# ---- block 1 ----
==> config.mk <==
export PLATFORM = sky130hd
export DESIGN_NAME = ara_inval_sequencer
export DESIGN_NICKNAME = d
export VERILOG_FILES = /design/src/rtl/ara_inval_sequencer.sv
export SDC_FILE = /design/constraint.sdc
export NUM_CORES = 1
export LEC_CHECK = 0
export ABC_CLOCK_PERIOD_IN_PS = 5950
export CORE_MARGIN = 10
export CORE_UTILIZATION = 30
export CTS_BUF_LIST = sky130_fd_sc_hd__clkbuf_8
export DETAILED_ROUTE_END_ITERATION = 10
export SKIP_LAST_GASP = 1
export SLEW_MARGIN = 10
export SYNTH_ARGS = -nofsm -noshare
export SYNTH_HDL_FRONTEND = slang
export SYNTH_SLANG_ARGS = --single-unit
==> constraint.sdc <==
create_clock -name clk_i -period 5.95 [get_ports clk_i]
set_input_delay 1.4875 -clock clk_i [delete_from_list [all_inputs] [get_ports clk_i]]
set_output_delay 1.4875 -clock clk_i [all_outputs]
set_load 0.02 [all_outputs]
==> src/rtl/ara_inval_sequencer.sv <==
// ara_inval_sequencer
// Converts queued address ranges into a stream of single-line L1 D-cache
// invalidations towards CVA6. Each range is given as a start byte address
// plus a line count minus one. Ranges are issued strictly in arrival order,
// with lines ascending inside each range. If a range starts on the line that
// was invalidated last, that line is not sent a second time.
//
// Ports
//   clk_i, rst_ni    clock, asynchronous active-low reset
//   en_i             coherence enable; while low no new ranges are accepted
//   rng_valid_i      range request valid
//   rng_ready_o      range request accepted (en_i && queue not full)
//   rng_addr_i       range start byte address, any alignment
//   rng_len_i        number of lines in the range minus one
//   inval_valid_o    line invalidation valid
//   inval_addr_o     line-aligned invalidation address
//   inval_ready_i    invalidation accepted by CVA6
//   busy_o           ranges queued or a sequence in flight
//   pending_o        queued ranges not yet started
//
// Handshakes: a transfer takes place on a rising edge where valid and ready
// are both high. Once valid is raised it stays high, and its payload stays
// stable, until that transfer takes place. Ready may depend on current-cycle
// state, but never on the valid of the same channel.
module ara_inval_sequencer #(
    parameter int unsigned AddrWidth   = 64,
    parameter int unsigned L1LineWidth = 16,
    parameter int unsigned Depth       = 4,
    parameter int unsigned LenWidth    = 8
) (
    input  logic                       clk_i,
    input  logic                       rst_ni,
    input  logic                       en_i,
    input  logic                       rng_valid_i,
    output logic                       rng_ready_o,
    input  logic [AddrWidth-1:0]       rng_addr_i,
    input  logic [LenWidth-1:0]        rng_len_i,
    output logic                       inval_valid_o,
    output logic [AddrWidth-1:0]       inval_addr_o,
    input  logic                       inval_ready_i,
    output logic                       busy_o,
    output logic [$clog2(Depth+1)-1:0] pending_o
);

    localparam int unsigned PtrW = $clog2(Depth);
    localparam int unsigned CntW = $clog2(Depth+1);
    localparam logic [AddrWidth-1:0] LineStep = AddrWidth'(L1LineWidth);

    typedef enum logic {
        IDLE  = 1'b0,
        ISSUE = 1'b1
    } state_e;

    state_e                state_q, state_d;
    logic [AddrWidth-1:0]  cur_addr_q, cur_addr_d;
    logic [LenWidth-1:0]   rem_q, rem_d;
    logic [AddrWidth-1:0]  last_line_q, last_line_d;
    logic                  last_vld_q, last_vld_d;
    logic [PtrW-1:0]       wr_ptr_q, wr_ptr_d;
    logic [PtrW-1:0]       rd_ptr_q, rd_ptr_d;
    logic [CntW-1:0]       count_q, count_d;
    logic [AddrWidth-1:0]  qaddr_q [Depth];
    logic [AddrWidth-1:0]  qaddr_d [Depth];
    logic [LenWidth-1:0]   qlen_q  [Depth];
    logic [LenWidth-1:0]   qlen_d  [Depth];

    logic                  full, empty, push, hs, want_load, bypass;
    logic                  load_valid, pop, enqueue, match_vld, skip;
    logic [AddrWidth-1:0]  in_base, ld_base, match_line;
    logic [LenWidth-1:0]   ld_len;

    assign full    = (count_q == CntW'(Depth));
    assign empty   = (count_q == '0);
    assign in_base = rng_addr_i & ~(LineStep - AddrWidth'(1));

    assign rng_ready_o = en_i && !full;
    assign push        = rng_valid_i && rng_ready_o;
    assign hs          = (state_q == ISSUE) && inval_ready_i;

    // A new entry is loaded either from IDLE or on the final line's handshake.
    assign want_load = (state_q == IDLE) || (hs && (rem_q == '0));
    // In IDLE with an empty queue the incoming range goes straight to the
    // sequencer, which gives the one-cycle push-to-issue latency.
    assign bypass     = (state_q == IDLE) && empty && push;
    assign load_valid = want_load && (!empty || bypass);
    assign pop        = load_valid && !empty;
    assign enqueue    = push && !bypass;

    assign ld_base = empty ? in_base   : qaddr_q[rd_ptr_q];
    assign ld_len  = empty ? rng_len_i : qlen_q[rd_ptr_q];

    // The line handshaken in this very cycle counts as the most recent line,
    // so back-to-back loads see it without waiting for last_line_q.
    assign match_line = hs ? cur_addr_q : last_line_q;
    assign match_vld  = en_i && (hs || last_vld_q);
    assign skip       = match_vld && (ld_base == match_line);

    always_comb begin
        state_d     = state_q;
        cur_addr_d  = cur_addr_q;
        rem_d       = rem_q;
        last_line_d = last_line_q;
        last_vld_d  = en_i && (hs || last_vld_q);
        wr_ptr_d    = wr_ptr_q;
        rd_ptr_d    = rd_ptr_q;
        qaddr_d     = qaddr_q;
        qlen_d      = qlen_q;

        if (hs) begin
            last_line_d = cur_addr_q;
        end

        if (enqueue) begin
            qaddr_d[wr_ptr_q] = in_base;
            qlen_d[wr_ptr_q]  = rng_len_i;
            wr_ptr_d          = wr_ptr_q + PtrW'(1);
        end
        if (pop) begin
            rd_ptr_d = rd_ptr_q + PtrW'(1);
        end
        count_d = count_q + CntW'(enqueue) - CntW'(pop);

        if (hs && (rem_q != '0)) begin
            cur_addr_d = cur_addr_q + LineStep;
            rem_d      = rem_q - LenWidth'(1);
        end else if (want_load) begin
            if (!load_valid) begin
                state_d = IDLE;
            end else if (skip && (ld_len == '0)) begin
                // Range covers only the line just invalidated: drop it.
                state_d = IDLE;
            end else if (skip) begin
                state_d    = ISSUE;
                cur_addr_d = ld_base + LineStep;
                rem_d      = ld_len - LenWidth'(1);
            end else begin
                state_d    = ISSUE;
                cur_addr_d = ld_base;
                rem_d      = ld_len;
            end
        end
    end

    always_ff @(posedge clk_i or negedge rst_ni) begin
        if (!rst_ni) begin
            state_q     <= IDLE;
            cur_addr_q  <= '0;
            rem_q       <= '0;
            last_line_q <= '0;
            last_vld_q  <= 1'b0;
            wr_ptr_q    <= '0;
            rd_ptr_q    <= '0;
            count_q     <= '0;
            for (int i = 0; i < int'(Depth); i++) begin
                qaddr_q[i] <= '0;
                qlen_q[i]  <= '0;
            end
        end else begin
            state_q     <= state_d;
            cur_addr_q  <= cur_addr_d;
            rem_q       <= rem_d;
            last_line_q <= last_line_d;
            last_vld_q  <= last_vld_d;
            wr_ptr_q    <= wr_ptr_d;
            rd_ptr_q    <= rd_ptr_d;
            count_q     <= count_d;
            qaddr_q     <= qaddr_d;
            qlen_q      <= qlen_d;
        end
    end

    assign inval_valid_o = (state_q == ISSUE);
    assign inval_addr_o  = cur_addr_q;
    assign pending_o     = count_q;
    assign busy_o        = (count_q != '0) || (state_q == ISSUE);

endmodule

Fig. 1: block 1, cells colored by class
Fill, decap, tap and diode cells in gray.
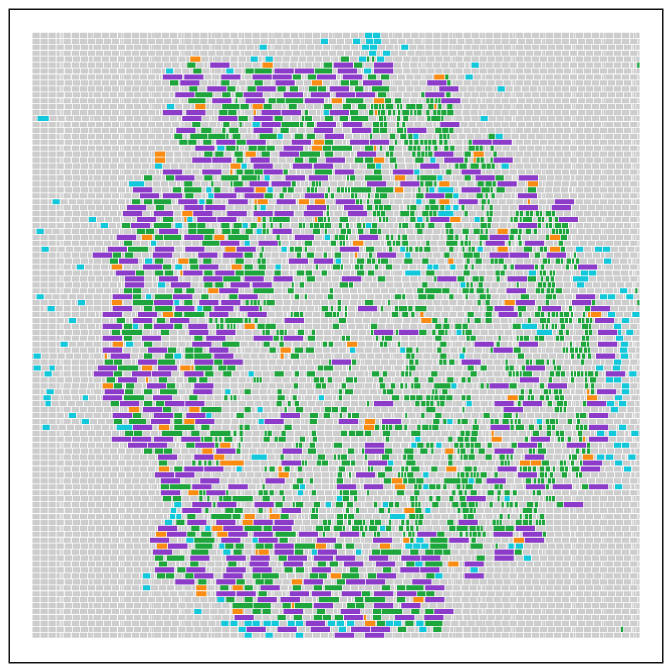
registers: in purple, cells 413, share of their area 39%. remaining buffers and delay cells: in cyan, cells 232, share of their area 8.4%. clock drivers and dummy loads: in orange, cells 124, share of their area 5.5%. remaining logic cells: in green, cells 1536, share of their area 47%.

Fig. 2: block 1, clock wiring as the flow saved it
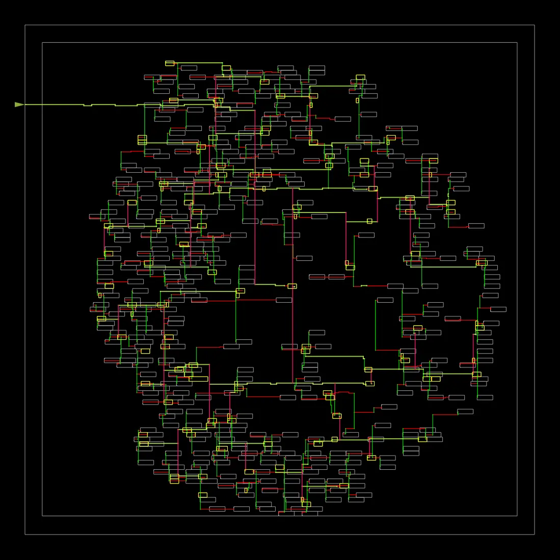
skew final: 0.0492 ns
Clock Buffer Count: 92
clock network power: 2.66 mW

==> results_dict.tcl <==
# place-and-route summary
set metrics [dict create \
    post_cts_buffers 0 \
    maxPowerGroup "combinational logic" \
    powerSeq_mw 5.21 \
    sw_frac_of_total 0.443 \
    crit_slowest_cell "mux2i_1" \
    drt_iter0_drc 1906 \
    design.seq.count 413 \
    muxShareOfSynthArea 0.233 \
    synth_top_area_share 0.444 \
    worst_pin_slew_ns 1.11 \
    grt_first_pass_wirelength_mm 130 \
    synth_compound_gate_area_share 0.107 \
    outcome "finished, final reports clean" \
    path_cells "buf_2 > and2_2 > buf_4 > mux2i_1 > o2111ai_1 > nor4bb_1 > and4_1 > nand4_2 > or3_4 > buf_4 > nor3_1 > xor2_1 > a221oi_1" \
    crit_arrival_ns 5.57 \
    cp_slowest_stage_delay_ns 0.59 \
    sequentialPowerShare 0.315 \
    drive_above_1_share 0.260 \
    antenna_left 0 \
    placed_cells 3221 \
    post_cts_resized 0 \
    route.met2.wl_mm 40.6 \
    flop_area_mm2 0.0103 \
    grt_util_met1 0.273 \
    num-nonclk-inverters 47 \
    maxCapViolations 0 \
    use_met2 0.304 \
    simple_gate_area_frac 0.141 \
    syn_inst 2081 \
    fin_nets 2345 \
    fin_cells 3348 \
    ctsLongestPathBuffers 3 \
    rrSetupSlack_ns 0.98 \
    hold_class "reg2reg" \
]
Fig. 3: block 1, signal metal coverage by tile
Bar = 100 um. 30 x 30 tiles, from dark blue (low) to red (high), scaled to the fullest tile. Values are wire area over tile area, all layers added.
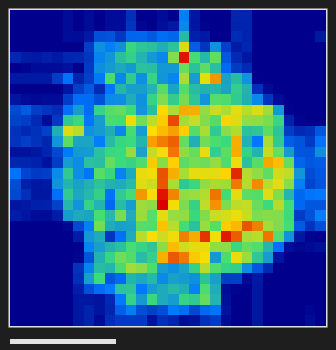
The mean over all tiles is 0.17. The emptiest ninth of the die: lower left. 25% of the tiles are nearly empty.
vias post-DR: 18954
global router's overall resource usage: 0.196
final WL: 90.3 mm
Avg WL per Cell: 27.0 um


# ---- block 2 ----
Fig. 4: block 2, cells colored by class
Fill, decap, tap and diode cells in gray.
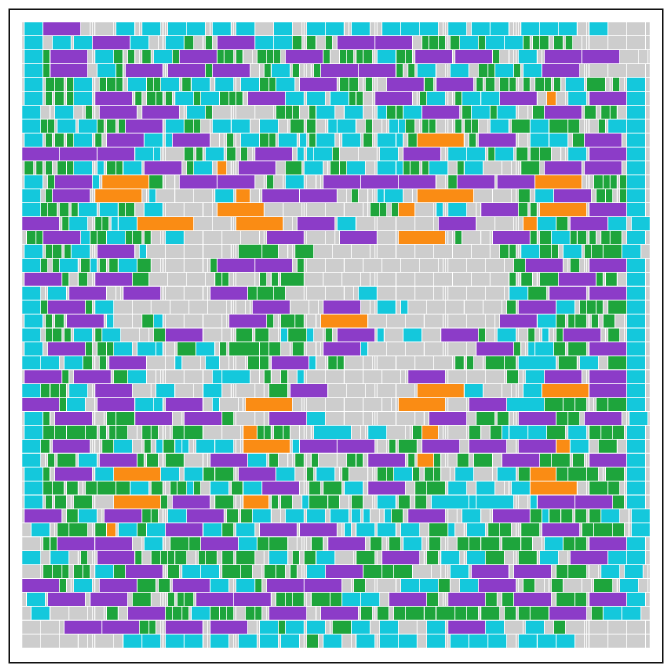
Fig. 5: block 2, the metal 3 layer
Bar = 50 um.
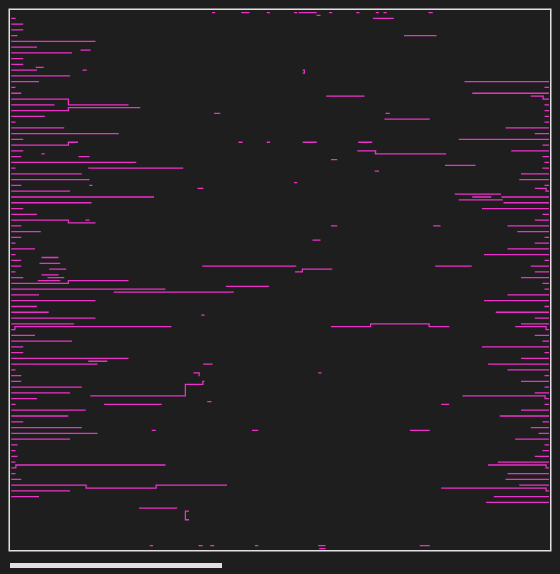
==> config.mk <==
export PLATFORM = sky130hd
export DESIGN_NAME = memory_stage_flat
export DESIGN_NICKNAME = d
export VERILOG_FILES = /design/src/rtl/memory_stage_if.sv /design/src/rtl/memory_stage.sv /design/src/flat_wrapper.sv
export SDC_FILE = /design/constraint.sdc
export NUM_CORES = 1
export LEC_CHECK = 0
export CORE_MARGIN = 2
export CORE_UTILIZATION = 45
export DETAILED_ROUTE_END_ITERATION = 10
export GPL_TIMING_DRIVEN = 0
export PLACE_DENSITY = 0.92
export SLEW_MARGIN = 20
export SYNTH_ARGS = -nofsm -noshare
export SYNTH_HDL_FRONTEND = slang
export SYNTH_SLANG_ARGS = --single-unit
==> constraint.sdc <==
create_clock -name clk -period 4.8 [get_ports clk]
set_input_delay 0.96 -clock clk [delete_from_list [all_inputs] [get_ports clk]]
set_output_delay 0.96 -clock clk [all_outputs]
set_load 0.03 [all_outputs]
==> src/rtl/memory_stage_if.sv <==
// Data-memory bus between the memory stage (master) and data memory (slave).
interface memory_stage_if;
    logic        dmem_req;
    logic        dmem_we;
    logic [31:0] dmem_addr;
    logic [31:0] dmem_wdata;
    logic [31:0] dmem_rdata;
    logic        dmem_ack;

    modport master (
        output dmem_req,
        output dmem_we,
        output dmem_addr,
        output dmem_wdata,
        input  dmem_rdata,
        input  dmem_ack
    );

    modport slave (
        input  dmem_req,
        input  dmem_we,
        input  dmem_addr,
        input  dmem_wdata,
        output dmem_rdata,
        output dmem_ack
    );
endinterface

==> src/rtl/memory_stage.sv <==
// Pipeline memory stage: accepts one instruction at a time from execute,
// issues aligned loads/stores on the data-memory bus, waits for ack or
// timeout, and forwards results to writeback.
module memory_stage #(
    parameter int unsigned TIMEOUT = 16
) (
    input  logic        clk,
    input  logic        rst,
    input  logic        valid_in,
    input  logic [31:0] brnch,
    input  logic        zero,
    input  logic [31:0] ALUresult,
    input  logic [31:0] rdData2,
    input  logic [4:0]  writeReg,
    input  logic        Branch,
    input  logic        MemRead,
    input  logic        MemWrite,
    input  logic        RegWrite,
    input  logic        MemtoReg,
    output logic        stall,
    output logic        PCSrc,
    output logic [31:0] branchTarget,
    output logic        valid_out,
    output logic [31:0] readData,
    output logic [31:0] ALUresultMEM,
    output logic [4:0]  writeRegMEM,
    output logic        RegWriteMEM,
    output logic        MemtoRegMEM,
    memory_stage_if.master dmem,
    output logic        align_err,
    output logic        bus_err
);

    localparam int unsigned CW = $clog2(TIMEOUT + 1);
    // Last WAIT cycle without ack: the request has then been held TIMEOUT cycles.
    localparam logic [CW-1:0] CNT_LAST = CW'(TIMEOUT - 1);

    typedef enum logic {
        IDLE,
        WAIT
    } state_t;

    state_t          state_q, state_d;
    logic [CW-1:0]   cnt_q, cnt_d;

    logic            pcsrc_q;
    logic [31:0]     branch_target_q;
    logic            valid_out_q;
    logic [31:0]     read_data_q;
    logic [31:0]     alu_result_q;
    logic [4:0]      write_reg_q;
    logic            reg_write_q;
    logic            mem_to_reg_q;
    logic            req_q;
    logic            we_q;
    logic [31:0]     addr_q;
    logic [31:0]     wdata_q;
    logic            align_err_q;
    logic            bus_err_q;

    logic            accept;
    logic            mem_op;
    logic            aligned;
    logic            go_mem;
    logic            misaligned;
    logic            ack_seen;
    logic            timed_out;

    assign accept     = (state_q == IDLE) && valid_in;
    assign mem_op     = MemRead || MemWrite;
    assign aligned    = (ALUresult[1:0] == 2'b00);
    assign go_mem     = accept && mem_op && aligned;
    assign misaligned = accept && mem_op && !aligned;
    // Ack only counts while a request is outstanding, i.e. in WAIT.
    assign ack_seen   = (state_q == WAIT) && dmem.dmem_ack;
    // Ack in the final cycle takes priority over the timeout.
    assign timed_out  = (state_q == WAIT) && !dmem.dmem_ack && (cnt_q == CNT_LAST);

    // State and wait-cycle counter registers.
    always_ff @(posedge clk) begin
        if (rst) begin
            state_q <= IDLE;
            cnt_q   <= '0;
        end else begin
            state_q <= state_d;
            cnt_q   <= cnt_d;
        end
    end

    // Next-state and counter logic; counter is zero in IDLE so it starts clear on WAIT entry.
    always_comb begin
        state_d = state_q;
        cnt_d   = '0;
        case (state_q)
            IDLE: begin
                if (go_mem) state_d = WAIT;
            end
            WAIT: begin
                if (ack_seen || timed_out) begin
                    state_d = IDLE;
                end else begin
                    cnt_d = cnt_q + CW'(1);
                end
            end
            default: state_d = IDLE;
        endcase
    end

    // FSM outputs: upstream is held for the whole outstanding request.
    always_comb begin
        stall = (state_q == WAIT);
    end

    // Datapath: capture on acceptance, complete on ack, abort on timeout.
    always_ff @(posedge clk) begin
        if (rst) begin
            pcsrc_q         <= 1'b0;
            branch_target_q <= '0;
            valid_out_q     <= 1'b0;
            read_data_q     <= '0;
            alu_result_q    <= '0;
            write_reg_q     <= '0;
            reg_write_q     <= 1'b0;
            mem_to_reg_q    <= 1'b0;
            req_q           <= 1'b0;
            we_q            <= 1'b0;
            addr_q          <= '0;
            wdata_q         <= '0;
            align_err_q     <= 1'b0;
            bus_err_q       <= 1'b0;
        end else begin
            pcsrc_q     <= 1'b0;
            valid_out_q <= 1'b0;
            align_err_q <= 1'b0;
            bus_err_q   <= 1'b0;

            if (accept) begin
                if (Branch) begin
                    pcsrc_q         <= zero;
                    branch_target_q <= brnch;
                end
                alu_result_q <= ALUresult;
                write_reg_q  <= writeReg;
                reg_write_q  <= RegWrite;
                mem_to_reg_q <= MemtoReg;
                if (!mem_op) valid_out_q <= 1'b1;
                if (misaligned) align_err_q <= 1'b1;
                if (go_mem) begin
                    req_q   <= 1'b1;
                    we_q    <= MemWrite;
                    addr_q  <= ALUresult;
                    wdata_q <= rdData2;
                end
            end

            if (ack_seen) begin
                req_q       <= 1'b0;
                we_q        <= 1'b0;
                valid_out_q <= 1'b1;
                if (!we_q) read_data_q <= dmem.dmem_rdata;
            end else if (timed_out) begin
                req_q     <= 1'b0;
                we_q      <= 1'b0;
                bus_err_q <= 1'b1;
            end
        end
    end

    assign PCSrc           = pcsrc_q;
    assign branchTarget    = branch_target_q;
    assign valid_out       = valid_out_q;
    assign readData        = read_data_q;
    assign ALUresultMEM    = alu_result_q;
    assign writeRegMEM     = write_reg_q;
    assign RegWriteMEM     = reg_write_q;
    assign MemtoRegMEM     = mem_to_reg_q;
    assign dmem.dmem_req   = req_q;
    assign dmem.dmem_we    = we_q;
    assign dmem.dmem_addr  = addr_q;
    assign dmem.dmem_wdata = wdata_q;
    assign align_err       = align_err_q;
    assign bus_err         = bus_err_q;

endmodule

==> src/flat_wrapper.sv <==
// flat-port wrapper written by rule: the top's interface ports become plain ports
module memory_stage_flat 
#(
    parameter int unsigned TIMEOUT = 16
)
  (clk, rst, valid_in, brnch, zero, ALUresult, rdData2, writeReg, Branch, MemRead, MemWrite, RegWrite, MemtoReg, stall, PCSrc, branchTarget, valid_out, readData, ALUresultMEM, writeRegMEM, RegWriteMEM, MemtoRegMEM, align_err, bus_err, dmem_dmem_req, dmem_dmem_we, dmem_dmem_addr, dmem_dmem_wdata, dmem_dmem_rdata, dmem_dmem_ack);
  memory_stage_if dmem_i ();
  input  logic clk;
  input  logic rst;
  input  logic valid_in;
  input  logic [31:0] brnch;
  input  logic zero;
  input  logic [31:0] ALUresult;
  input  logic [31:0] rdData2;
  input  logic [4:0] writeReg;
  input  logic Branch;
  input  logic MemRead;
  input  logic MemWrite;
  input  logic RegWrite;
  input  logic MemtoReg;
  output logic stall;
  output logic PCSrc;
  output logic [31:0] branchTarget;
  output logic valid_out;
  output logic [31:0] readData;
  output logic [31:0] ALUresultMEM;
  output logic [4:0] writeRegMEM;
  output logic RegWriteMEM;
  output logic MemtoRegMEM;
  output logic align_err;
  output logic bus_err;
  output wire logic [$bits(dmem_i.dmem_req)-1:0] dmem_dmem_req;
  output wire logic [$bits(dmem_i.dmem_we)-1:0] dmem_dmem_we;
  output wire logic [$bits(dmem_i.dmem_addr)-1:0] dmem_dmem_addr;
  output wire logic [$bits(dmem_i.dmem_wdata)-1:0] dmem_dmem_wdata;
  input wire logic [$bits(dmem_i.dmem_rdata)-1:0] dmem_dmem_rdata;
  input wire logic [$bits(dmem_i.dmem_ack)-1:0] dmem_dmem_ack;
  assign dmem_dmem_req = dmem_i.dmem_req;
  assign dmem_dmem_we = dmem_i.dmem_we;
  assign dmem_dmem_addr = dmem_i.dmem_addr;
  assign dmem_dmem_wdata = dmem_i.dmem_wdata;
  assign dmem_i.dmem_rdata = dmem_dmem_rdata;
  assign dmem_i.dmem_ack = dmem_dmem_ack;
  memory_stage #(.TIMEOUT(TIMEOUT)) u_core (.clk(clk), .rst(rst), .valid_in(valid_in), .brnch(brnch), .zero(zero), .ALUresult(ALUresult), .rdData2(rdData2), .writeReg(writeReg), .Branch(Branch), .MemRead(MemRead), .MemWrite(MemWrite), .RegWrite(RegWrite), .MemtoReg(MemtoReg), .stall(stall), .PCSrc(PCSrc), .branchTarget(branchTarget), .valid_out(valid_out), .readData(readData), .ALUresultMEM(ALUresultMEM), .writeRegMEM(writeRegMEM), .RegWriteMEM(RegWriteMEM), .MemtoRegMEM(MemtoRegMEM), .dmem(dmem_i), .align_err(align_err), .bus_err(bus_err));
endmodule
==> results_dict.tcl <==
# place-and-route summary
set metrics [dict create \
    die_w_um 127 \
    crit_slowest_cell "clkdlybuf4s50_1" \
    yosys.stat.seqShare 0.523 \
    post_cts_resized 0 \
    critPathBufInv 1 \
    ctsHtreeMaxLevel 4 \
    grt_overflow 0 \
    clockNetworkAreaShare 0.0540 \
    buffer_area_frac 0.321 \
    top_usage_layer "met2" \
    cts.sinks 179 \
    slew_violations 0 \
    ys_area_mm2 0.00686 \
    setup-violations-final 0 \
    tool_warnings 26 \
    hp-start "u_core.branchTarget[14]" \
    pg_clk_mw 1.38 \
    grt_first_pass_wirelength_mm 33.4 \
    pg_comb_mw 0.528 \
    grt_use_total 0.262 \
    muxShareOfSynthArea 0.0905 \
    path_cells "clkdlybuf4s50_1" \
    fin_crit_sh 0.567 \
    syn_avg_cell_area_um2 8.90 \
    flop_area_mm2 0.00358 \
    xor_share 0.00256 \
    hold_viol_final 0 \
    num-clock-buffers 19 \
    power_frac_clock 0.397 \
    critPathCaptureType "output pin" \
    fmax_mhz 367 \
    maxPowerGroup "sequential cells" \
    synth_flops 179 \
    p_int_mw 2.59 \
    topCombFamilyByArea "simple AND/OR/NAND/NOR gates" \
    outcome "finished, final reports clean" \
    path_class "reg2out" \
    dp_hpwl_mm 16.2 \
    synth-async-reset-ratio 0 \
    startpoint "u_core.stall" \
    yosysTopAreaCell "dfxtp_1" \
]
## Picture notes: Fig. 4
registers: in purple, cells 179, share of their area 34%. remaining logic cells: in green, cells 533, share of their area 28%. clock drivers and dummy loads: in orange, cells 31, share of their area 5.5%. remaining buffers and delay cells: in cyan, cells 373, share of their area 33%.
row count: 45
Seq/total area: 0.331
Final Core Density: 0.720
core footprint: 0.0150 mm^2

## Picture notes: Fig. 5
The wires run mostly horizontal. The layer holds 8.1% of the routed length.


# ---- block 3 ----
Fig. 6: block 3, metal 1
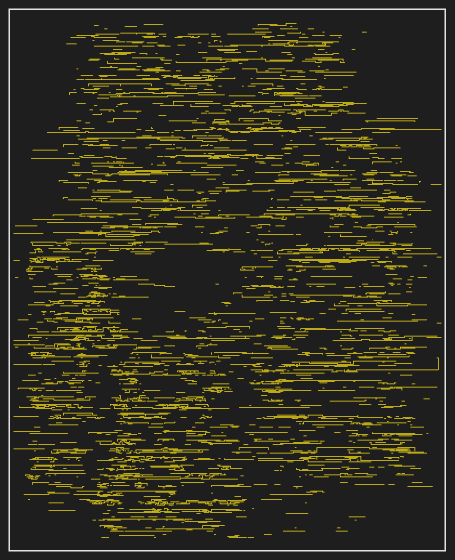
===== src/rtl/buffer_m_sequencer_pkg.sv =====
// Shared constants for the bufferM metadata sequencer: FSM encoding,
// skid FIFO depth and the issue credit limit.
package buffer_m_sequencer_pkg;

  typedef logic [1:0] state_t;

  localparam logic [1:0] ST_IDLE  = 2'd0;
  localparam logic [1:0] ST_ISSUE = 2'd1;
  localparam logic [1:0] ST_DRAIN = 2'd2;

  localparam int FIFO_DEPTH = 4;
  localparam int CREDIT_MAX = 2;

  // Words already buffered plus the one read still in the ROM pipeline must
  // leave room for the read issued now and one more that may land before
  // the consumer's stall is seen.
  function automatic logic credit_ok(input logic [2:0] fifo_count, input logic inflight);
    return (int'(fifo_count) + int'(inflight)) <= CREDIT_MAX;
  endfunction

endpackage


===== src/rtl/buffer_m_sequencer_if.sv =====
// Control, ROM and stream signals of the bufferM sequencer.
// master = the sequencer, slave = PE control / ROM / operand path.
interface buffer_m_sequencer_if #(
  parameter int addrLen = 10,
  parameter int dataLen = 32,
  parameter int cntLen  = 11
) ();

  logic               start;
  logic [addrLen-1:0] base_addr;
  logic [addrLen-1:0] stride;
  logic [cntLen-1:0]  count;
  logic [addrLen-1:0] rd_addr;
  logic [dataLen-1:0] rom_data;
  logic [dataLen-1:0] out_data;
  logic               out_valid;
  logic               out_ready;
  logic               busy;
  logic               done;

  modport master (
    input  start, base_addr, stride, count, rom_data, out_ready,
    output rd_addr, out_data, out_valid, busy, done
  );

  modport slave (
    output start, base_addr, stride, count, rom_data, out_ready,
    input  rd_addr, out_data, out_valid, busy, done
  );

endinterface


===== src/rtl/buffer_m_skid_fifo.sv =====
// 4-entry synchronous FIFO with a registered head word. A push and a pop in
// the same cycle are both honoured; a push into a full FIFO without a pop
// is dropped (the sequencer's credit rule keeps that from happening).
import buffer_m_sequencer_pkg::*;

module buffer_m_skid_fifo #(
  parameter int dataLen = 32
) (
  input  logic               clk,
  input  logic               reset_n,
  input  logic               i_push,
  input  logic [dataLen-1:0] i_push_data,
  input  logic               i_pop,
  output logic [dataLen-1:0] o_head,
  output logic [2:0]         o_count,
  output logic               o_empty
);

  logic [dataLen-1:0] r_mem [FIFO_DEPTH];
  logic [dataLen-1:0] r_head;
  logic [1:0]         r_rd_ptr;
  logic [1:0]         r_wr_ptr;
  logic [2:0]         r_count;

  logic               w_do_pop;
  logic               w_do_push;
  logic [1:0]         w_rd_next;

  assign w_do_pop  = i_pop && (r_count != 3'd0);
  assign w_do_push = i_push && ((r_count != 3'(FIFO_DEPTH)) || w_do_pop);
  assign w_rd_next = r_rd_ptr + {1'b0, w_do_pop};

  // Storage array: write the pushed word at the write pointer.
  always_ff @(posedge clk or negedge reset_n) begin
    if (!reset_n) begin
      for (int i = 0; i < FIFO_DEPTH; i++) r_mem[i] <= '0;
    end else if (w_do_push) begin
      r_mem[r_wr_ptr] <= i_push_data;
    end
  end

  // Pointers and occupancy.
  always_ff @(posedge clk or negedge reset_n) begin
    if (!reset_n) begin
      r_rd_ptr <= '0;
      r_wr_ptr <= '0;
      r_count  <= '0;
    end else begin
      r_rd_ptr <= w_rd_next;
      if (w_do_push) r_wr_ptr <= r_wr_ptr + 2'd1;
      r_count <= r_count + {2'b0, w_do_push} - {2'b0, w_do_pop};
    end
  end

  // Head register: take the incoming word directly when it lands in the
  // slot that becomes the head (FIFO empty after this cycle's pop).
  always_ff @(posedge clk or negedge reset_n) begin
    if (!reset_n) begin
      r_head <= '0;
    end else if (w_do_push && (r_wr_ptr == w_rd_next)) begin
      r_head <= i_push_data;
    end else begin
      r_head <= r_mem[w_rd_next];
    end
  end

  assign o_head  = r_head;
  assign o_count = r_count;
  assign o_empty = (r_count == 3'd0);

endmodule


===== src/rtl/buffer_m_sequencer.sv =====
// Streams a strided run of bufferM words onto a valid/ready stream, hiding
// the ROM's one-cycle read latency behind a small credit-managed FIFO.
//
// state | meaning
// IDLE  | waiting for start; count=0 start only pulses done
// ISSUE | presenting one ROM address per cycle while credit allows
// DRAIN | all addresses issued; waiting for the last word to transfer
import buffer_m_sequencer_pkg::*;

module buffer_m_sequencer #(
  parameter int addrLen = 10,
  parameter int dataLen = 32,
  parameter int cntLen  = 11
) (
  input logic                  clk,
  input logic                  reset_n,
  buffer_m_sequencer_if.master bus
);

  logic [1:0]         r_state;
  logic [addrLen-1:0] r_rd_addr;
  logic [addrLen-1:0] r_stride;
  logic [cntLen-1:0]  r_issue_left;
  logic [cntLen-1:0]  r_xfer_left;
  logic               r_inflight;
  logic               r_done_zero;

  logic [dataLen-1:0] w_fifo_head;
  logic [2:0]         w_fifo_count;
  logic               w_fifo_empty;
  logic               w_accept;
  logic               w_issue;
  logic               w_pop;
  logic               w_last_xfer;

  assign w_accept    = (r_state == ST_IDLE) && bus.start && (bus.count != '0);
  assign w_issue     = (r_state == ST_ISSUE) && credit_ok(w_fifo_count, r_inflight);
  assign w_pop       = !w_fifo_empty && bus.out_ready;
  assign w_last_xfer = w_pop && (r_state != ST_IDLE) && (r_xfer_left == cntLen'(1));

  // Run control: state, issue budget, transfer budget and the count=0 done.
  always_ff @(posedge clk or negedge reset_n) begin
    if (!reset_n) begin
      r_state      <= ST_IDLE;
      r_stride     <= '0;
      r_issue_left <= '0;
      r_xfer_left  <= '0;
      r_done_zero  <= 1'b0;
    end else begin
      r_done_zero <= 1'b0;
      if (w_pop && (r_state != ST_IDLE)) r_xfer_left <= r_xfer_left - cntLen'(1);
      case (r_state)
        ST_IDLE: begin
          if (w_accept) begin
            r_state      <= ST_ISSUE;
            r_stride     <= bus.stride;
            r_issue_left <= bus.count;
            r_xfer_left  <= bus.count;
          end else if (bus.start) begin
            r_done_zero <= 1'b1;
          end
        end
        ST_ISSUE: begin
          if (w_issue) begin
            r_issue_left <= r_issue_left - cntLen'(1);
            if (r_issue_left == cntLen'(1)) r_state <= ST_DRAIN;
          end
        end
        ST_DRAIN: begin
          if (w_last_xfer) r_state <= ST_IDLE;
        end
        default: r_state <= ST_IDLE;
      endcase
    end
  end

  // Read address: load base on accept, step by stride after every issue but
  // the last, so rd_addr rests on the final address of the run.
  always_ff @(posedge clk or negedge reset_n) begin
    if (!reset_n) begin
      r_rd_addr <= '0;
    end else if (w_accept) begin
      r_rd_addr <= bus.base_addr;
    end else if (w_issue && (r_issue_left != cntLen'(1))) begin
      r_rd_addr <= r_rd_addr + r_stride;
    end
  end

  // ROM data is valid the cycle after an issue; remember which cycles those are.
  always_ff @(posedge clk or negedge reset_n) begin
    if (!reset_n) r_inflight <= 1'b0;
    else          r_inflight <= w_issue;
  end

  buffer_m_skid_fifo #(
    .dataLen(dataLen)
  ) u_fifo (
    .clk         (clk),
    .reset_n     (reset_n),
    .i_push      (r_inflight),
    .i_push_data (bus.rom_data),
    .i_pop       (w_pop),
    .o_head      (w_fifo_head),
    .o_count     (w_fifo_count),
    .o_empty     (w_fifo_empty)
  );

  assign bus.rd_addr   = r_rd_addr;
  assign bus.out_data  = w_fifo_head;
  assign bus.out_valid = !w_fifo_empty;
  assign bus.busy      = (r_state != ST_IDLE);
  assign bus.done      = r_done_zero | w_last_xfer;

endmodule


===== src/flat_wrapper.sv =====
// flat-port wrapper written by rule: the top's interface ports become plain ports
module buffer_m_sequencer_flat 
#(
  parameter int addrLen = 10,
  parameter int dataLen = 32,
  parameter int cntLen  = 11
)
  (clk, reset_n, bus_start, bus_base_addr, bus_stride, bus_count, bus_rom_data, bus_out_ready, bus_rd_addr, bus_out_data, bus_out_valid, bus_busy, bus_done);
  buffer_m_sequencer_if #(.addrLen(addrLen), .dataLen(dataLen), .cntLen(cntLen)) bus_i ();
  input logic clk;
  input logic reset_n;
  input wire logic [$bits(bus_i.start)-1:0] bus_start;
  input wire logic [$bits(bus_i.base_addr)-1:0] bus_base_addr;
  input wire logic [$bits(bus_i.stride)-1:0] bus_stride;
  input wire logic [$bits(bus_i.count)-1:0] bus_count;
  input wire logic [$bits(bus_i.rom_data)-1:0] bus_rom_data;
  input wire logic [$bits(bus_i.out_ready)-1:0] bus_out_ready;
  output wire logic [$bits(bus_i.rd_addr)-1:0] bus_rd_addr;
  output wire logic [$bits(bus_i.out_data)-1:0] bus_out_data;
  output wire logic [$bits(bus_i.out_valid)-1:0] bus_out_valid;
  output wire logic [$bits(bus_i.busy)-1:0] bus_busy;
  output wire logic [$bits(bus_i.done)-1:0] bus_done;
  assign bus_i.start = bus_start;
  assign bus_i.base_addr = bus_base_addr;
  assign bus_i.stride = bus_stride;
  assign bus_i.count = bus_count;
  assign bus_i.rom_data = bus_rom_data;
  assign bus_i.out_ready = bus_out_ready;
  assign bus_rd_addr = bus_i.rd_addr;
  assign bus_out_data = bus_i.out_data;
  assign bus_out_valid = bus_i.out_valid;
  assign bus_busy = bus_i.busy;
  assign bus_done = bus_i.done;
  buffer_m_sequencer #(.addrLen(addrLen), .dataLen(dataLen), .cntLen(cntLen)) u_core (.clk(clk), .reset_n(reset_n), .bus(bus_i));
endmodule

===== config.mk =====
export PLATFORM = sky130hd
export DESIGN_NAME = buffer_m_sequencer_flat
export DESIGN_NICKNAME = d
export VERILOG_FILES = /design/src/rtl/buffer_m_sequencer_pkg.sv /design/src/rtl/buffer_m_sequencer_if.sv /design/src/rtl/buffer_m_skid_fifo.sv /design/src/rtl/buffer_m_sequencer.sv /design/src/flat_wrapper.sv
export SDC_FILE = /design/constraint.sdc
export NUM_CORES = 1
export LEC_CHECK = 0
export CORE_ASPECT_RATIO = 1.25
export CORE_MARGIN = 2
export CORE_UTILIZATION = 45
export DETAILED_ROUTE_END_ITERATION = 6
export PLACE_DENSITY = 0.66
export SYNTH_ARGS = -nofsm -noshare
export SYNTH_HDL_FRONTEND = slang
export SYNTH_SLANG_ARGS = --single-unit
export TNS_END_PERCENT = 1

===== constraint.sdc =====
create_clock -name clk -period 3.4 [get_ports clk]
set_input_delay 0.85 -clock clk [delete_from_list [all_inputs] [get_ports clk]]
set_output_delay 0.85 -clock clk [all_outputs]
set_load 0.02 [all_outputs]

==> results_dict.tcl <==
# place-and-route summary
set metrics [dict create \
    pg_clk_mw 2.45 \
    vias 6260 \
    path_cells "or3_1 > nor4_1 > nand4b_1 > nand2b_1 > dlygate4sd2_1" \
    antenna_cells 0 \
    most_common_cell "dfrtp_1" \
    top_usage_layer "met2" \
    cp_top_family "simple AND/OR/NAND/NOR gates" \
    via_per_inst 5.48 \
    topCombFamilyByArea "multiplexers" \
    largest_class "sequential cells" \
    antenna_found_initial 0 \
    required_ns 2.55 \
    cts_tree "done" \
    use_met3 0.0263 \
    syn_avg_cell_area_um2 13.5 \
    synth_compound_gate_area_share 0.0518 \
    outcome "finished, final reports clean" \
    insertion_delay_ns 0.50 \
    tool_warnings 31 \
]
## Picture notes: Fig. 6
The longest straight run is 31.3 um. 852 nets have wire on it.
met1 global-route usage: 0.240
final WL: 20.9 mm


# ---- block 4 ----
**config.mk**
```make
export PLATFORM = sky130hd
export DESIGN_NAME = rx_e1_byte_pack_flat
export DESIGN_NICKNAME = d
export VERILOG_FILES = /design/src/rtl/rx_e1_pkg.sv /design/src/rtl/rx_e1_byte_pack_if.sv /design/src/rtl/rx_e1_sync_fifo.sv /design/src/rtl/rx_e1_byte_pack.sv /design/src/flat_wrapper.sv
export SDC_FILE = /design/constraint.sdc
export NUM_CORES = 2
export LEC_CHECK = 0
export CAP_MARGIN = 40
export CORE_ASPECT_RATIO = 1.2
export CORE_MARGIN = 2
export CORE_UTILIZATION = 56
export CTS_CLUSTER_SIZE = 24
export DETAILED_ROUTE_END_ITERATION = 16
export DONT_BUFFER_PORTS = 1
export HOLD_SLACK_MARGIN = 0.1
export PLACE_DENSITY = 0.71
export SKIP_LAST_GASP = 1
export SYNTH_ARGS = -nofsm -noshare
export SYNTH_HDL_FRONTEND = slang
export SYNTH_HIERARCHICAL = 1
export SYNTH_SLANG_ARGS = --single-unit
```
**constraint.sdc**
```tcl
create_clock -name Ck -period 72.3 [get_ports Ck]
set_clock_uncertainty 0.2 [all_clocks]
set_input_delay 21.69 -clock Ck [delete_from_list [all_inputs] [get_ports Ck]]
set_output_delay 21.69 -clock Ck [all_outputs]
set_load 0.02 [all_outputs]
```
**src/rtl/rx_e1_pkg.sv**
```systemverilog
// Shared constants, word type and group-count helper for the receive E1 byte packer.
package rx_e1_pkg;
   localparam int E1_SLOTS = 14;
   localparam int MF_LEN   = 16;
   localparam int MFI_W    = $clog2(MF_LEN);
   localparam int CH_W     = 6;

   typedef struct packed {
      logic [CH_W-1:0] ch;
      logic [7:0]      dat_byte;
   } e1_word_t;

   function automatic int gn(input int ch_n);
      return (ch_n + E1_SLOTS - 1) / E1_SLOTS;
   endfunction
endpackage

```
**src/rtl/rx_e1_byte_pack_if.sv**
```systemverilog
// Output word stream of the receive E1 byte packer.
// A word moves on every clock edge where Out_Vld and Out_Rdy are both high; while
// Out_Vld is high and Out_Rdy low the source holds Out_Ch/Out_Byte unchanged.
interface rx_e1_byte_pack_if;
   import rx_e1_pkg::*;
   logic            Out_Vld;
   logic            Out_Rdy;
   logic [CH_W-1:0] Out_Ch;
   logic [7:0]      Out_Byte;

   modport master (output Out_Vld, Out_Ch, Out_Byte, input Out_Rdy);
   modport slave  (input Out_Vld, Out_Ch, Out_Byte, output Out_Rdy);
endinterface

```
**src/rtl/rx_e1_sync_fifo.sv**
```systemverilog
// Single-clock first-word-fall-through FIFO; read data reads as zero while empty.
module rx_e1_sync_fifo #(
   parameter int W  = 14,
   parameter int AW = 4
) (
   input  logic         clk,
   input  logic         rst,
   input  logic         wr_en,
   input  logic [W-1:0] wr_data,
   input  logic         rd_en,
   output logic [W-1:0] rd_data,
   output logic         full,
   output logic         empty
);
   logic [W-1:0]  mem_q [2**AW];
   logic [AW-1:0] wp_q, wp_d, rp_q, rp_d;
   logic [AW:0]   cnt_q, cnt_d;
   logic          do_wr, do_rd;

   assign full    = cnt_q[AW];
   assign empty   = (cnt_q == '0);
   assign rd_data = empty ? '0 : mem_q[rp_q];

   // A write into a full FIFO is accepted when the same edge also pops a word.
   always_comb begin
      do_rd = rd_en & ~empty;
      do_wr = wr_en & (~full | do_rd);
      wp_d  = wp_q + AW'(do_wr);
      rp_d  = rp_q + AW'(do_rd);
      cnt_d = cnt_q + (AW+1)'(do_wr) - (AW+1)'(do_rd);
   end

   always_ff @(posedge clk or posedge rst) begin
      if (rst) begin
         wp_q  <= '0;
         rp_q  <= '0;
         cnt_q <= '0;
      end else begin
         wp_q  <= wp_d;
         rp_q  <= rp_d;
         cnt_q <= cnt_d;
      end
   end

   always_ff @(posedge clk) begin
      if (do_wr) mem_q[wp_q] <= wr_data;
   end
endmodule

```
**src/rtl/rx_e1_byte_pack.sv**
```systemverilog
// Receive E1 byte packer: per-channel serial-to-byte packers, holding bank, round-robin
// scanner into an output FIFO. Overrun flags are built only with RX_E1_BYTE_PACK_OVR_EN.
module rx_e1_byte_pack
   import rx_e1_pkg::*;
#(
   parameter int CH_N    = 42,
   parameter int FIFO_AW = 4
) (
   input  logic             Ck,
   input  logic             Rs,
   input  logic [MFI_W-1:0] E1_MFI,
   input  logic [5:0]       Dv_Dat,
   input  logic [CH_N-1:0]  Ch_En,
   rx_e1_byte_pack_if.master out_if,
   output logic [CH_N-1:0]  Ovr_Flag,
   input  logic             Ovr_Clr
);
   localparam int GN = gn(CH_N);

   logic [2*GN-1:0] grp;
   logic [CH_N-1:0] hit, dat, done, take, full_q, full_d;
   logic [2:0]      cnt_q  [CH_N];
   logic [2:0]      cnt_d  [CH_N];
   logic [6:0]      sh_q   [CH_N];
   logic [6:0]      sh_d   [CH_N];
   logic [7:0]      hold_q [CH_N];
   logic [7:0]      hold_d [CH_N];
   logic [CH_W-1:0] ptr_q, ptr_d;
   logic            sel_full, fifo_full, fifo_empty, fifo_wr;
   logic [7:0]      sel_hold;
   e1_word_t        wr_word, rd_word;

   assign grp = Dv_Dat[2*GN-1:0];

   // Slot m of group g feeds channel 14g+m; slots 14/15 never match any channel.
   always_comb begin
      hit  = '0;
      dat  = '0;
      done = '0;
      for (int c = 0; c < CH_N; c++) begin
         hit[c]    = (E1_MFI == MFI_W'(c % E1_SLOTS)) && grp[2*(c / E1_SLOTS) + 1];
         dat[c]    = grp[2*(c / E1_SLOTS)];
         cnt_d[c]  = cnt_q[c];
         sh_d[c]   = sh_q[c];
         hold_d[c] = hold_q[c];
         if (!Ch_En[c]) begin
            cnt_d[c] = '0;
            sh_d[c]  = '0;
         end else if (hit[c]) begin
            sh_d[c]  = {sh_q[c][5:0], dat[c]};
            cnt_d[c] = cnt_q[c] + 3'd1;
            if (cnt_q[c] == 3'd7) begin
               hold_d[c] = {sh_q[c], dat[c]};
               done[c]   = 1'b1;
            end
         end
      end
   end

   // Scanner stalls only on a full slot it cannot push; a fresh byte beats the scan clear.
   always_comb begin
      sel_full = 1'b0;
      sel_hold = '0;
      take     = '0;
      full_d   = full_q;
      for (int c = 0; c < CH_N; c++) begin
         if (ptr_q == CH_W'(c)) begin
            sel_full = full_q[c];
            sel_hold = hold_q[c];
         end
         take[c] = full_q[c] && (ptr_q == CH_W'(c)) && !fifo_full;
         if (!Ch_En[c])    full_d[c] = 1'b0;
         else if (done[c]) full_d[c] = 1'b1;
         else if (take[c]) full_d[c] = 1'b0;
      end
      fifo_full_stall:
      begin
         fifo_wr          = sel_full && !fifo_full;
         wr_word.ch       = ptr_q;
         wr_word.dat_byte = sel_hold;
         if (sel_full && fifo_full)          ptr_d = ptr_q;
         else if (ptr_q == CH_W'(CH_N - 1))  ptr_d = '0;
         else                                ptr_d = ptr_q + 1'b1;
      end
   end

   always_ff @(posedge Ck or posedge Rs) begin
      if (Rs) begin
         for (int c = 0; c < CH_N; c++) begin
            cnt_q[c]  <= '0;
            sh_q[c]   <= '0;
            hold_q[c] <= '0;
         end
         full_q <= '0;
         ptr_q  <= '0;
      end else begin
         for (int c = 0; c < CH_N; c++) begin
            cnt_q[c]  <= cnt_d[c];
            sh_q[c]   <= sh_d[c];
            hold_q[c] <= hold_d[c];
         end
         full_q <= full_d;
         ptr_q  <= ptr_d;
      end
   end

`ifdef RX_E1_BYTE_PACK_OVR_EN
   logic [CH_N-1:0] ovr_q, ovr_d;

   // Clear and a same-cycle overrun: the overrun wins.
   always_comb ovr_d = (ovr_q & ~{CH_N{Ovr_Clr}}) | (done & full_q & ~take);

   always_ff @(posedge Ck or posedge Rs) begin
      if (Rs) ovr_q <= '0;
      else    ovr_q <= ovr_d;
   end

   assign Ovr_Flag = ovr_q;
`else
   logic ovr_clr_unused;
   assign ovr_clr_unused = Ovr_Clr;
   assign Ovr_Flag       = '0;
`endif

   rx_e1_sync_fifo #(
      .W  ($bits(e1_word_t)),
      .AW (FIFO_AW)
   ) u_fifo (
      .clk     (Ck),
      .rst     (Rs),
      .wr_en   (fifo_wr),
      .wr_data (wr_word),
      .rd_en   (out_if.Out_Rdy),
      .rd_data (rd_word),
      .full    (fifo_full),
      .empty   (fifo_empty)
   );

   assign out_if.Out_Vld  = ~fifo_empty;
   assign out_if.Out_Ch   = rd_word.ch;
   assign out_if.Out_Byte = rd_word.dat_byte;
endmodule

```
**src/flat_wrapper.sv**
```systemverilog
// flat-port wrapper written by rule: the top's interface ports become plain ports
module rx_e1_byte_pack_flat import rx_e1_pkg::*;
#(
   parameter int CH_N    = 42,
   parameter int FIFO_AW = 4
)
  (Ck, Rs, E1_MFI, Dv_Dat, Ch_En, Ovr_Flag, Ovr_Clr, out_if_Out_Vld, out_if_Out_Ch, out_if_Out_Byte, out_if_Out_Rdy);
  rx_e1_byte_pack_if out_if_i ();
  input  logic Ck;
  input  logic Rs;
  input  logic [MFI_W-1:0] E1_MFI;
  input  logic [5:0] Dv_Dat;
  input  logic [CH_N-1:0] Ch_En;
  output logic [CH_N-1:0] Ovr_Flag;
  input  logic Ovr_Clr;
  output wire logic [$bits(out_if_i.Out_Vld)-1:0] out_if_Out_Vld;
  output wire logic [$bits(out_if_i.Out_Ch)-1:0] out_if_Out_Ch;
  output wire logic [$bits(out_if_i.Out_Byte)-1:0] out_if_Out_Byte;
  input wire logic [$bits(out_if_i.Out_Rdy)-1:0] out_if_Out_Rdy;
  assign out_if_Out_Vld = out_if_i.Out_Vld;
  assign out_if_Out_Ch = out_if_i.Out_Ch;
  assign out_if_Out_Byte = out_if_i.Out_Byte;
  assign out_if_i.Out_Rdy = out_if_Out_Rdy;
  rx_e1_byte_pack #(.CH_N(CH_N), .FIFO_AW(FIFO_AW)) u_core (.Ck(Ck), .Rs(Rs), .E1_MFI(E1_MFI), .Dv_Dat(Dv_Dat), .Ch_En(Ch_En), .out_if(out_if_i), .Ovr_Flag(Ovr_Flag), .Ovr_Clr(Ovr_Clr));
endmodule
```
==> results_dict.tcl <==
# place-and-route summary
set metrics [dict create \
    setup_tns_ns 0 \
    lay_top_cells "dfrtp_1, nand2_1, mux2_2" \
    topCombFamilyByArea "AND-OR/OR-AND gates" \
    ys_area_mm2 0.0458 \
    ys_cells 3517 \
    finalCriticalPeriod_ns 25.42 \
    use_met3 0.0597 \
    worst_pin_slew_ns 1.03 \
    grt_use_total 0.290 \
    cp_num_cells 4 \
    dp_hpwl_mm 84.2 \
    outcome "finished, final reports clean" \
    num_tap_cells 1044 \
    placed_cells 4432 \
    met3_length_mm 8.14 \
    finalWirelength_mm 122 \
    path_clk_slew_ns 0.06 \
    path_class "reg2out" \
    sw_frac_of_total 0.259 \
    startpoint "u_core/u_fifo/rp_q[0]" \
    final.fill_count 6056 \
    route.met2.wl_mm 60.5 \
    flop_area_mm2 0.0272 \
    synth-async-reset-ratio 0.785 \
    yosys-top-cells-count "dfrtp_1, nand2_1, mux2_2" \
    drt_iter0_drc 3057 \
    comb_share 0.349 \
    p_int_mw 0.960 \
    power_frac_comb 0.109 \
    grt_first_pass_wirelength_mm 186 \
]
Fig. 7: block 4, metal 1
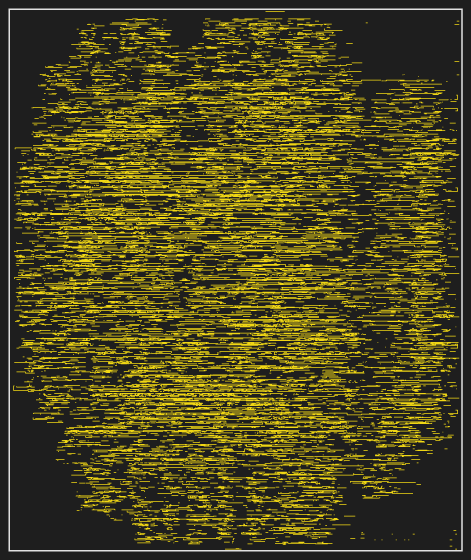
The layer carries 46.3 mm of wire. The wires run mostly horizontal. The layer holds 38% of the routed length.


# ---- block 5 ----
Fig. 8: block 5, the metal 3 layer
Bar = 50 um.
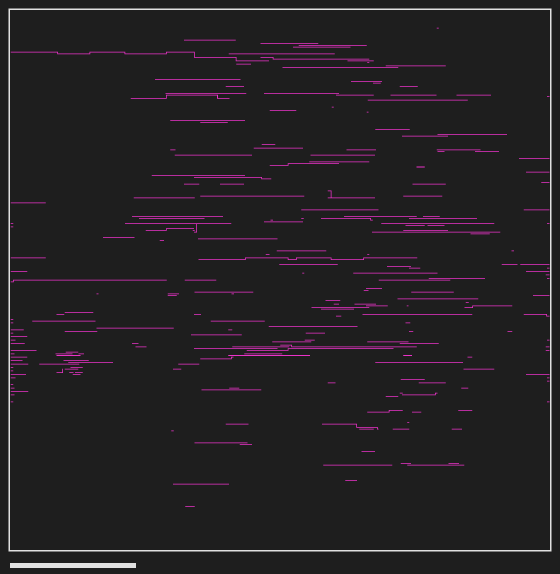
**src/rtl/soft_fifo_thresh.sv**
```systemverilog
// Show-ahead flip-flop FIFO with almost-full/almost-empty thresholds,
// sticky overflow/underflow flags and a peak-occupancy tracker.
module soft_fifo_thresh #(
  parameter int WIDTH     = 32,
  parameter int LOG_DEPTH = 4,
  parameter int AF_THRESH = (1 << LOG_DEPTH) - 1,
  parameter int AE_THRESH = 1
) (
  input  logic                 clock,
  input  logic                 reset,
  input  logic                 flush,
  input  logic                 wrreq,
  input  logic [WIDTH-1:0]     data,
  input  logic                 rdreq,
  input  logic                 err_clear,
  output logic [WIDTH-1:0]     q,
  output logic                 full,
  output logic                 empty,
  output logic                 almost_full,
  output logic                 almost_empty,
  output logic [LOG_DEPTH:0]   usedw,
  output logic [LOG_DEPTH:0]   peak_usedw,
  output logic                 overflow,
  output logic                 underflow
);

  localparam int DEPTH = 1 << LOG_DEPTH;
  localparam int PTR_W = (LOG_DEPTH > 0) ? LOG_DEPTH : 1;
  localparam int CNT_W = LOG_DEPTH + 1;

  localparam logic [CNT_W-1:0] CNT_ZERO = '0;
  localparam logic [CNT_W-1:0] CNT_ONE  = CNT_W'(1);
  localparam logic [CNT_W-1:0] CNT_FULL = CNT_W'(DEPTH);
  localparam logic [CNT_W-1:0] AF_LVL   = CNT_W'(AF_THRESH);
  localparam logic [CNT_W-1:0] AE_LVL   = CNT_W'(AE_THRESH);
  localparam logic [PTR_W-1:0] PTR_ZERO = '0;
  localparam logic [PTR_W-1:0] PTR_ONE  = PTR_W'(1);
  localparam logic [PTR_W-1:0] PTR_LAST = PTR_W'(DEPTH - 1);

  logic [PTR_W-1:0] wr_ptr_reg, wr_ptr_next;
  logic [PTR_W-1:0] rd_ptr_reg, rd_ptr_next;
  logic [CNT_W-1:0] usedw_reg, usedw_next;
  logic [CNT_W-1:0] peak_reg, peak_next;
  logic             overflow_reg, overflow_next;
  logic             underflow_reg, underflow_next;

  logic             rd_acc, wr_acc, rd_en, wr_en;
  logic             ovf_evt, udf_evt;
  logic [WIDTH-1:0] entry_view [DEPTH];

  assign full         = (usedw_reg == CNT_FULL);
  assign empty        = (usedw_reg == CNT_ZERO);
  assign almost_full  = (usedw_reg >= AF_LVL);
  assign almost_empty = (usedw_reg <= AE_LVL);

  assign rd_acc = rdreq & ~empty;
  assign wr_acc = wrreq & (~full | rd_acc);

  // Flush squashes the request entirely; reset additionally blocks the array write.
  assign rd_en   = rd_acc & ~flush;
  assign wr_en   = wr_acc & ~flush & ~reset;
  assign ovf_evt = wrreq & full & ~rd_acc & ~flush;
  assign udf_evt = rdreq & empty & ~flush;

  always_comb begin
    wr_ptr_next    = wr_ptr_reg;
    rd_ptr_next    = rd_ptr_reg;
    usedw_next     = usedw_reg;
    peak_next      = peak_reg;
    overflow_next  = (overflow_reg & ~err_clear) | ovf_evt;
    underflow_next = (underflow_reg & ~err_clear) | udf_evt;

    if (flush) begin
      wr_ptr_next = PTR_ZERO;
      rd_ptr_next = PTR_ZERO;
      usedw_next  = CNT_ZERO;
    end else begin
      if (wr_acc)
        wr_ptr_next = (wr_ptr_reg == PTR_LAST) ? PTR_ZERO : wr_ptr_reg + PTR_ONE;
      if (rd_en)
        rd_ptr_next = (rd_ptr_reg == PTR_LAST) ? PTR_ZERO : rd_ptr_reg + PTR_ONE;
      case ({wr_acc, rd_en})
        2'b10:   usedw_next = usedw_reg + CNT_ONE;
        2'b01:   usedw_next = usedw_reg - CNT_ONE;
        default: usedw_next = usedw_reg;
      endcase
    end

    // err_clear restarts the peak from the occupancy about to be registered.
    if (err_clear)
      peak_next = usedw_next;
    else if (usedw_next > peak_reg)
      peak_next = usedw_next;
  end

  always_ff @(posedge clock) begin
    if (reset) begin
      wr_ptr_reg    <= PTR_ZERO;
      rd_ptr_reg    <= PTR_ZERO;
      usedw_reg     <= CNT_ZERO;
      peak_reg      <= CNT_ZERO;
      overflow_reg  <= 1'b0;
      underflow_reg <= 1'b0;
    end else begin
      wr_ptr_reg    <= wr_ptr_next;
      rd_ptr_reg    <= rd_ptr_next;
      usedw_reg     <= usedw_next;
      peak_reg      <= peak_next;
      overflow_reg  <= overflow_next;
      underflow_reg <= underflow_next;
    end
  end

  // Storage is plain registers with no reset; only the addressed entry loads.
  for (genvar gi = 0; gi < DEPTH; gi++) begin : g_entry
    logic [WIDTH-1:0] entry_reg;

    always_ff @(posedge clock) begin
      if (wr_en && (wr_ptr_reg == PTR_W'(gi)))
        entry_reg <= data;
    end

    assign entry_view[gi] = entry_reg;
  end

  assign q          = entry_view[rd_ptr_reg];
  assign usedw      = usedw_reg;
  assign peak_usedw = peak_reg;
  assign overflow   = overflow_reg;
  assign underflow  = underflow_reg;

endmodule

```
**config.mk**
```make
export PLATFORM = sky130hd
export DESIGN_NAME = soft_fifo_thresh
export DESIGN_NICKNAME = d
export VERILOG_FILES = /design/src/rtl/soft_fifo_thresh.sv
export SDC_FILE = /design/constraint.sdc
export NUM_CORES = 1
export LEC_CHECK = 0
export CELL_PAD_IN_SITES_DETAIL_PLACEMENT = 0
export CELL_PAD_IN_SITES_GLOBAL_PLACEMENT = 1
export CORE_MARGIN = 3
export CORE_UTILIZATION = 48
export DETAILED_ROUTE_END_ITERATION = 7
export GPL_TIMING_DRIVEN = 1
export PLACE_DENSITY = 0.85
export REMOVE_ABC_BUFFERS = 1
export SETUP_SLACK_MARGIN = 0.4
export SLEW_MARGIN = 30
export SYNTH_ARGS = -nofsm -noshare
export SYNTH_HDL_FRONTEND = slang
export SYNTH_SLANG_ARGS = --single-unit
```
**constraint.sdc**
```tcl
create_clock -name clock -period 4.4 [get_ports clock]
set_input_delay 0.66 -clock clock [delete_from_list [all_inputs] [get_ports clock]]
set_output_delay 0.66 -clock clock [all_outputs]
set_load 0.05 [all_outputs]
```
==> results_dict.tcl <==
# place-and-route summary
set metrics [dict create \
    sw_frac_of_total 0.198 \
    crit-reg2reg-capture "peak_usedw[1]" \
    critPathCaptureType "output pin" \
    insertion_delay_ns 0.58 \
    die.size.y_um 214 \
    cp_num_cells 6 \
    path_cells "buf_4 > mux4_2 > nor2b_1 > a211oi_1 > a21oi_1 > clkdlybuf4s50_1" \
    outcome "finished, final reports clean" \
    largest_class "sequential cells" \
    worst_pin_slew_ns 0.696 \
    crit_arrival_ns 3.19 \
    grt_pass1_vias 10600 \
    startpoint "rd_ptr_reg[0]" \
    gp_congestion 0.781 \
    p_int_mw 8.07 \
    yosysTopAreaCell "edfxtp_1" \
]
About Fig. 8:
130 nets have wire on it. The wires run mostly horizontal.


# ---- block 6 ----
Fig. 9: block 6, cells colored by class
Fill, decap, tap and diode cells in gray.
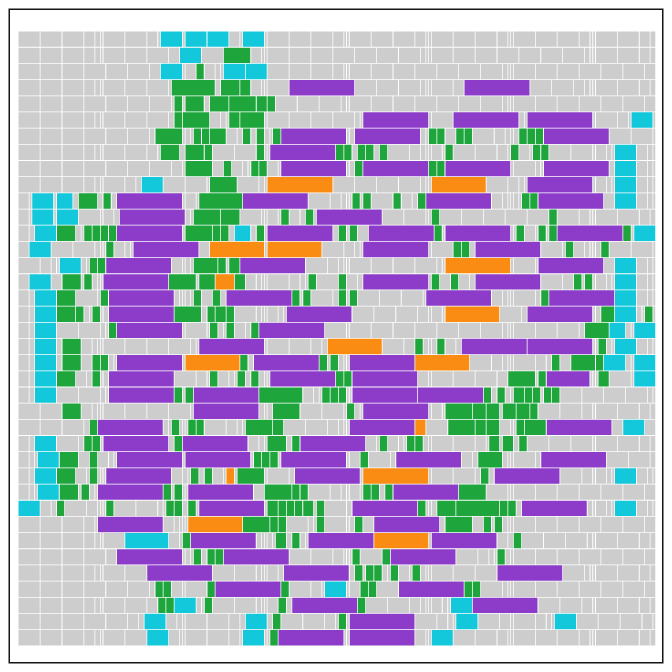
Fig. 10: block 6, metal 1
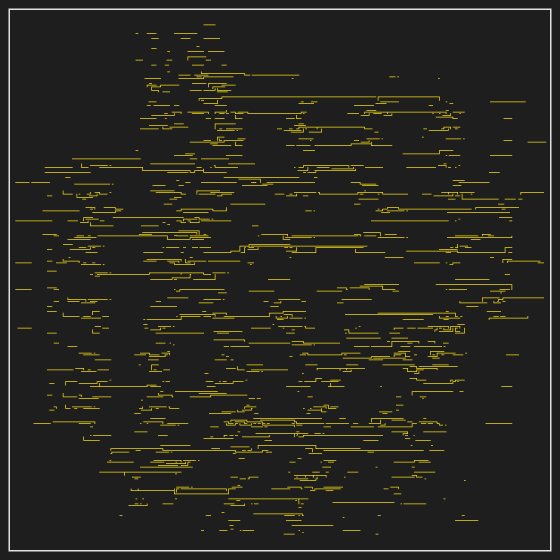
`src/rtl/cla_pipe_adder.sv`:
```
// ============================================================================
// Module   : cla_pipe_adder
// Brief    : Pipelined carry-lookahead adder/subtractor, one GROUP-bit slice
//            per stage, valid/ready handshake with global stall.
// Revision : 1.0  initial release
// ============================================================================
`default_nettype none

module cla_pipe_adder #(
    parameter int WIDTH = 16,
    parameter int GROUP = 4
) (
    input  logic             clk,
    input  logic             rst,
    input  logic             in_valid,
    output logic             in_ready,
    input  logic [WIDTH-1:0] a,
    input  logic [WIDTH-1:0] b,
    input  logic             cin,
    input  logic             sub,
    output logic             out_valid,
    input  logic             out_ready,
    output logic [WIDTH-1:0] sum,
    output logic             cout,
    output logic             ovf
);

    // At least two slices are assumed (NG >= 2).
    localparam int NG = WIDTH / GROUP;

    // Returns {carry into slice MSB, slice carry out, slice sum}.
    function automatic logic [GROUP+1:0] f_cla(
        input logic [GROUP-1:0] fa,
        input logic [GROUP-1:0] fb,
        input logic             fc
    );
        logic [GROUP-1:0] g;
        logic [GROUP-1:0] p;
        logic [GROUP:0]   c;
        logic             t;
        logic             term;
        g    = fa & fb;
        p    = fa ^ fb;
        c    = '0;
        c[0] = fc;
        for (int i = 0; i < GROUP; i++) begin
            t = fc;
            for (int j = 0; j <= i; j++) t = t & p[j];
            for (int j = 0; j <= i; j++) begin
                term = g[j];
                for (int m = j + 1; m <= i; m++) term = term & p[m];
                t = t | term;
            end
            c[i+1] = t;
        end
        return {c[GROUP-1], c[GROUP], p ^ c[GROUP-1:0]};
    endfunction

    logic             r_vld [NG];
    logic [WIDTH-1:0] r_sum [NG];
    logic             r_c   [NG];
    logic [WIDTH-1:0] r_a   [NG-1];
    logic [WIDTH-1:0] r_b   [NG-1];
    logic             r_ovf;

    logic             w_adv;
    logic [WIDTH-1:0] w_b_eff;
    logic             w_c0;
    logic [GROUP-1:0] w_op_a   [NG];
    logic [GROUP-1:0] w_op_b   [NG];
    logic             w_op_c   [NG];
    logic [WIDTH-1:0] w_sum_in [NG];
    logic [WIDTH-1:0] w_sum_nx [NG];
    logic [GROUP+1:0] w_res    [NG];

    assign w_adv    = !r_vld[NG-1] | out_ready;
    assign in_ready = w_adv;
    assign w_b_eff  = sub ? ~b : b;
    assign w_c0     = sub | cin;

    always_comb begin
        w_op_a[0]   = a[GROUP-1:0];
        w_op_b[0]   = w_b_eff[GROUP-1:0];
        w_op_c[0]   = w_c0;
        w_sum_in[0] = '0;
        for (int k = 1; k < NG; k++) begin
            w_op_a[k]   = r_a[k-1][GROUP-1:0];
            w_op_b[k]   = r_b[k-1][GROUP-1:0];
            w_op_c[k]   = r_c[k-1];
            w_sum_in[k] = r_sum[k-1];
        end
        for (int k = 0; k < NG; k++) begin
            w_res[k]    = f_cla(w_op_a[k], w_op_b[k], w_op_c[k]);
            w_sum_nx[k] = w_sum_in[k];
            w_sum_nx[k][k*GROUP +: GROUP] = w_res[k][GROUP-1:0];
        end
    end

    // Single global enable: every stage shifts or every stage holds.
    always_ff @(posedge clk) begin
        if (rst) begin
            for (int k = 0; k < NG; k++) begin
                r_vld[k] <= 1'b0;
                r_sum[k] <= '0;
                r_c[k]   <= 1'b0;
            end
            for (int k = 0; k < NG - 1; k++) begin
                r_a[k] <= '0;
                r_b[k] <= '0;
            end
            r_ovf <= 1'b0;
        end else if (w_adv) begin
            r_vld[0] <= in_valid;
            for (int k = 1; k < NG; k++) r_vld[k] <= r_vld[k-1];
            for (int k = 0; k < NG; k++) begin
                r_sum[k] <= w_sum_nx[k];
                r_c[k]   <= w_res[k][GROUP];
            end
            // Unresolved operand bits shift down so the next slice sits at the LSBs.
            r_a[0] <= a >> GROUP;
            r_b[0] <= w_b_eff >> GROUP;
            for (int k = 1; k < NG - 1; k++) begin
                r_a[k] <= r_a[k-1] >> GROUP;
                r_b[k] <= r_b[k-1] >> GROUP;
            end
            r_ovf <= w_res[NG-1][GROUP+1] ^ w_res[NG-1][GROUP];
        end
    end

    assign out_valid = r_vld[NG-1];
    assign sum       = r_sum[NG-1];
    assign cout      = r_c[NG-1];
    assign ovf       = r_ovf;

endmodule

`default_nettype wire

```
`config.mk`:
```
export PLATFORM = sky130hd
export DESIGN_NAME = cla_pipe_adder
export DESIGN_NICKNAME = d
export VERILOG_FILES = /design/src/rtl/cla_pipe_adder.sv
export SDC_FILE = /design/constraint.sdc
export NUM_CORES = 1
export LEC_CHECK = 0
export ABC_AREA = 1
export CAP_MARGIN = 10
export CORE_UTILIZATION = 38
export CTS_CLUSTER_SIZE = 24
export DETAILED_ROUTE_END_ITERATION = 16
export PLACE_DENSITY = 0.65
export SLEW_MARGIN = 20
export SYNTH_ARGS = -nofsm -noshare
export SYNTH_HDL_FRONTEND = slang
export SYNTH_SLANG_ARGS = --single-unit
```
`constraint.sdc`:
```
create_clock -name clk -period 5 [get_ports clk]
set_clock_uncertainty 0.05 [all_clocks]
set_input_delay 1.5 -clock clk [delete_from_list [all_inputs] [get_ports clk]]
set_output_delay 1.5 -clock clk [all_outputs]
set_load 0.1 [all_outputs]
```
==> results_dict.tcl <==
# place-and-route summary
set metrics [dict create \
    numCtsBuffers 9 \
    fin_nets 501 \
    syn_inst 379 \
    most_common_cell "nor2_1" \
    grt_pass1_vias 2205 \
    crit_slowest_cell "clkdlybuf4s50_1" \
    layout.area.comb_mm2 0.00114 \
    placed_cells 568 \
    antenna_cells 0 \
    core-area_mm2 0.0111 \
    cp_slowest_stage_delay_ns 0.45 \
    outcome "finished, final reports clean" \
    yosys_warnings 0 \
    relSlewSlack 0.354 \
    required_ns 3.45 \
    simple_gate_area_frac 0.123 \
    power_mw 1.99 \
    edf_count 96 \
    power_frac_comb 0.125 \
    flop_area_mm2 0.00290 \
    insertion_delay_ns 0.33 \
    ys_sh_adder 0.0750 \
    p_leak_nw 2.36 \
    final_common_cell "nor2_1" \
    path_clk_slew_ns 0.06 \
    post_cts_buffers 0 \
    die_w_um 110 \
    ff2ff_path_depth 4 \
    ctsHtreeMaxLevel 3 \
    rows 38 \
    maxCapViolations 0 \
    post_cts_resized 0 \
    hp-start "ovf" \
    sw_frac_of_total 0.225 \
    final.fill_count 1012 \
    critPathCapture "in_ready" \
    path_cells "clkdlybuf4s50_1 > inv_1 > nand2_2 > buf_4" \
    fin_crit_sh 0.786 \
    synth_compound_gate_area_share 0.0188 \
    num-nonclk-inverters 81 \
    p_int_mw 1.54 \
    comb_share 0.209 \
    fmax_mhz 255 \
]
Notes on Fig. 9 above:
remaining buffers and delay cells: in cyan, cells 60, share of their area 11%. clock drivers and dummy loads: in orange, cells 15, share of their area 6.3%. registers: in purple, cells 97, share of their area 55%. remaining logic cells: in green, cells 271, share of their area 27%.

Notes on Fig. 10 above:
The wires run mostly horizontal. The layer holds 48% of the routed length.
met1 global-route usage: 0.131
vias post-DR: 2462


# ---- block 7 ----
===== config.mk =====
export PLATFORM = sky130hd
export DESIGN_NAME = cpu_mmu_cache_seq_flat
export DESIGN_NICKNAME = d
export VERILOG_FILES = /design/src/rtl/cpu_mmu_cache_seq_if.sv /design/src/rtl/cpu_mmu_cache_seq.sv /design/src/flat_wrapper.sv
export SDC_FILE = /design/constraint.sdc
export NUM_CORES = 1
export LEC_CHECK = 0
export CAP_MARGIN = 10
export CORE_ASPECT_RATIO = 0.6
export CORE_MARGIN = 2
export CORE_UTILIZATION = 50
export CTS_CLUSTER_DIAMETER = 60
export DETAILED_ROUTE_END_ITERATION = 8
export HOLD_SLACK_MARGIN = 0.15
export PLACE_DENSITY = 0.86
export SLEW_MARGIN = 20
export SYNTH_ARGS = -nofsm -noshare
export SYNTH_HDL_FRONTEND = slang
export SYNTH_SLANG_ARGS = --single-unit
export TNS_END_PERCENT = 1

===== constraint.sdc =====
create_clock -name sysclk -period 3.97 [get_ports sysclk]
set_input_delay 1.191 -clock sysclk [delete_from_list [all_inputs] [get_ports sysclk]]
set_output_delay 1.191 -clock sysclk [all_outputs]
set_load 0.1 [all_outputs]

===== src/rtl/cpu_mmu_cache_seq_if.sv =====
// Signal bundle between the CPU access port, the MMU tag comparator,
// the cache RAM strobes and the system bus, as seen by the sequencer.
interface cpu_mmu_cache_seq_if #(
    parameter int CNT_W = 16
) ();
    // CPU access request
    logic             REQ;
    logic             WRITE;
    logic [13:0]      PPN_23_10;
    // Comparator and cache control
    logic             CON_n;
    logic             HIT0_n;
    logic             HIT1_n;
    logic             FMISS;
    logic             TAG_WE;
    logic [13:0]      TAG_DATA;
    logic             DATA_WE;
    // System bus handshake
    logic             BUS_REQ;
    logic             BUS_GNT;
    logic             BUS_ACK;
    logic             BUS_ERR;
    // Access status
    logic             RDY;
    logic             ERR;
    logic             HIT;
    logic             BUSY;
    logic [CNT_W-1:0] MISS_CNT;

    // Sequencer side
    modport slave (
        input  REQ, WRITE, PPN_23_10, CON_n, HIT0_n, HIT1_n,
        input  BUS_GNT, BUS_ACK, BUS_ERR,
        output FMISS, BUS_REQ, TAG_WE, TAG_DATA, DATA_WE,
        output RDY, ERR, HIT, BUSY, MISS_CNT
    );

    // CPU / comparator / bus side
    modport master (
        output REQ, WRITE, PPN_23_10, CON_n, HIT0_n, HIT1_n,
        output BUS_GNT, BUS_ACK, BUS_ERR,
        input  FMISS, BUS_REQ, TAG_WE, TAG_DATA, DATA_WE,
        input  RDY, ERR, HIT, BUSY, MISS_CNT
    );
endinterface


===== src/rtl/cpu_mmu_cache_seq.sv =====
// Cache access sequencer sitting behind the MMU tag comparator.
// Decides hit/miss for each CPU access, runs the bus cycle on misses and
// on every write (write-through), and refills tag/data after a read miss.
module cpu_mmu_cache_seq #(
    parameter int TIMEOUT = 64,
    parameter int CNT_W   = 16
) (
    input  logic                  sysclk,
    input  logic                  sysreset,
    cpu_mmu_cache_seq_if.slave    bus
);

    localparam int TMO_W = $clog2(TIMEOUT) + 1;

    typedef enum logic [2:0] {
        S_IDLE,
        S_CMP,
        S_BREQ,
        S_WAIT,
        S_FILL,
        S_DONE
    } state_t;

    state_t             state_q, state_d;
    logic [13:0]        tag_q, tag_d;
    logic               write_q, write_d;
    logic               hit_flag_q, hit_flag_d;
    logic               fill_flag_q, fill_flag_d;
    logic               err_flag_q, err_flag_d;
    logic [TMO_W-1:0]   tmo_cnt_q, tmo_cnt_d;
    logic [CNT_W-1:0]   miss_cnt_q, miss_cnt_d;
    logic               fmiss_q, fmiss_d;

    logic               hit_now;
    logic               bus_req;
    logic               tag_we;
    logic               data_we;
    logic               rdy;

    // Comparator result is only meaningful with the cache enabled.
    assign hit_now = !bus.HIT0_n && !bus.HIT1_n && !bus.CON_n;

    // Next-state, flag updates and per-state strobes.
    always_comb begin
        state_d     = state_q;
        tag_d       = tag_q;
        write_d     = write_q;
        hit_flag_d  = hit_flag_q;
        fill_flag_d = fill_flag_q;
        err_flag_d  = err_flag_q;
        tmo_cnt_d   = tmo_cnt_q;
        miss_cnt_d  = miss_cnt_q;
        fmiss_d     = 1'b0;
        bus_req     = 1'b0;
        tag_we      = 1'b0;
        data_we     = 1'b0;
        rdy         = 1'b0;

        case (state_q)
            S_IDLE: begin
                if (bus.REQ) begin
                    tag_d       = bus.PPN_23_10;
                    write_d     = bus.WRITE;
                    hit_flag_d  = 1'b0;
                    fill_flag_d = 1'b0;
                    err_flag_d  = 1'b0;
                    state_d     = S_CMP;
                end
            end

            S_CMP: begin
                if (hit_now) begin
                    hit_flag_d = 1'b1;
                end
                if (!write_q && hit_now) begin
                    state_d = S_DONE;
                end else begin
                    state_d = S_BREQ;
                    // Only a cached read miss refills and is counted.
                    if (!write_q && !bus.CON_n) begin
                        fill_flag_d = 1'b1;
                        if (miss_cnt_q != {CNT_W{1'b1}}) begin
                            miss_cnt_d = miss_cnt_q + CNT_W'(1);
                        end
                    end
                end
                // Write hit updates the cached copy; the bus cycle follows.
                if (write_q && hit_now) begin
                    data_we = 1'b1;
                end
            end

            S_BREQ: begin
                bus_req = 1'b1;
                if (bus.BUS_GNT) begin
                    tmo_cnt_d = '0;
                    state_d   = S_WAIT;
                end
            end

            S_WAIT: begin
                bus_req   = 1'b1;
                tmo_cnt_d = tmo_cnt_q + TMO_W'(1);
                // An ack in the same cycle as an error or timeout wins.
                if (bus.BUS_ACK) begin
                    state_d = fill_flag_q ? S_FILL : S_DONE;
                end else if (bus.BUS_ERR || (tmo_cnt_q == TMO_W'(TIMEOUT - 1))) begin
                    err_flag_d = 1'b1;
                    state_d    = S_DONE;
                end
            end

            S_FILL: begin
                tag_we  = 1'b1;
                data_we = 1'b1;
                state_d = S_DONE;
            end

            S_DONE: begin
                rdy     = 1'b1;
                state_d = S_IDLE;
            end

            default: begin
                state_d = S_IDLE;
            end
        endcase
    end

    // State and datapath registers; reset abandons any bus cycle.
    always_ff @(posedge sysclk) begin
        if (sysreset) begin
            state_q     <= S_IDLE;
            tag_q       <= '0;
            write_q     <= 1'b0;
            hit_flag_q  <= 1'b0;
            fill_flag_q <= 1'b0;
            err_flag_q  <= 1'b0;
            tmo_cnt_q   <= '0;
            miss_cnt_q  <= '0;
            fmiss_q     <= 1'b1;
        end else begin
            state_q     <= state_d;
            tag_q       <= tag_d;
            write_q     <= write_d;
            hit_flag_q  <= hit_flag_d;
            fill_flag_q <= fill_flag_d;
            err_flag_q  <= err_flag_d;
            tmo_cnt_q   <= tmo_cnt_d;
            miss_cnt_q  <= miss_cnt_d;
            fmiss_q     <= fmiss_d;
        end
    end

    // Force-miss covers the tag write and the first cycle out of reset,
    // when tag RAM contents cannot be trusted.
    assign bus.FMISS    = fmiss_q || (state_q == S_FILL);
    assign bus.BUS_REQ  = bus_req;
    assign bus.TAG_WE   = tag_we;
    assign bus.TAG_DATA = tag_q;
    assign bus.DATA_WE  = data_we;
    assign bus.RDY      = rdy;
    assign bus.ERR      = rdy && err_flag_q;
    assign bus.HIT      = rdy && hit_flag_q;
    assign bus.BUSY     = (state_q != S_IDLE);
    assign bus.MISS_CNT = miss_cnt_q;

endmodule


===== src/flat_wrapper.sv =====
// flat-port wrapper written by rule: the top's interface ports become plain ports
module cpu_mmu_cache_seq_flat 
#(
    parameter int TIMEOUT = 64,
    parameter int CNT_W   = 16
)
  (sysclk, sysreset, bus_REQ, bus_WRITE, bus_PPN_23_10, bus_CON_n, bus_HIT0_n, bus_HIT1_n, bus_BUS_GNT, bus_BUS_ACK, bus_BUS_ERR, bus_FMISS, bus_BUS_REQ, bus_TAG_WE, bus_TAG_DATA, bus_DATA_WE, bus_RDY, bus_ERR, bus_HIT, bus_BUSY, bus_MISS_CNT);
  cpu_mmu_cache_seq_if #(.CNT_W(CNT_W)) bus_i ();
  input  logic sysclk;
  input  logic sysreset;
  input wire logic [$bits(bus_i.REQ)-1:0] bus_REQ;
  input wire logic [$bits(bus_i.WRITE)-1:0] bus_WRITE;
  input wire logic [$bits(bus_i.PPN_23_10)-1:0] bus_PPN_23_10;
  input wire logic [$bits(bus_i.CON_n)-1:0] bus_CON_n;
  input wire logic [$bits(bus_i.HIT0_n)-1:0] bus_HIT0_n;
  input wire logic [$bits(bus_i.HIT1_n)-1:0] bus_HIT1_n;
  input wire logic [$bits(bus_i.BUS_GNT)-1:0] bus_BUS_GNT;
  input wire logic [$bits(bus_i.BUS_ACK)-1:0] bus_BUS_ACK;
  input wire logic [$bits(bus_i.BUS_ERR)-1:0] bus_BUS_ERR;
  output wire logic [$bits(bus_i.FMISS)-1:0] bus_FMISS;
  output wire logic [$bits(bus_i.BUS_REQ)-1:0] bus_BUS_REQ;
  output wire logic [$bits(bus_i.TAG_WE)-1:0] bus_TAG_WE;
  output wire logic [$bits(bus_i.TAG_DATA)-1:0] bus_TAG_DATA;
  output wire logic [$bits(bus_i.DATA_WE)-1:0] bus_DATA_WE;
  output wire logic [$bits(bus_i.RDY)-1:0] bus_RDY;
  output wire logic [$bits(bus_i.ERR)-1:0] bus_ERR;
  output wire logic [$bits(bus_i.HIT)-1:0] bus_HIT;
  output wire logic [$bits(bus_i.BUSY)-1:0] bus_BUSY;
  output wire logic [$bits(bus_i.MISS_CNT)-1:0] bus_MISS_CNT;
  assign bus_i.REQ = bus_REQ;
  assign bus_i.WRITE = bus_WRITE;
  assign bus_i.PPN_23_10 = bus_PPN_23_10;
  assign bus_i.CON_n = bus_CON_n;
  assign bus_i.HIT0_n = bus_HIT0_n;
  assign bus_i.HIT1_n = bus_HIT1_n;
  assign bus_i.BUS_GNT = bus_BUS_GNT;
  assign bus_i.BUS_ACK = bus_BUS_ACK;
  assign bus_i.BUS_ERR = bus_BUS_ERR;
  assign bus_FMISS = bus_i.FMISS;
  assign bus_BUS_REQ = bus_i.BUS_REQ;
  assign bus_TAG_WE = bus_i.TAG_WE;
  assign bus_TAG_DATA = bus_i.TAG_DATA;
  assign bus_DATA_WE = bus_i.DATA_WE;
  assign bus_RDY = bus_i.RDY;
  assign bus_ERR = bus_i.ERR;
  assign bus_HIT = bus_i.HIT;
  assign bus_BUSY = bus_i.BUSY;
  assign bus_MISS_CNT = bus_i.MISS_CNT;
  cpu_mmu_cache_seq #(.TIMEOUT(TIMEOUT), .CNT_W(CNT_W)) u_core (.sysclk(sysclk), .sysreset(sysreset), .bus(bus_i));
endmodule

Fig. 11: block 7, metal 1
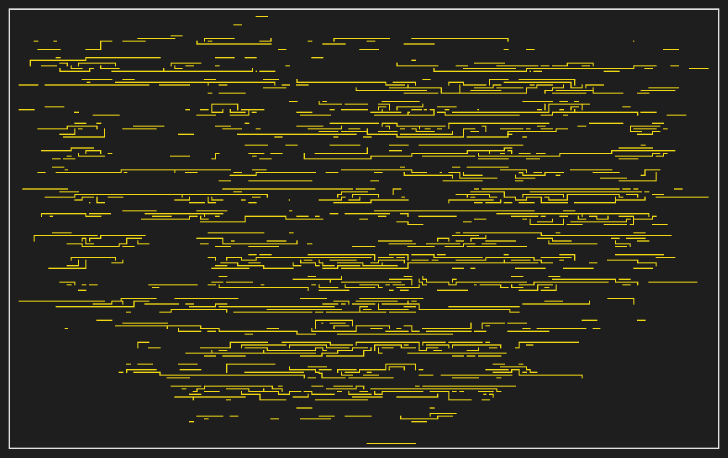
314 nets have wire on it. The wires run mostly horizontal. The layer holds 47% of the routed length.
met1 global-route usage: 0.323
vias post-DR: 2127

==> results_dict.tcl <==
# place-and-route summary
set metrics [dict create \
    crit_arrival_ns 2.29 \
    worst_pin_slew_ns 0.998 \
    fmax_mhz 287 \
    placed_cells 372 \
    required_ns 2.78 \
    drt_iter0_drc 127 \
    power_frac_comb 0.312 \
    clockNetworkAreaShare 0.0305 \
    power_frac_clock 0.244 \
    largest_class "logic gates" \
    path_clk_slew_ns 0.08 \
    outcome "finished, final reports clean" \
    drc 0 \
    fin_cells 380 \
    setup_tns_ns 0 \
    ys_cells 261 \
    firstDrtPassIters 5 \
    grt_pass1_vias 1861 \
    gp_congestion 0.855 \
]

# ---- block 8 ----
Fig. 12: block 8, the metal 3 layer
Bar = 50 um.
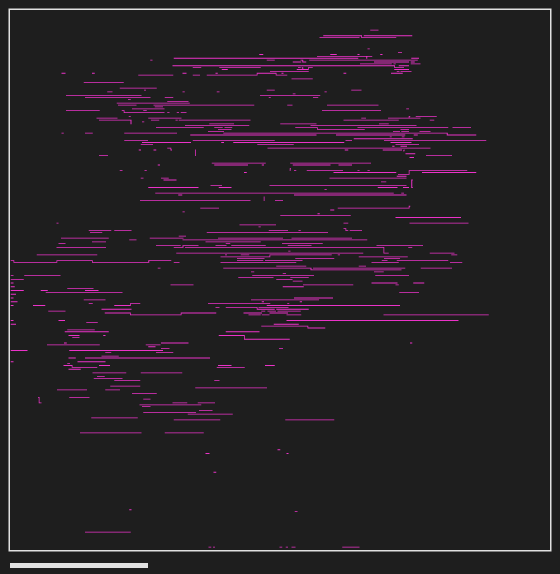
Fig. 13: block 8, cells colored by class
Fill, decap, tap and diode cells in gray.
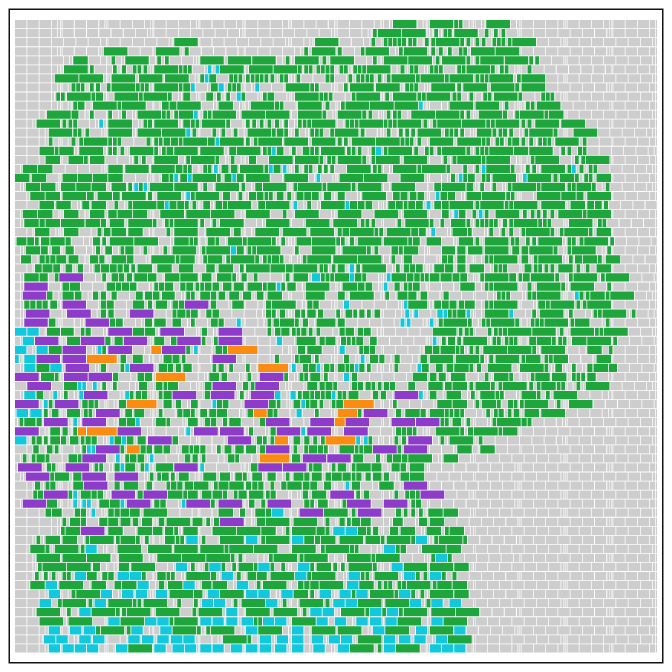
`config.mk`:
```
export PLATFORM = sky130hd
export DESIGN_NAME = box_avg_downscaler
export DESIGN_NICKNAME = d
export VERILOG_FILES = /design/src/rtl/downscale_pkg.sv /design/src/rtl/column_adder_tree.sv /design/src/rtl/box_avg_downscaler.sv
export SDC_FILE = /design/constraint.sdc
export NUM_CORES = 1
export LEC_CHECK = 0
export CAP_MARGIN = 10
export CORE_UTILIZATION = 50
export CTS_CLUSTER_DIAMETER = 100
export CTS_CLUSTER_SIZE = 16
export DETAILED_ROUTE_END_ITERATION = 8
export GPL_TIMING_DRIVEN = 0
export HOLD_SLACK_MARGIN = 0.08
export PLACE_DENSITY = 0.78
export SYNTH_ARGS = -nofsm -noshare
export SYNTH_HDL_FRONTEND = slang
export SYNTH_SLANG_ARGS = --single-unit
```
`constraint.sdc`:
```
create_clock -name clk -period 9.05 [get_ports clk]
set_input_delay 2.715 -clock clk [delete_from_list [all_inputs] [get_ports clk]]
set_output_delay 2.715 -clock clk [all_outputs]
set_load 0.005 [all_outputs]
```
`src/rtl/downscale_pkg.sv`:
```
// Shared definitions for the box-average downscaler.
// Holds the width helpers, the reciprocal function that builds the
// per-window-width scale ROM, and the packed column type.
package downscale_pkg;

  localparam int DEF_DATA_W      = 8;
  localparam int DEF_N_LINES     = 15;
  localparam int DEF_N_COLS      = 20;
  localparam int DEF_RECIP_SHIFT = 24;

  // Column type for the default configuration: line i at bits [i*DATA_W +: DATA_W]
  typedef logic [DEF_N_LINES*DEF_DATA_W-1:0] column_t;

  // Width of one column sum (N_LINES pixels)
  function automatic int col_w(input int data_w, input int n_lines);
    return data_w + $clog2(n_lines);
  endfunction

  // Width of a full window sum (N_COLS column sums)
  function automatic int sum_w(input int data_w, input int n_lines, input int n_cols);
    return col_w(data_w, n_lines) + $clog2(n_cols);
  endfunction

  // Width of the window sum times its fixed-point reciprocal
  function automatic int prod_w(input int data_w, input int n_lines, input int n_cols,
                                input int shift);
    return sum_w(data_w, n_lines, n_cols) + shift;
  endfunction

  // ceil(2^shift / (n_lines*k)); rounding up lets a flat window reproduce its value under truncation
  function automatic longint unsigned recip_ceil(input int n_lines, input int k, input int shift);
    longint unsigned num;
    longint unsigned den;
    if (k <= 0 || n_lines <= 0) return 64'd0;
    num = 64'd1 << shift;
    den = 64'(n_lines) * 64'(k);
    return (num + den - 64'd1) / den;
  endfunction

endpackage

```
`src/rtl/column_adder_tree.sv`:
```
// Registered sum of the N_LINES pixels of one input column.
// The sum is captured only when the pipeline enable is high.
module column_adder_tree
  import downscale_pkg::*;
#(
  parameter int DATA_W  = 8,
  parameter int N_LINES = 15
) (
  input  logic                              clk,
  input  logic                              rst_n,
  input  logic                              en_i,
  input  logic [N_LINES*DATA_W-1:0]         lines_i,
  output logic [col_w(DATA_W, N_LINES)-1:0] sum_o
);

  localparam int COL_W = col_w(DATA_W, N_LINES);

  logic [COL_W-1:0] sum_d;
  logic [COL_W-1:0] sum_q;

  // Combinational sum of all lines of the column
  always_comb begin
    sum_d = '0;
    for (int i = 0; i < N_LINES; i++) begin
      sum_d = sum_d + COL_W'(lines_i[i*DATA_W +: DATA_W]);
    end
  end

  // Column sum register, frozen while the pipeline is stalled
  always_ff @(posedge clk) begin
    if (!rst_n)    sum_q <= '0;
    else if (en_i) sum_q <= sum_d;
  end

  assign sum_o = sum_q;

endmodule

```
`src/rtl/box_avg_downscaler.sv`:
```
// Box-filter downscaler: averages an N_LINES x N_COLS window into one pixel.
// Pipeline: S0 column sum, S1 window accumulate, S2 reciprocal multiply, S3 shift/saturate.
// A single enable (output free or being taken) advances or freezes every stage.
// Optional build macro DOWNSCALE_ROUND_EN: round-half-up before the shift
// (undefined: truncate).
module box_avg_downscaler
  import downscale_pkg::*;
#(
  parameter int DATA_W      = 8,
  parameter int N_LINES     = 15,
  parameter int N_COLS      = 20,
  parameter int RECIP_SHIFT = 24
) (
  input  logic                      clk,
  input  logic                      rst_n,
  input  logic                      in_valid,
  output logic                      in_ready,
  input  logic [N_LINES*DATA_W-1:0] in_lines,
  input  logic                      in_last,
  output logic                      out_valid,
  input  logic                      out_ready,
  output logic [DATA_W-1:0]         out_data,
  output logic                      out_partial
);

  localparam int COL_W  = col_w(DATA_W, N_LINES);
  localparam int SUM_W  = sum_w(DATA_W, N_LINES, N_COLS);
  localparam int PROD_W = prod_w(DATA_W, N_LINES, N_COLS, RECIP_SHIFT);
  localparam int K_W    = $clog2(N_COLS + 1);
  localparam logic [DATA_W-1:0] PIX_MAX = '1;

  logic              en;
  logic              accept;
  logic              close_now;
  logic [K_W-1:0]    col_cnt_d, col_cnt_q;

  logic [COL_W-1:0]  s0_sum;
  logic              s0_valid_q, s0_close_q;
  logic [K_W-1:0]    s0_k_q;

  logic [SUM_W-1:0]  acc_sum;
  logic [SUM_W-1:0]  acc_d, acc_q, total_d, total_q;
  logic [K_W-1:0]    k_d, k_q;
  logic              tvalid_d, tvalid_q;

  logic [PROD_W-1:0] recip;
  logic [PROD_W-1:0] prod_d, prod_q;
  logic              s2_partial_d, s2_partial_q, pvalid_q;

  logic [PROD_W-1:0] rounded, scaled;
  logic [DATA_W-1:0] pix;
  logic              out_valid_q, out_partial_q;
  logic [DATA_W-1:0] out_data_q;

  assign en        = !out_valid_q || out_ready;
  assign in_ready  = en;
  assign accept    = in_valid && en;
  assign close_now = in_last || (col_cnt_q == K_W'(N_COLS - 1));

  // Column position inside the current window; wraps on the closing column
  always_comb begin
    col_cnt_d = col_cnt_q;
    if (accept) col_cnt_d = close_now ? '0 : col_cnt_q + K_W'(1);
  end

  // Column counter register
  always_ff @(posedge clk) begin
    if (!rst_n) col_cnt_q <= '0;
    else        col_cnt_q <= col_cnt_d;
  end

  column_adder_tree #(
    .DATA_W  (DATA_W),
    .N_LINES (N_LINES)
  ) u_col_sum (
    .clk     (clk),
    .rst_n   (rst_n),
    .en_i    (en),
    .lines_i (in_lines),
    .sum_o   (s0_sum)
  );

  // S0 side-band: valid, window width so far and window-close flag
  always_ff @(posedge clk) begin
    if (!rst_n) begin
      s0_valid_q <= 1'b0;
      s0_k_q     <= '0;
      s0_close_q <= 1'b0;
    end else if (en) begin
      s0_valid_q <= in_valid;
      s0_k_q     <= col_cnt_q + K_W'(1);
      s0_close_q <= close_now;
    end
  end

  // S1: accumulate column sums; on close hand the window total onward and restart
  always_comb begin
    acc_sum  = acc_q + SUM_W'(s0_sum);
    acc_d    = acc_q;
    total_d  = total_q;
    k_d      = k_q;
    tvalid_d = 1'b0;
    if (s0_valid_q) begin
      if (s0_close_q) begin
        total_d  = acc_sum;
        k_d      = s0_k_q;
        acc_d    = '0;
        tvalid_d = 1'b1;
      end else begin
        acc_d = acc_sum;
      end
    end
  end

  // S1 registers
  always_ff @(posedge clk) begin
    if (!rst_n) begin
      acc_q    <= '0;
      total_q  <= '0;
      k_q      <= '0;
      tvalid_q <= 1'b0;
    end else if (en) begin
      acc_q    <= acc_d;
      total_q  <= total_d;
      k_q      <= k_d;
      tvalid_q <= tvalid_d;
    end
  end

  // Reciprocal ROM, one constant per window width 1..N_COLS
  always_comb begin
    recip = '0;
    for (int i = 1; i <= N_COLS; i++) begin
      if (k_q == K_W'(i)) recip = PROD_W'(recip_ceil(N_LINES, i, RECIP_SHIFT));
    end
  end

  // S2 next-state: scale the window total and note whether the window was short
  always_comb begin
    prod_d       = PROD_W'(total_q) * recip;
    s2_partial_d = (k_q != K_W'(N_COLS));
  end

  // S2 registers
  always_ff @(posedge clk) begin
    if (!rst_n) begin
      prod_q       <= '0;
      s2_partial_q <= 1'b0;
      pvalid_q     <= 1'b0;
    end else if (en) begin
      prod_q       <= prod_d;
      s2_partial_q <= s2_partial_d;
      pvalid_q     <= tvalid_q;
    end
  end

  // S3 datapath: optional half-LSB rounding, drop fraction bits, clamp to pixel range
  always_comb begin
`ifdef DOWNSCALE_ROUND_EN
    rounded = prod_q + (PROD_W'(1) << (RECIP_SHIFT - 1));
`else
    rounded = prod_q;
`endif
    scaled = rounded >> RECIP_SHIFT;
    pix    = (scaled > PROD_W'(PIX_MAX)) ? PIX_MAX : DATA_W'(scaled);
  end

  // Output register; data holds while the consumer stalls
  always_ff @(posedge clk) begin
    if (!rst_n) begin
      out_valid_q   <= 1'b0;
      out_data_q    <= '0;
      out_partial_q <= 1'b0;
    end else if (en) begin
      out_valid_q <= pvalid_q;
      if (pvalid_q) begin
        out_data_q    <= pix;
        out_partial_q <= s2_partial_q;
      end
    end
  end

  assign out_valid   = out_valid_q;
  assign out_data    = out_data_q;
  assign out_partial = out_partial_q;

endmodule

```
==> results_dict.tcl <==
# place-and-route summary
set metrics [dict create \
    outcome "finished, final reports clean" \
    muxShareOfSynthArea 0.00213 \
    largest_class "logic gates" \
    synth_top_area_share 0.401 \
    path_cells "clkdlybuf4s50_1 > ha_1 > fa_1 > xnor2_1 > fa_1 > fa_1 > fa_1 > fa_1 > inv_1 > fa_1 > inv_1 > fa_1 > inv_1 > fa_1 > a21o_1 > a21oi_1 > o21bai_1 > a21oi_1 > o21bai_1 > a211o_1 > a21oi_1 > nand4b_1" \
    post_cts_buffers 0 \
    post_cts_resized 0 \
    yosys_warnings 0 \
    fin_cells 2799 \
    area.share.sequential 0.0883 \
    switchingPower_mw 1.78 \
    wl_met1_mm 19.9 \
    ff2ff_path_depth 26 \
    rsz0062_at_grt "no" \
    fmax_mhz 115 \
    io_pins 136 \
]
## Picture notes: Fig. 12
229 nets have wire on it. The layer carries 4110 um of wire. The layer holds 8.1% of the routed length. The longest straight run is 86.3 um. The wires run mostly horizontal.

## Picture notes: Fig. 13
remaining buffers and delay cells: in cyan, cells 240, share of their area 8.6%. clock drivers and dummy loads: in orange, cells 16, share of their area 1.5%. remaining logic cells: in green, cells 1981, share of their area 81%. registers: in purple, cells 93, share of their area 9.1%.


# ---- block 9 ----
File: src/rtl/vga_frame_sequencer.sv
// VGA timing generator with a tiled playfield and a double-buffered falling-piece overlay.
// Pixel pipeline: counters -> stage 1 (map address, piece hit) -> stage 2 (colour, syncs).
module vga_frame_sequencer #(
  parameter int BLOCK_W   = 17,
  parameter int BOARD_X0  = 235,
  parameter int BOARD_Y0  = 70,
  parameter int H_VISIBLE = 640,
  parameter int H_FRONT   = 16,
  parameter int H_SYNC    = 96,
  parameter int H_BACK    = 48,
  parameter int V_VISIBLE = 480,
  parameter int V_FRONT   = 10,
  parameter int V_SYNC    = 2,
  parameter int V_BACK    = 33
) (
  input  logic        clk,
  input  logic        rst_n,
  input  logic [15:0] piece_x,
  input  logic [19:0] piece_y,
  input  logic        piece_load,
  output logic [7:0]  map_addr,
  input  logic        map_data,
  output logic        vga_hs,
  output logic        vga_vs,
  output logic [3:0]  vga_r,
  output logic [3:0]  vga_g,
  output logic [3:0]  vga_b,
  output logic        frame_tick
);

  localparam logic [9:0] L_H_MAX  = 10'(H_VISIBLE + H_FRONT + H_SYNC + H_BACK - 1);
  localparam logic [9:0] L_V_MAX  = 10'(V_VISIBLE + V_FRONT + V_SYNC + V_BACK - 1);
  localparam logic [9:0] L_H_VIS  = 10'(H_VISIBLE);
  localparam logic [9:0] L_V_VIS  = 10'(V_VISIBLE);
  localparam logic [9:0] L_HS_ON  = 10'(H_VISIBLE + H_FRONT);
  localparam logic [9:0] L_HS_OFF = 10'(H_VISIBLE + H_FRONT + H_SYNC);
  localparam logic [9:0] L_VS_ON  = 10'(V_VISIBLE + V_FRONT);
  localparam logic [9:0] L_VS_OFF = 10'(V_VISIBLE + V_FRONT + V_SYNC);
  localparam logic [9:0] L_X0     = 10'(BOARD_X0);
  localparam logic [9:0] L_X1     = 10'(BOARD_X0 + 10 * BLOCK_W);
  localparam logic [9:0] L_Y0     = 10'(BOARD_Y0);
  localparam logic [9:0] L_Y1     = 10'(BOARD_Y0 + 20 * BLOCK_W);
  localparam logic [4:0] L_SUB_MAX = 5'(BLOCK_W - 1);

  function automatic logic in_x(input logic [9:0] h);
    return (h >= L_X0) && (h < L_X1);
  endfunction

  function automatic logic in_y(input logic [9:0] v);
    return (v >= L_Y0) && (v < L_Y1);
  endfunction

  logic [1:0]  r_pre;
  logic [9:0]  r_hcount, r_vcount;
  logic [3:0]  r_col;
  logic [4:0]  r_hsub, r_row, r_vsub;
  logic [15:0] r_shadow_x, r_act_x;
  logic [19:0] r_shadow_y, r_act_y;
  logic        r_pend, r_frame_tick;
  logic        r_s1_vis, r_s1_hs, r_s1_vs, r_s1_inb, r_s1_hit;
  logic [7:0]  r_map_addr;
  logic        r_hs, r_vs;
  logic [3:0]  r_r, r_g, r_b;

  logic        w_pix_ce, w_h_wrap, w_xfer, w_in_board, w_piece_hit;
  logic [9:0]  w_h_nxt, w_v_nxt;
  logic [7:0]  w_addr;

  assign w_pix_ce = (r_pre == 2'd3);
  assign w_h_wrap = (r_hcount == L_H_MAX);
  assign w_h_nxt  = w_h_wrap ? 10'd0 : r_hcount + 10'd1;
  assign w_v_nxt  = (r_vcount == L_V_MAX) ? 10'd0 : r_vcount + 10'd1;
  // Fires on the tick that moves the beam to the first blanking line.
  assign w_xfer   = w_pix_ce && w_h_wrap && (r_vcount == L_V_VIS - 10'd1);
  assign w_in_board = in_x(r_hcount) && in_y(r_vcount);
  assign w_addr   = {r_row, 3'b000} + {2'b00, r_row, 1'b0} + {4'b0000, r_col};

  always_comb begin
    w_piece_hit = 1'b0;
    for (int k = 0; k < 4; k++) begin
      if ((r_act_x[4*k +: 4] == r_col) && (r_act_y[5*k +: 5] == r_row) &&
          (r_act_x[4*k +: 4] <= 4'd9) && (r_act_y[5*k +: 5] <= 5'd19))
        w_piece_hit = 1'b1;
    end
  end

  always_ff @(posedge clk or negedge rst_n) begin
    if (!rst_n) r_pre <= 2'd0;
    else        r_pre <= r_pre + 2'd1;
  end

  // Cell counters follow the beam incrementally and hold still outside the board.
  always_ff @(posedge clk or negedge rst_n) begin
    if (!rst_n) begin
      r_hcount <= '0; r_vcount <= '0;
      r_col <= '0; r_hsub <= '0; r_row <= '0; r_vsub <= '0;
    end else if (w_pix_ce) begin
      r_hcount <= w_h_nxt;
      if (w_h_nxt == L_X0) begin
        r_col <= '0; r_hsub <= '0;
      end else if (in_x(w_h_nxt)) begin
        if (r_hsub == L_SUB_MAX) begin
          r_hsub <= '0; r_col <= r_col + 4'd1;
        end else begin
          r_hsub <= r_hsub + 5'd1;
        end
      end
      if (w_h_wrap) begin
        r_vcount <= w_v_nxt;
        if (w_v_nxt == L_Y0) begin
          r_row <= '0; r_vsub <= '0;
        end else if (in_y(w_v_nxt)) begin
          if (r_vsub == L_SUB_MAX) begin
            r_vsub <= '0; r_row <= r_row + 5'd1;
          end else begin
            r_vsub <= r_vsub + 5'd1;
          end
        end
      end
    end
  end

  // A load on the transfer clock bypasses the shadow so the newest piece wins.
  always_ff @(posedge clk or negedge rst_n) begin
    if (!rst_n) begin
      r_shadow_x <= '0; r_shadow_y <= '0;
      r_act_x <= '0; r_act_y <= '0;
      r_pend <= 1'b0; r_frame_tick <= 1'b0;
    end else begin
      r_frame_tick <= w_xfer;
      if (piece_load) begin
        r_shadow_x <= piece_x; r_shadow_y <= piece_y;
      end
      if (w_xfer) begin
        r_pend <= 1'b0;
        if (piece_load) begin
          r_act_x <= piece_x; r_act_y <= piece_y;
        end else if (r_pend) begin
          r_act_x <= r_shadow_x; r_act_y <= r_shadow_y;
        end
      end else if (piece_load) begin
        r_pend <= 1'b1;
      end
    end
  end

  always_ff @(posedge clk or negedge rst_n) begin
    if (!rst_n) begin
      r_s1_vis <= 1'b0; r_s1_hs <= 1'b1; r_s1_vs <= 1'b1;
      r_s1_inb <= 1'b0; r_s1_hit <= 1'b0; r_map_addr <= '0;
      r_hs <= 1'b1; r_vs <= 1'b1; r_r <= '0; r_g <= '0; r_b <= '0;
    end else if (w_pix_ce) begin
      r_s1_vis   <= (r_hcount < L_H_VIS) && (r_vcount < L_V_VIS);
      r_s1_hs    <= !((r_hcount >= L_HS_ON) && (r_hcount < L_HS_OFF));
      r_s1_vs    <= !((r_vcount >= L_VS_ON) && (r_vcount < L_VS_OFF));
      r_s1_inb   <= w_in_board;
      r_s1_hit   <= w_in_board && w_piece_hit;
      r_map_addr <= w_in_board ? w_addr : 8'd0;
      r_hs <= r_s1_hs;
      r_vs <= r_s1_vs;
      if (!r_s1_vis) begin
        r_r <= 4'h0; r_g <= 4'h0; r_b <= 4'h0;
      end else if (r_s1_hit) begin
        r_r <= 4'hF; r_g <= 4'hF; r_b <= 4'hF;
      end else if (r_s1_inb) begin
        r_r <= map_data ? 4'h8 : 4'h0;
        r_g <= map_data ? 4'h8 : 4'h0;
        r_b <= map_data ? 4'h8 : 4'h0;
      end else begin
        r_r <= 4'h0; r_g <= 4'h8; r_b <= 4'h0;
      end
    end
  end

  assign map_addr   = r_map_addr;
  assign vga_hs     = r_hs;
  assign vga_vs     = r_vs;
  assign vga_r      = r_r;
  assign vga_g      = r_g;
  assign vga_b      = r_b;
  assign frame_tick = r_frame_tick;

endmodule

File: config.mk
export PLATFORM = sky130hd
export DESIGN_NAME = vga_frame_sequencer
export DESIGN_NICKNAME = d
export VERILOG_FILES = /design/src/rtl/vga_frame_sequencer.sv
export SDC_FILE = /design/constraint.sdc
export NUM_CORES = 1
export LEC_CHECK = 0
export ABC_AREA = 1
export CORE_AREA = 2 2 91 158
export DETAILED_ROUTE_END_ITERATION = 16
export DIE_AREA = 0 0 93 160
export GPL_TIMING_DRIVEN = 1
export PLACE_DENSITY = 0.77
export SETUP_SLACK_MARGIN = 0.2
export SYNTH_ARGS = -nofsm -noshare
export SYNTH_HDL_FRONTEND = slang
export SYNTH_SLANG_ARGS = --single-unit
File: constraint.sdc
create_clock -name clk -period 2.8 [get_ports clk]
set_clock_uncertainty 0.1 [all_clocks]
set_input_delay 0.56 -clock clk [delete_from_list [all_inputs] [get_ports clk]]
set_output_delay 0.56 -clock clk [all_outputs]
set_load 0.03 [all_outputs]
Fig. 14: block 9, cells colored by class
Fill, decap, tap and diode cells in gray.
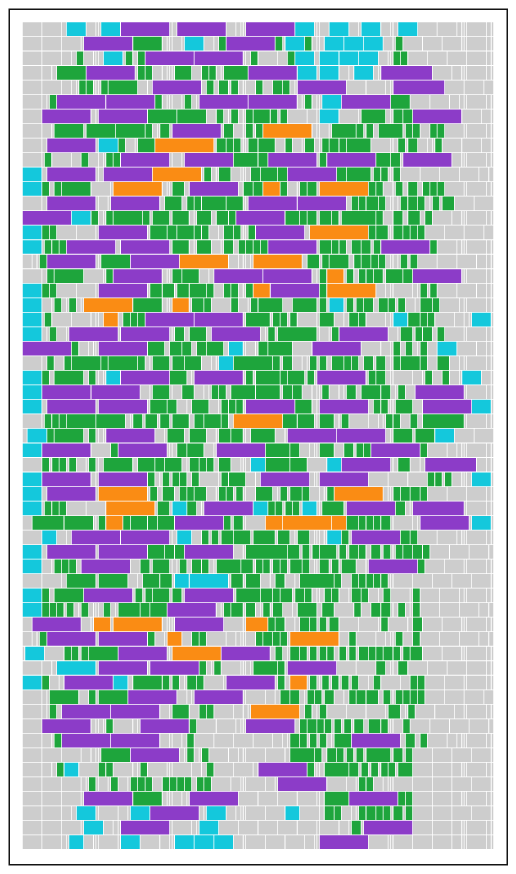
clock drivers and dummy loads: in orange, cells 31, share of their area 6.9%. remaining buffers and delay cells: in cyan, cells 81, share of their area 9.2%. remaining logic cells: in green, cells 689, share of their area 45%. registers: in purple, cells 133, share of their area 39%.
core footprint: 0.0137 mm^2
Final Core Density: 0.642
Seq/total area: 0.379

Fig. 15: block 9, clock wiring as the flow saved it
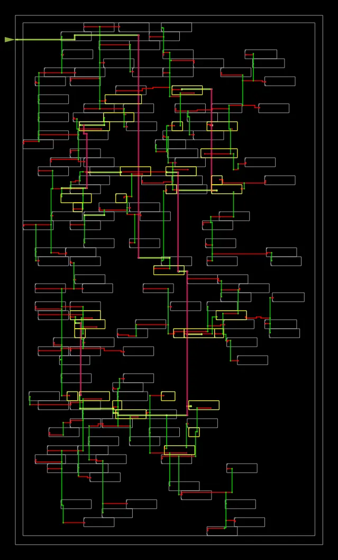
Clock Sinks: 133
registers: 133
Clock Buffer Count: 17
CTS buffer count: 17

==> results_dict.tcl <==
# place-and-route summary
set metrics [dict create \
    most_common_cell "nand2_1" \
    rrSetupSlack_ns 0.36 \
    post_cts_resized 0 \
    fin_nets 989 \
    cts_root_buf "clkbuf_16" \
    cp_num_cells 12 \
    port_buffers 62 \
    final.fill_count 1155 \
    synth_flops 133 \
    cp_common_cell "inv_2" \
    largest_class "logic gates" \
    grt_overflow 0 \
    die_area_mm2 0.0149 \
    grt_pass1_vias 6092 \
    hold_viol_final 0 \
    maxCapViolations 0 \
    drc 0 \
    path_clk_slew_ns 0.06 \
    use_met3 0.0363 \
    crit_arrival_ns 2.64 \
    antenna_left 0 \
    routed.top_layer "met4" \
    fin_crit_sh 0.870 \
    gp_congestion 0.932 \
    use_met2 0.455 \
    synth-async-reset-ratio 1.00 \
    critPathBufInv 4 \
    muxShareOfSynthArea 0.0628 \
    ff_type "dfrtp_1" \
    power_frac_clock 0.509 \
    start_kind "register" \
    worst_pin_slew_ns 0.665 \
    p_int_mw 3.38 \
    hold_class "in2async" \
    buffers 81 \
    layout.area.comb_mm2 0.00358 \
    outcome "finished, final reports clean" \
    fin_cells 1111 \
    clockNetworkAreaShare 0.0670 \
    areaGrowthSynthToFinish_pct 19.6 \
    grt_util_met1 0.275 \
    nMultiInputCombCells 616 \
    tool_warnings 36 \
]

# ---- block 10 ----
File: src/rtl/cache_fill_fsm.sv
// Cache block fill sequencer: on a miss it streams WORDS read requests for the
// aligned block and writes returning words into the data array, then pulses the tag write.
module cache_fill_fsm #(
  parameter int DWIDTH = 16,
  parameter int AWIDTH = 16,
  parameter int WORDS  = 8
) (
  input  logic                       clk,
  input  logic                       rst,
  input  logic                       miss_detected,
  input  logic [AWIDTH-1:0]          miss_address,
  input  logic [DWIDTH-1:0]          memory_data,
  input  logic                       memory_data_valid,
  output logic                       fsm_busy,
  output logic                       mem_read_req,
  output logic [AWIDTH-1:0]          memory_address,
  output logic                       write_data_array,
  output logic [$clog2(WORDS)-1:0]   word_index,
  output logic [DWIDTH-1:0]          fill_data,
  output logic                       write_tag_array,
  output logic [0:0]                 fsm_state
);

  localparam int IDXW = $clog2(WORDS);
  localparam int OFFB = IDXW + 1;
  localparam int CNTW = IDXW + 1;

  localparam logic [CNTW-1:0]   CNT_FULL = CNTW'(WORDS);
  localparam logic [CNTW-1:0]   CNT_LAST = CNTW'(WORDS - 1);
  localparam logic [AWIDTH-1:0] OFF_MASK = AWIDTH'((1 << OFFB) - 1);

  localparam logic [0:0] IDLE = 1'b0;
  localparam logic [0:0] FILL = 1'b1;

  logic [0:0]        state;
  logic [AWIDTH-1:0] base;
  logic [CNTW-1:0]   req_cnt;
  logic [CNTW-1:0]   rcv_cnt;

  logic in_fill;
  logic req_en;
  logic wr_en;
  logic last_wr;

  // Request and receive sides are gated by rst so a mid-fill reset aborts
  // in the very cycle it is asserted: no request, no write, no tag pulse.
  always_comb begin
    in_fill = (state == FILL);
    req_en  = in_fill && !rst && (req_cnt < CNT_FULL);
    wr_en   = in_fill && !rst && memory_data_valid && (rcv_cnt < CNT_FULL);
    last_wr = wr_en && (rcv_cnt == CNT_LAST);
  end

  always_comb begin
    fsm_busy         = in_fill | ((state == IDLE) & miss_detected);
    mem_read_req     = req_en;
    memory_address   = '0;
    write_data_array = wr_en;
    word_index       = '0;
    fill_data        = '0;
    write_tag_array  = last_wr;
    fsm_state        = state;
    // base is block-aligned and the offset stays below 2*WORDS, so OR never carries.
    if (req_en) begin
      memory_address = base | AWIDTH'({req_cnt[IDXW-1:0], 1'b0});
    end
    if (wr_en) begin
      word_index = rcv_cnt[IDXW-1:0];
      fill_data  = memory_data;
    end
  end

  always_ff @(posedge clk) begin
    if (rst) begin
      state   <= IDLE;
      base    <= '0;
      req_cnt <= '0;
      rcv_cnt <= '0;
    end else begin
      case (state)
        IDLE: begin
          if (miss_detected) begin
            base    <= miss_address & ~OFF_MASK;
            req_cnt <= '0;
            rcv_cnt <= '0;
            state   <= FILL;
          end
        end
        FILL: begin
          if (req_en) begin
            req_cnt <= req_cnt + 1'b1;
          end
          if (wr_en) begin
            rcv_cnt <= rcv_cnt + 1'b1;
          end
          if (last_wr) begin
            state <= IDLE;
          end
        end
        default: state <= IDLE;
      endcase
    end
  end

endmodule

File: config.mk
export PLATFORM = sky130hd
export DESIGN_NAME = cache_fill_fsm
export DESIGN_NICKNAME = d
export VERILOG_FILES = /design/src/rtl/cache_fill_fsm.sv
export SDC_FILE = /design/constraint.sdc
export NUM_CORES = 1
export LEC_CHECK = 0
export ABC_AREA = 1
export CAP_MARGIN = 20
export CORE_MARGIN = 8
export CORE_UTILIZATION = 38
export DETAILED_ROUTE_END_ITERATION = 7
export GPL_TIMING_DRIVEN = 0
export PLACE_DENSITY_LB_ADDON = 0.05
export RECOVER_POWER = 50
export SKIP_LAST_GASP = 1
export SLEW_MARGIN = 20
export SYNTH_ARGS = -nofsm -noshare
export SYNTH_HDL_FRONTEND = slang
export SYNTH_SLANG_ARGS = --single-unit
File: constraint.sdc
create_clock -name clk -period 2.65 [get_ports clk]
set_input_delay 0.265 -clock clk [delete_from_list [all_inputs] [get_ports clk]]
set_output_delay 0.265 -clock clk [all_outputs]
set_load 0.01 [all_outputs]
Fig. 16: block 10, clock wiring as the flow saved it
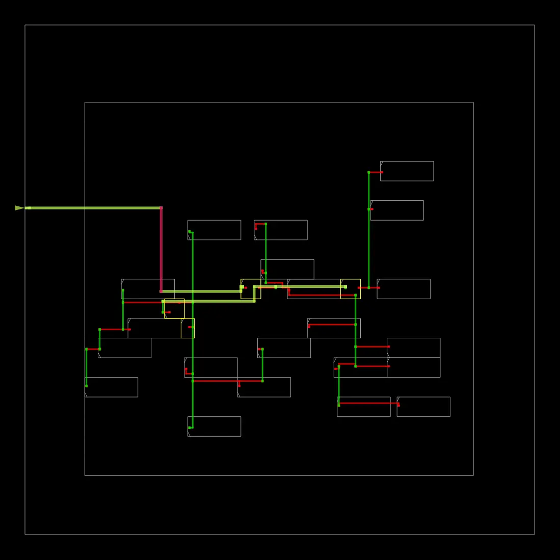
Clock Buffer Count: 3
clock network power: 0.153 mW

==> results_dict.tcl <==
# place-and-route summary
set metrics [dict create \
    drive_above_1_share 0.0683 \
    critPathCapture "memory_address[14]" \
    finish.utilization 0.680 \
    grt_util_met1 0.165 \
    area.share.sequential 0.222 \
    crit_arrival_ns 2.08 \
    antenna_left 0 \
    reg2reg_from "fsm_state" \
    firstDrtPassIters 4 \
    areaGrowthSynthToFinish_pct 67.3 \
    syn_area_mm2 0.00113 \
    outcome "finished, final reports clean" \
    reg_top3 "base x12, rcv_cnt x4, req_cnt x4" \
    power_frac_comb 0.239 \
    grt_first_pass_wirelength_mm 5.89 \
    ys_sh_adder 0.0221 \
    cts_root_buf "clkbuf_4" \
    grt_use_total 0.141 \
    powerSeq_mw 0.340 \
    rrSetupSlack_ns 1.24 \
    flop_area_um2 420 \
    final.fill_count 263 \
    cp_num_cells 6 \
    ys_cells 175 \
    crit-reg2reg-capture "req_cnt[2]" \
    grt_overflow 0 \
    routed.top_layer "met4" \
    cts.sinks 21 \
    ff2ff_path_depth 6 \
    maxCapViolations 0 \
    drc 0 \
    p_int_mw 0.473 \
    io_pins 76 \
    sequentialPowerShare 0.525 \
    numCtsBuffers 3 \
    startpoint "rst" \
    nMultiInputCombCells 105 \
    wl_per_cell_um 12.5 \
    vias 1246 \
    insertion_delay_ns 0.30 \
]

# ---- block 11 ----
Fig. 17: block 11, cells colored by class
Fill, decap, tap and diode cells in gray.
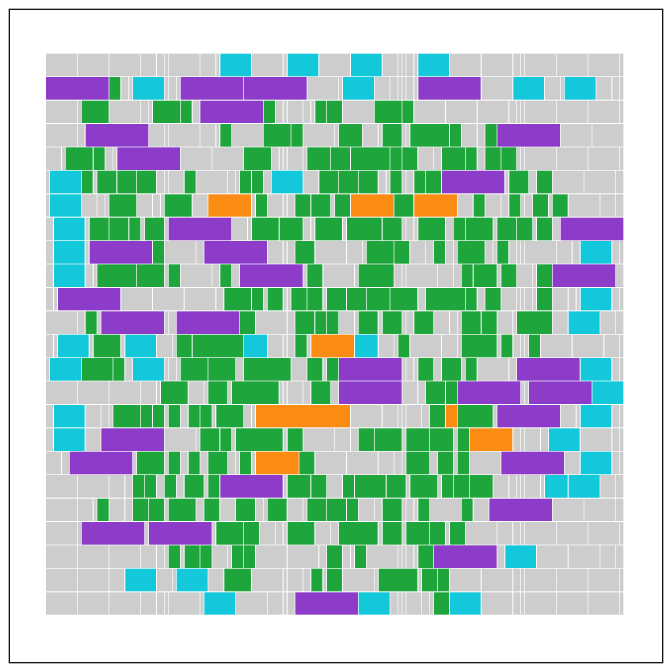
Fig. 18: block 11, clock wiring as the flow saved it
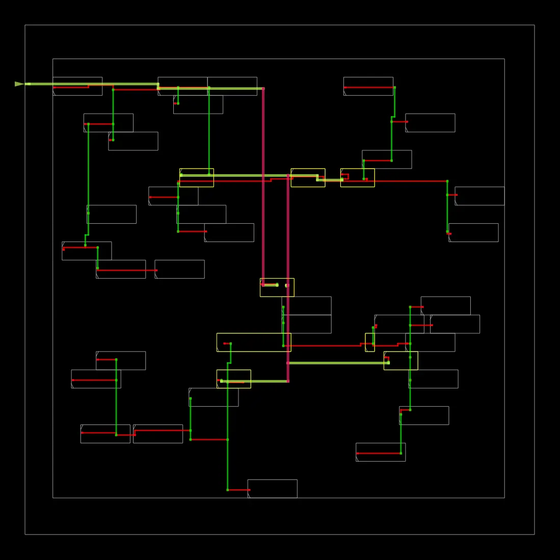
## config.mk

```make
export PLATFORM = sky130hd
export DESIGN_NAME = vga_timing_gen_flat
export DESIGN_NICKNAME = d
export VERILOG_FILES = /design/src/rtl/vga_timing_gen_if.sv /design/src/rtl/vga_timing_gen.sv /design/src/flat_wrapper.sv
export SDC_FILE = /design/constraint.sdc
export NUM_CORES = 1
export LEC_CHECK = 0
export ABC_AREA = 0
export CORE_MARGIN = 4
export CORE_UTILIZATION = 45
export DETAILED_ROUTE_END_ITERATION = 10
export PLACE_DENSITY_LB_ADDON = 0.15
export SETUP_SLACK_MARGIN = 0.2
export SYNTH_ARGS = -nofsm -noshare
export SYNTH_HDL_FRONTEND = slang
export SYNTH_SLANG_ARGS = --single-unit
export TNS_END_PERCENT = 10
```

## constraint.sdc

```tcl
create_clock -name vclock -period 4.3 [get_ports vclock]
set_clock_uncertainty 0.2 [all_clocks]
set_input_delay 0.86 -clock vclock [delete_from_list [all_inputs] [get_ports vclock]]
set_output_delay 0.86 -clock vclock [all_outputs]
set_load 0.01 [all_outputs]
```

## src/rtl/vga_timing_gen_if.sv

```systemverilog
// Raster timing bundle: pixel-advance enable in, counters and strobes out.
// Latency: none, this is wiring only.
// Backpressure: ce from the consumer is the only throttle on the raster.
interface vga_timing_gen_if;
  logic        ce;
  logic [10:0] hcount;
  logic [9:0]  vcount;
  logic        hsync;
  logic        vsync;
  logic        blank;
  logic        frame_start;
  logic [7:0]  frame_count;

  // The timing generator drives the raster and receives the enable.
  modport master (
    input  ce,
    output hcount, vcount, hsync, vsync, blank, frame_start, frame_count
  );

  // A display pipeline consumes the raster and drives the enable.
  modport slave (
    output ce,
    input  hcount, vcount, hsync, vsync, blank, frame_start, frame_count
  );
endinterface

```

## src/rtl/vga_timing_gen.sv

```systemverilog
// VGA raster generator: pixel/line counters, active-low syncs, blank, frame strobe/counter.
// Latency: every output is a register, and all outputs describe the same (hcount,vcount) point.
// Backpressure: ce=0 freezes the raster and all outputs; frame_start reads 0 while frozen.
module vga_timing_gen #(
  parameter int H_ACTIVE = 1024,
  parameter int H_FP     = 24,
  parameter int H_SYNC   = 136,
  parameter int H_BP     = 160,
  parameter int V_ACTIVE = 768,
  parameter int V_FP     = 3,
  parameter int V_SYNC   = 6,
  parameter int V_BP     = 29
) (
  input  logic             vclock,
  input  logic             reset,
  vga_timing_gen_if.master bus
);

  localparam int H_TOTAL = H_ACTIVE + H_FP + H_SYNC + H_BP;
  localparam int V_TOTAL = V_ACTIVE + V_FP + V_SYNC + V_BP;

  // All boundaries are pre-sized to the counter widths so comparisons stay
  // in 11/10 bits; H_TOTAL up to 2048 and V_TOTAL up to 1024 still fit.
  localparam logic [10:0] H_LAST   = 11'(H_TOTAL - 1);
  localparam logic [10:0] H_VIS    = 11'(H_ACTIVE);
  localparam logic [10:0] HS_FIRST = 11'(H_ACTIVE + H_FP);
  localparam logic [10:0] HS_LAST  = 11'(H_ACTIVE + H_FP + H_SYNC - 1);
  localparam logic [9:0]  V_LAST   = 10'(V_TOTAL - 1);
  localparam logic [9:0]  V_VIS    = 10'(V_ACTIVE);
  localparam logic [9:0]  VS_FIRST = 10'(V_ACTIVE + V_FP);
  localparam logic [9:0]  VS_LAST  = 10'(V_ACTIVE + V_FP + V_SYNC - 1);

  logic [10:0] r_hcount;
  logic [9:0]  r_vcount;
  logic        r_hsync;
  logic        r_vsync;
  logic        r_blank;
  logic        r_frame_start;
  logic [7:0]  r_frame_count;

  logic        w_h_last;
  logic        w_v_last;
  logic [10:0] w_h_nxt;
  logic [9:0]  w_v_nxt;
  logic        w_hsync_nxt;
  logic        w_vsync_nxt;
  logic        w_blank_nxt;
  logic        w_frame_wrap;

  // Next raster position and the decodes of that position, so the sync and
  // blank registers load in the same edge as the counters (no skew).
  always_comb begin
    w_h_last     = (r_hcount == H_LAST);
    w_v_last     = (r_vcount == V_LAST);
    w_frame_wrap = w_h_last && w_v_last;

    w_h_nxt = r_hcount + 11'd1;
    w_v_nxt = r_vcount;
    if (w_h_last) begin
      w_h_nxt = '0;
      w_v_nxt = w_v_last ? '0 : (r_vcount + 10'd1);
    end

    w_hsync_nxt = !((w_h_nxt >= HS_FIRST) && (w_h_nxt <= HS_LAST));
    w_vsync_nxt = !((w_v_nxt >= VS_FIRST) && (w_v_nxt <= VS_LAST));
    w_blank_nxt = (w_h_nxt >= H_VIS) || (w_v_nxt >= V_VIS);
  end

  // Raster state: reset parks at the origin with syncs idle and no strobe;
  // a frozen cycle holds everything except the one-cycle frame strobe.
  always_ff @(posedge vclock) begin
    if (reset) begin
      r_hcount      <= '0;
      r_vcount      <= '0;
      r_hsync       <= 1'b1;
      r_vsync       <= 1'b1;
      r_blank       <= 1'b0;
      r_frame_start <= 1'b0;
      r_frame_count <= '0;
    end else if (bus.ce) begin
      r_hcount      <= w_h_nxt;
      r_vcount      <= w_v_nxt;
      r_hsync       <= w_hsync_nxt;
      r_vsync       <= w_vsync_nxt;
      r_blank       <= w_blank_nxt;
      r_frame_start <= w_frame_wrap;
      if (w_frame_wrap) begin
        r_frame_count <= r_frame_count + 8'd1;
      end
    end else begin
      r_frame_start <= 1'b0;
    end
  end

  assign bus.hcount      = r_hcount;
  assign bus.vcount      = r_vcount;
  assign bus.hsync       = r_hsync;
  assign bus.vsync       = r_vsync;
  assign bus.blank       = r_blank;
  assign bus.frame_start = r_frame_start;
  assign bus.frame_count = r_frame_count;

  // The frame strobe can only ever accompany the origin.
  a_frame_start_at_origin: assert property (
    @(posedge vclock) r_frame_start |-> (r_hcount == '0) && (r_vcount == '0)
  );

  // Counters never present a position beyond the raster.
  a_counts_in_range: assert property (
    @(posedge vclock) (r_hcount <= H_LAST) && (r_vcount <= V_LAST)
  );

endmodule

```

## src/flat_wrapper.sv

```systemverilog
// flat-port wrapper written by rule: the top's interface ports become plain ports
module vga_timing_gen_flat 
#(
  parameter int H_ACTIVE = 1024,
  parameter int H_FP     = 24,
  parameter int H_SYNC   = 136,
  parameter int H_BP     = 160,
  parameter int V_ACTIVE = 768,
  parameter int V_FP     = 3,
  parameter int V_SYNC   = 6,
  parameter int V_BP     = 29
)
  (vclock, reset, bus_ce, bus_hcount, bus_vcount, bus_hsync, bus_vsync, bus_blank, bus_frame_start, bus_frame_count);
  vga_timing_gen_if bus_i ();
  input  logic vclock;
  input  logic reset;
  input wire logic [$bits(bus_i.ce)-1:0] bus_ce;
  output wire logic [$bits(bus_i.hcount)-1:0] bus_hcount;
  output wire logic [$bits(bus_i.vcount)-1:0] bus_vcount;
  output wire logic [$bits(bus_i.hsync)-1:0] bus_hsync;
  output wire logic [$bits(bus_i.vsync)-1:0] bus_vsync;
  output wire logic [$bits(bus_i.blank)-1:0] bus_blank;
  output wire logic [$bits(bus_i.frame_start)-1:0] bus_frame_start;
  output wire logic [$bits(bus_i.frame_count)-1:0] bus_frame_count;
  assign bus_i.ce = bus_ce;
  assign bus_hcount = bus_i.hcount;
  assign bus_vcount = bus_i.vcount;
  assign bus_hsync = bus_i.hsync;
  assign bus_vsync = bus_i.vsync;
  assign bus_blank = bus_i.blank;
  assign bus_frame_start = bus_i.frame_start;
  assign bus_frame_count = bus_i.frame_count;
  vga_timing_gen #(.H_ACTIVE(H_ACTIVE), .H_FP(H_FP), .H_SYNC(H_SYNC), .H_BP(H_BP), .V_ACTIVE(V_ACTIVE), .V_FP(V_FP), .V_SYNC(V_SYNC), .V_BP(V_BP)) u_core (.vclock(vclock), .reset(reset), .bus(bus_i));
endmodule
```

==> results_dict.tcl <==
# place-and-route summary
set metrics [dict create \
    routed.top_layer "met4" \
    maxPowerGroup "sequential cells" \
    fp_util 0.471 \
    die_area_mm2 0.00574 \
    ctsHtreeMaxLevel 2 \
    outcome "finished, final reports clean" \
    ys_area_mm2 0.00207 \
    power_frac_clock 0.469 \
    cp_top_family "simple AND/OR/NAND/NOR gates" \
    fin_nets 298 \
    layout.area.comb_mm2 0.00125 \
    required_ns 4.23 \
    use_met2 0.271 \
    drc 0 \
    dp_hpwl_mm 3.40 \
    fmax_mhz 341 \
    setup_tns_ns 0 \
    pre_cts_ws_ns 1.17 \
    slew_violations 0 \
    antenna_found_initial 0 \
]
## Picture notes: Fig. 17
registers: in purple, cells 33, share of their area 27%. remaining buffers and delay cells: in cyan, cells 38, share of their area 15%. clock drivers and dummy loads: in orange, cells 8, share of their area 4.8%. remaining logic cells: in green, cells 212, share of their area 53%.

## Picture notes: Fig. 18
Clock Buffer Count: 7
clock network power: 0.304 mW
CTS buffer count: 5
registers: 33
Late-Pin Clk Latency: 0.29 ns



==> screenshots <==
Clock wiring as the flow saved it.
shot_01.png
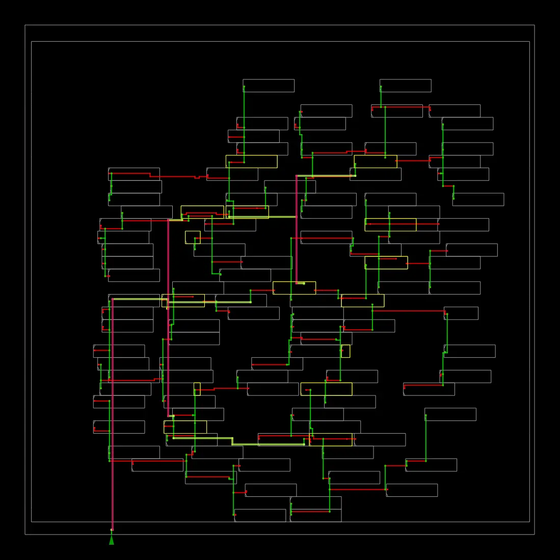
shot_02.png
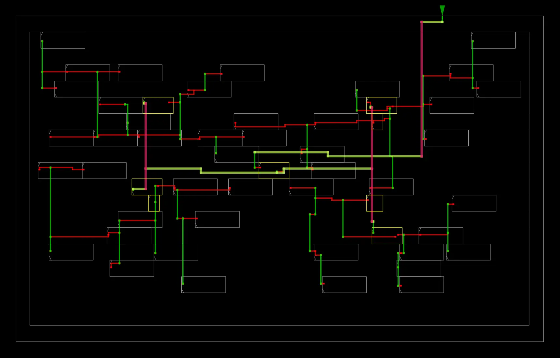
shot_03.png
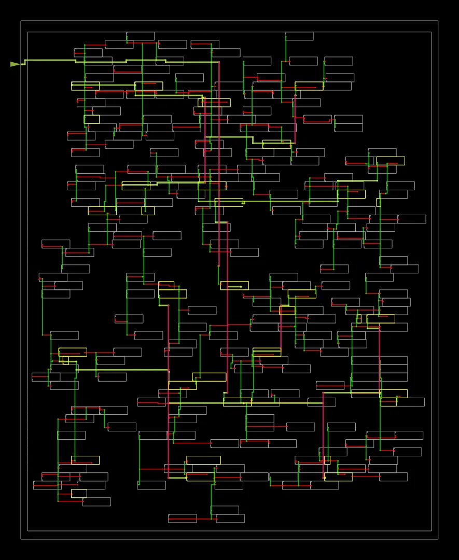
shot_04.png
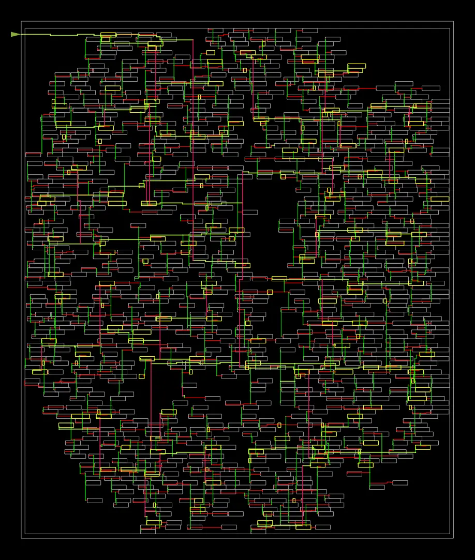
shot_05.png
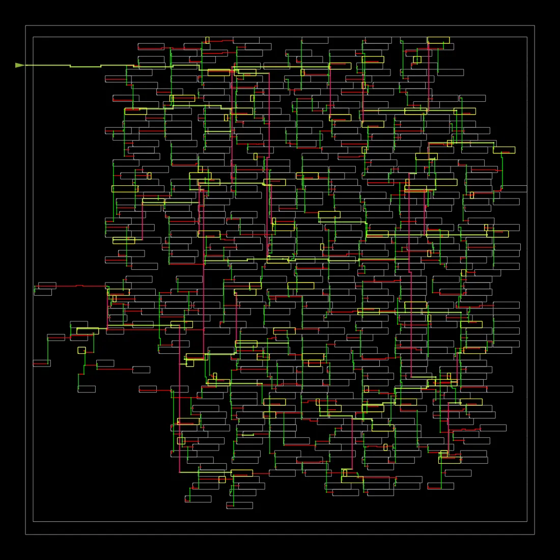
shot_06.png
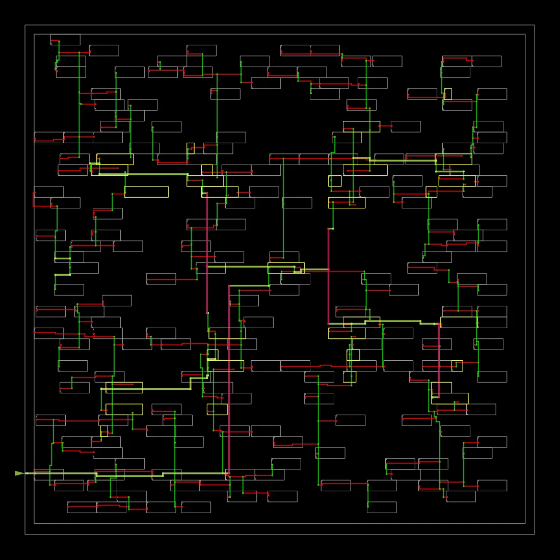
| from | picture |
|---|---|
| block 6 | shot_01.png |
| block 7 | shot_02.png |
| block 3 | shot_03.png |
| block 5 | shot_05.png |
| block 4 | shot_04.png |
| block 2 | shot_06.png |
The one with the fewest sequential cells is shot_02.png.


==> gallery <==
Cells colored by class.
Fill, decap, tap and diode cells in gray.
image #1
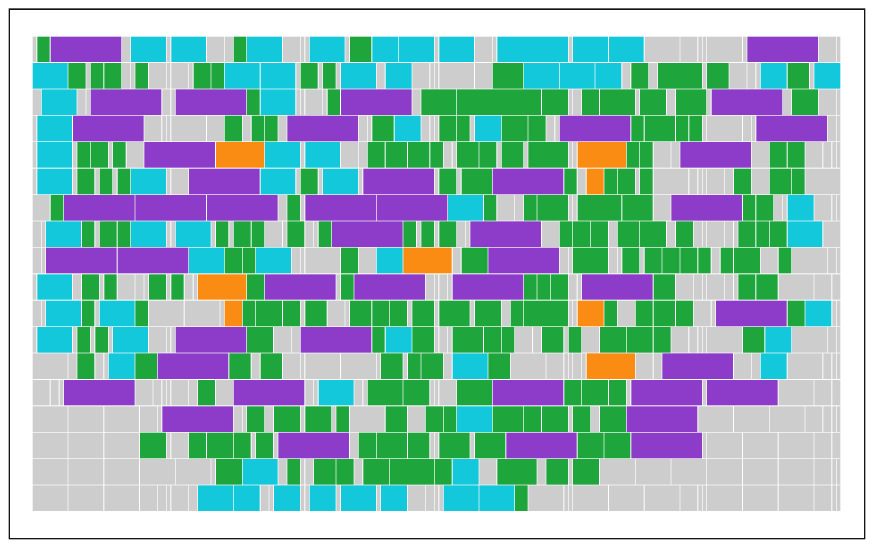
image #2
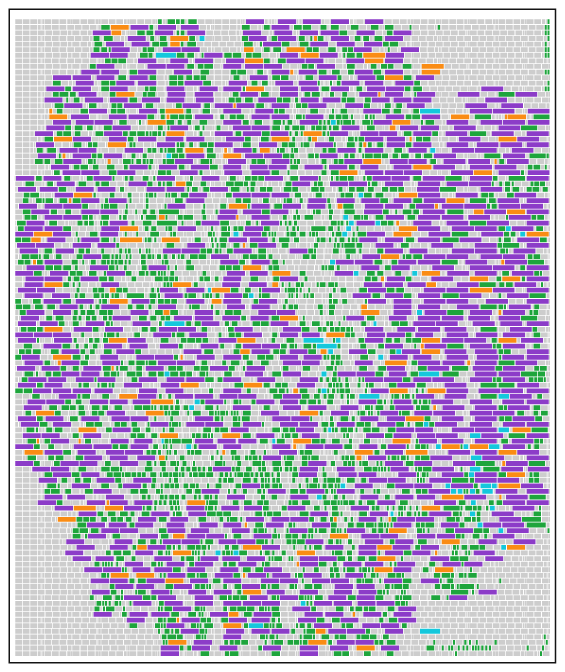
image #3
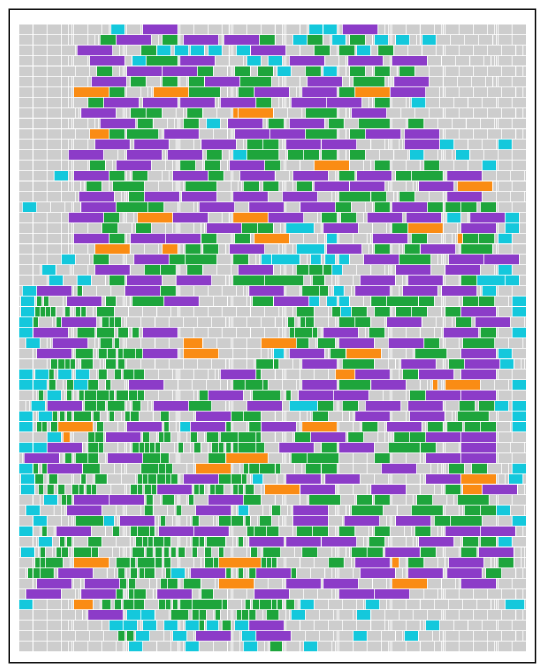
image #4
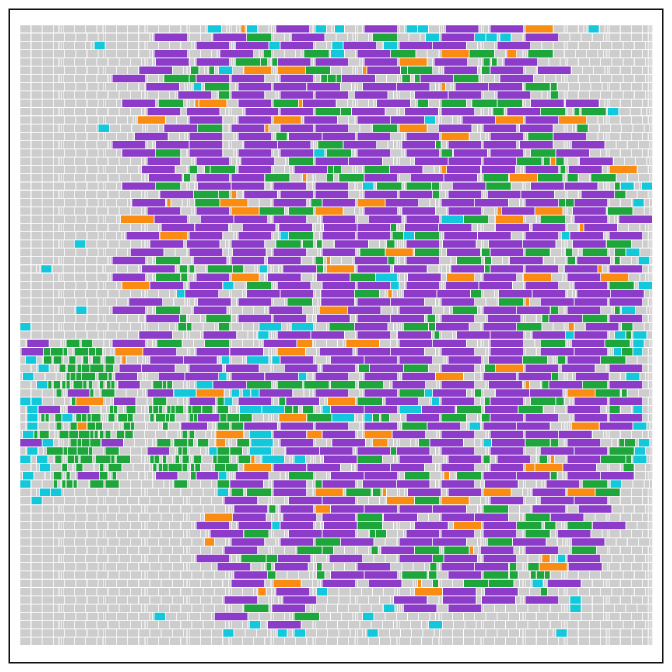
image #5
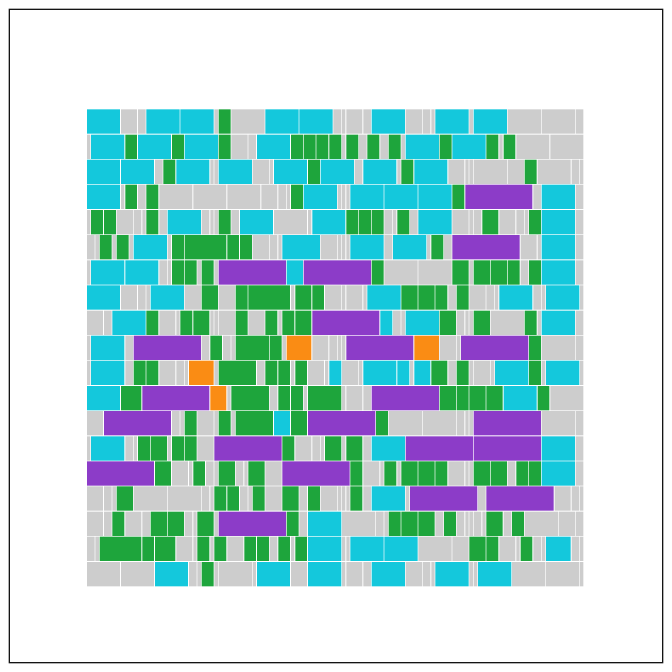
| picture | from |
|---|---|
| image #5 | block 10 |
| image #3 | block 3 |
| image #4 | block 5 |
| image #2 | block 4 |
| image #1 | block 7 |
The one with the most sequential cells is image #2.

No activity file was given, so power comes from the tool's default toggle rates.
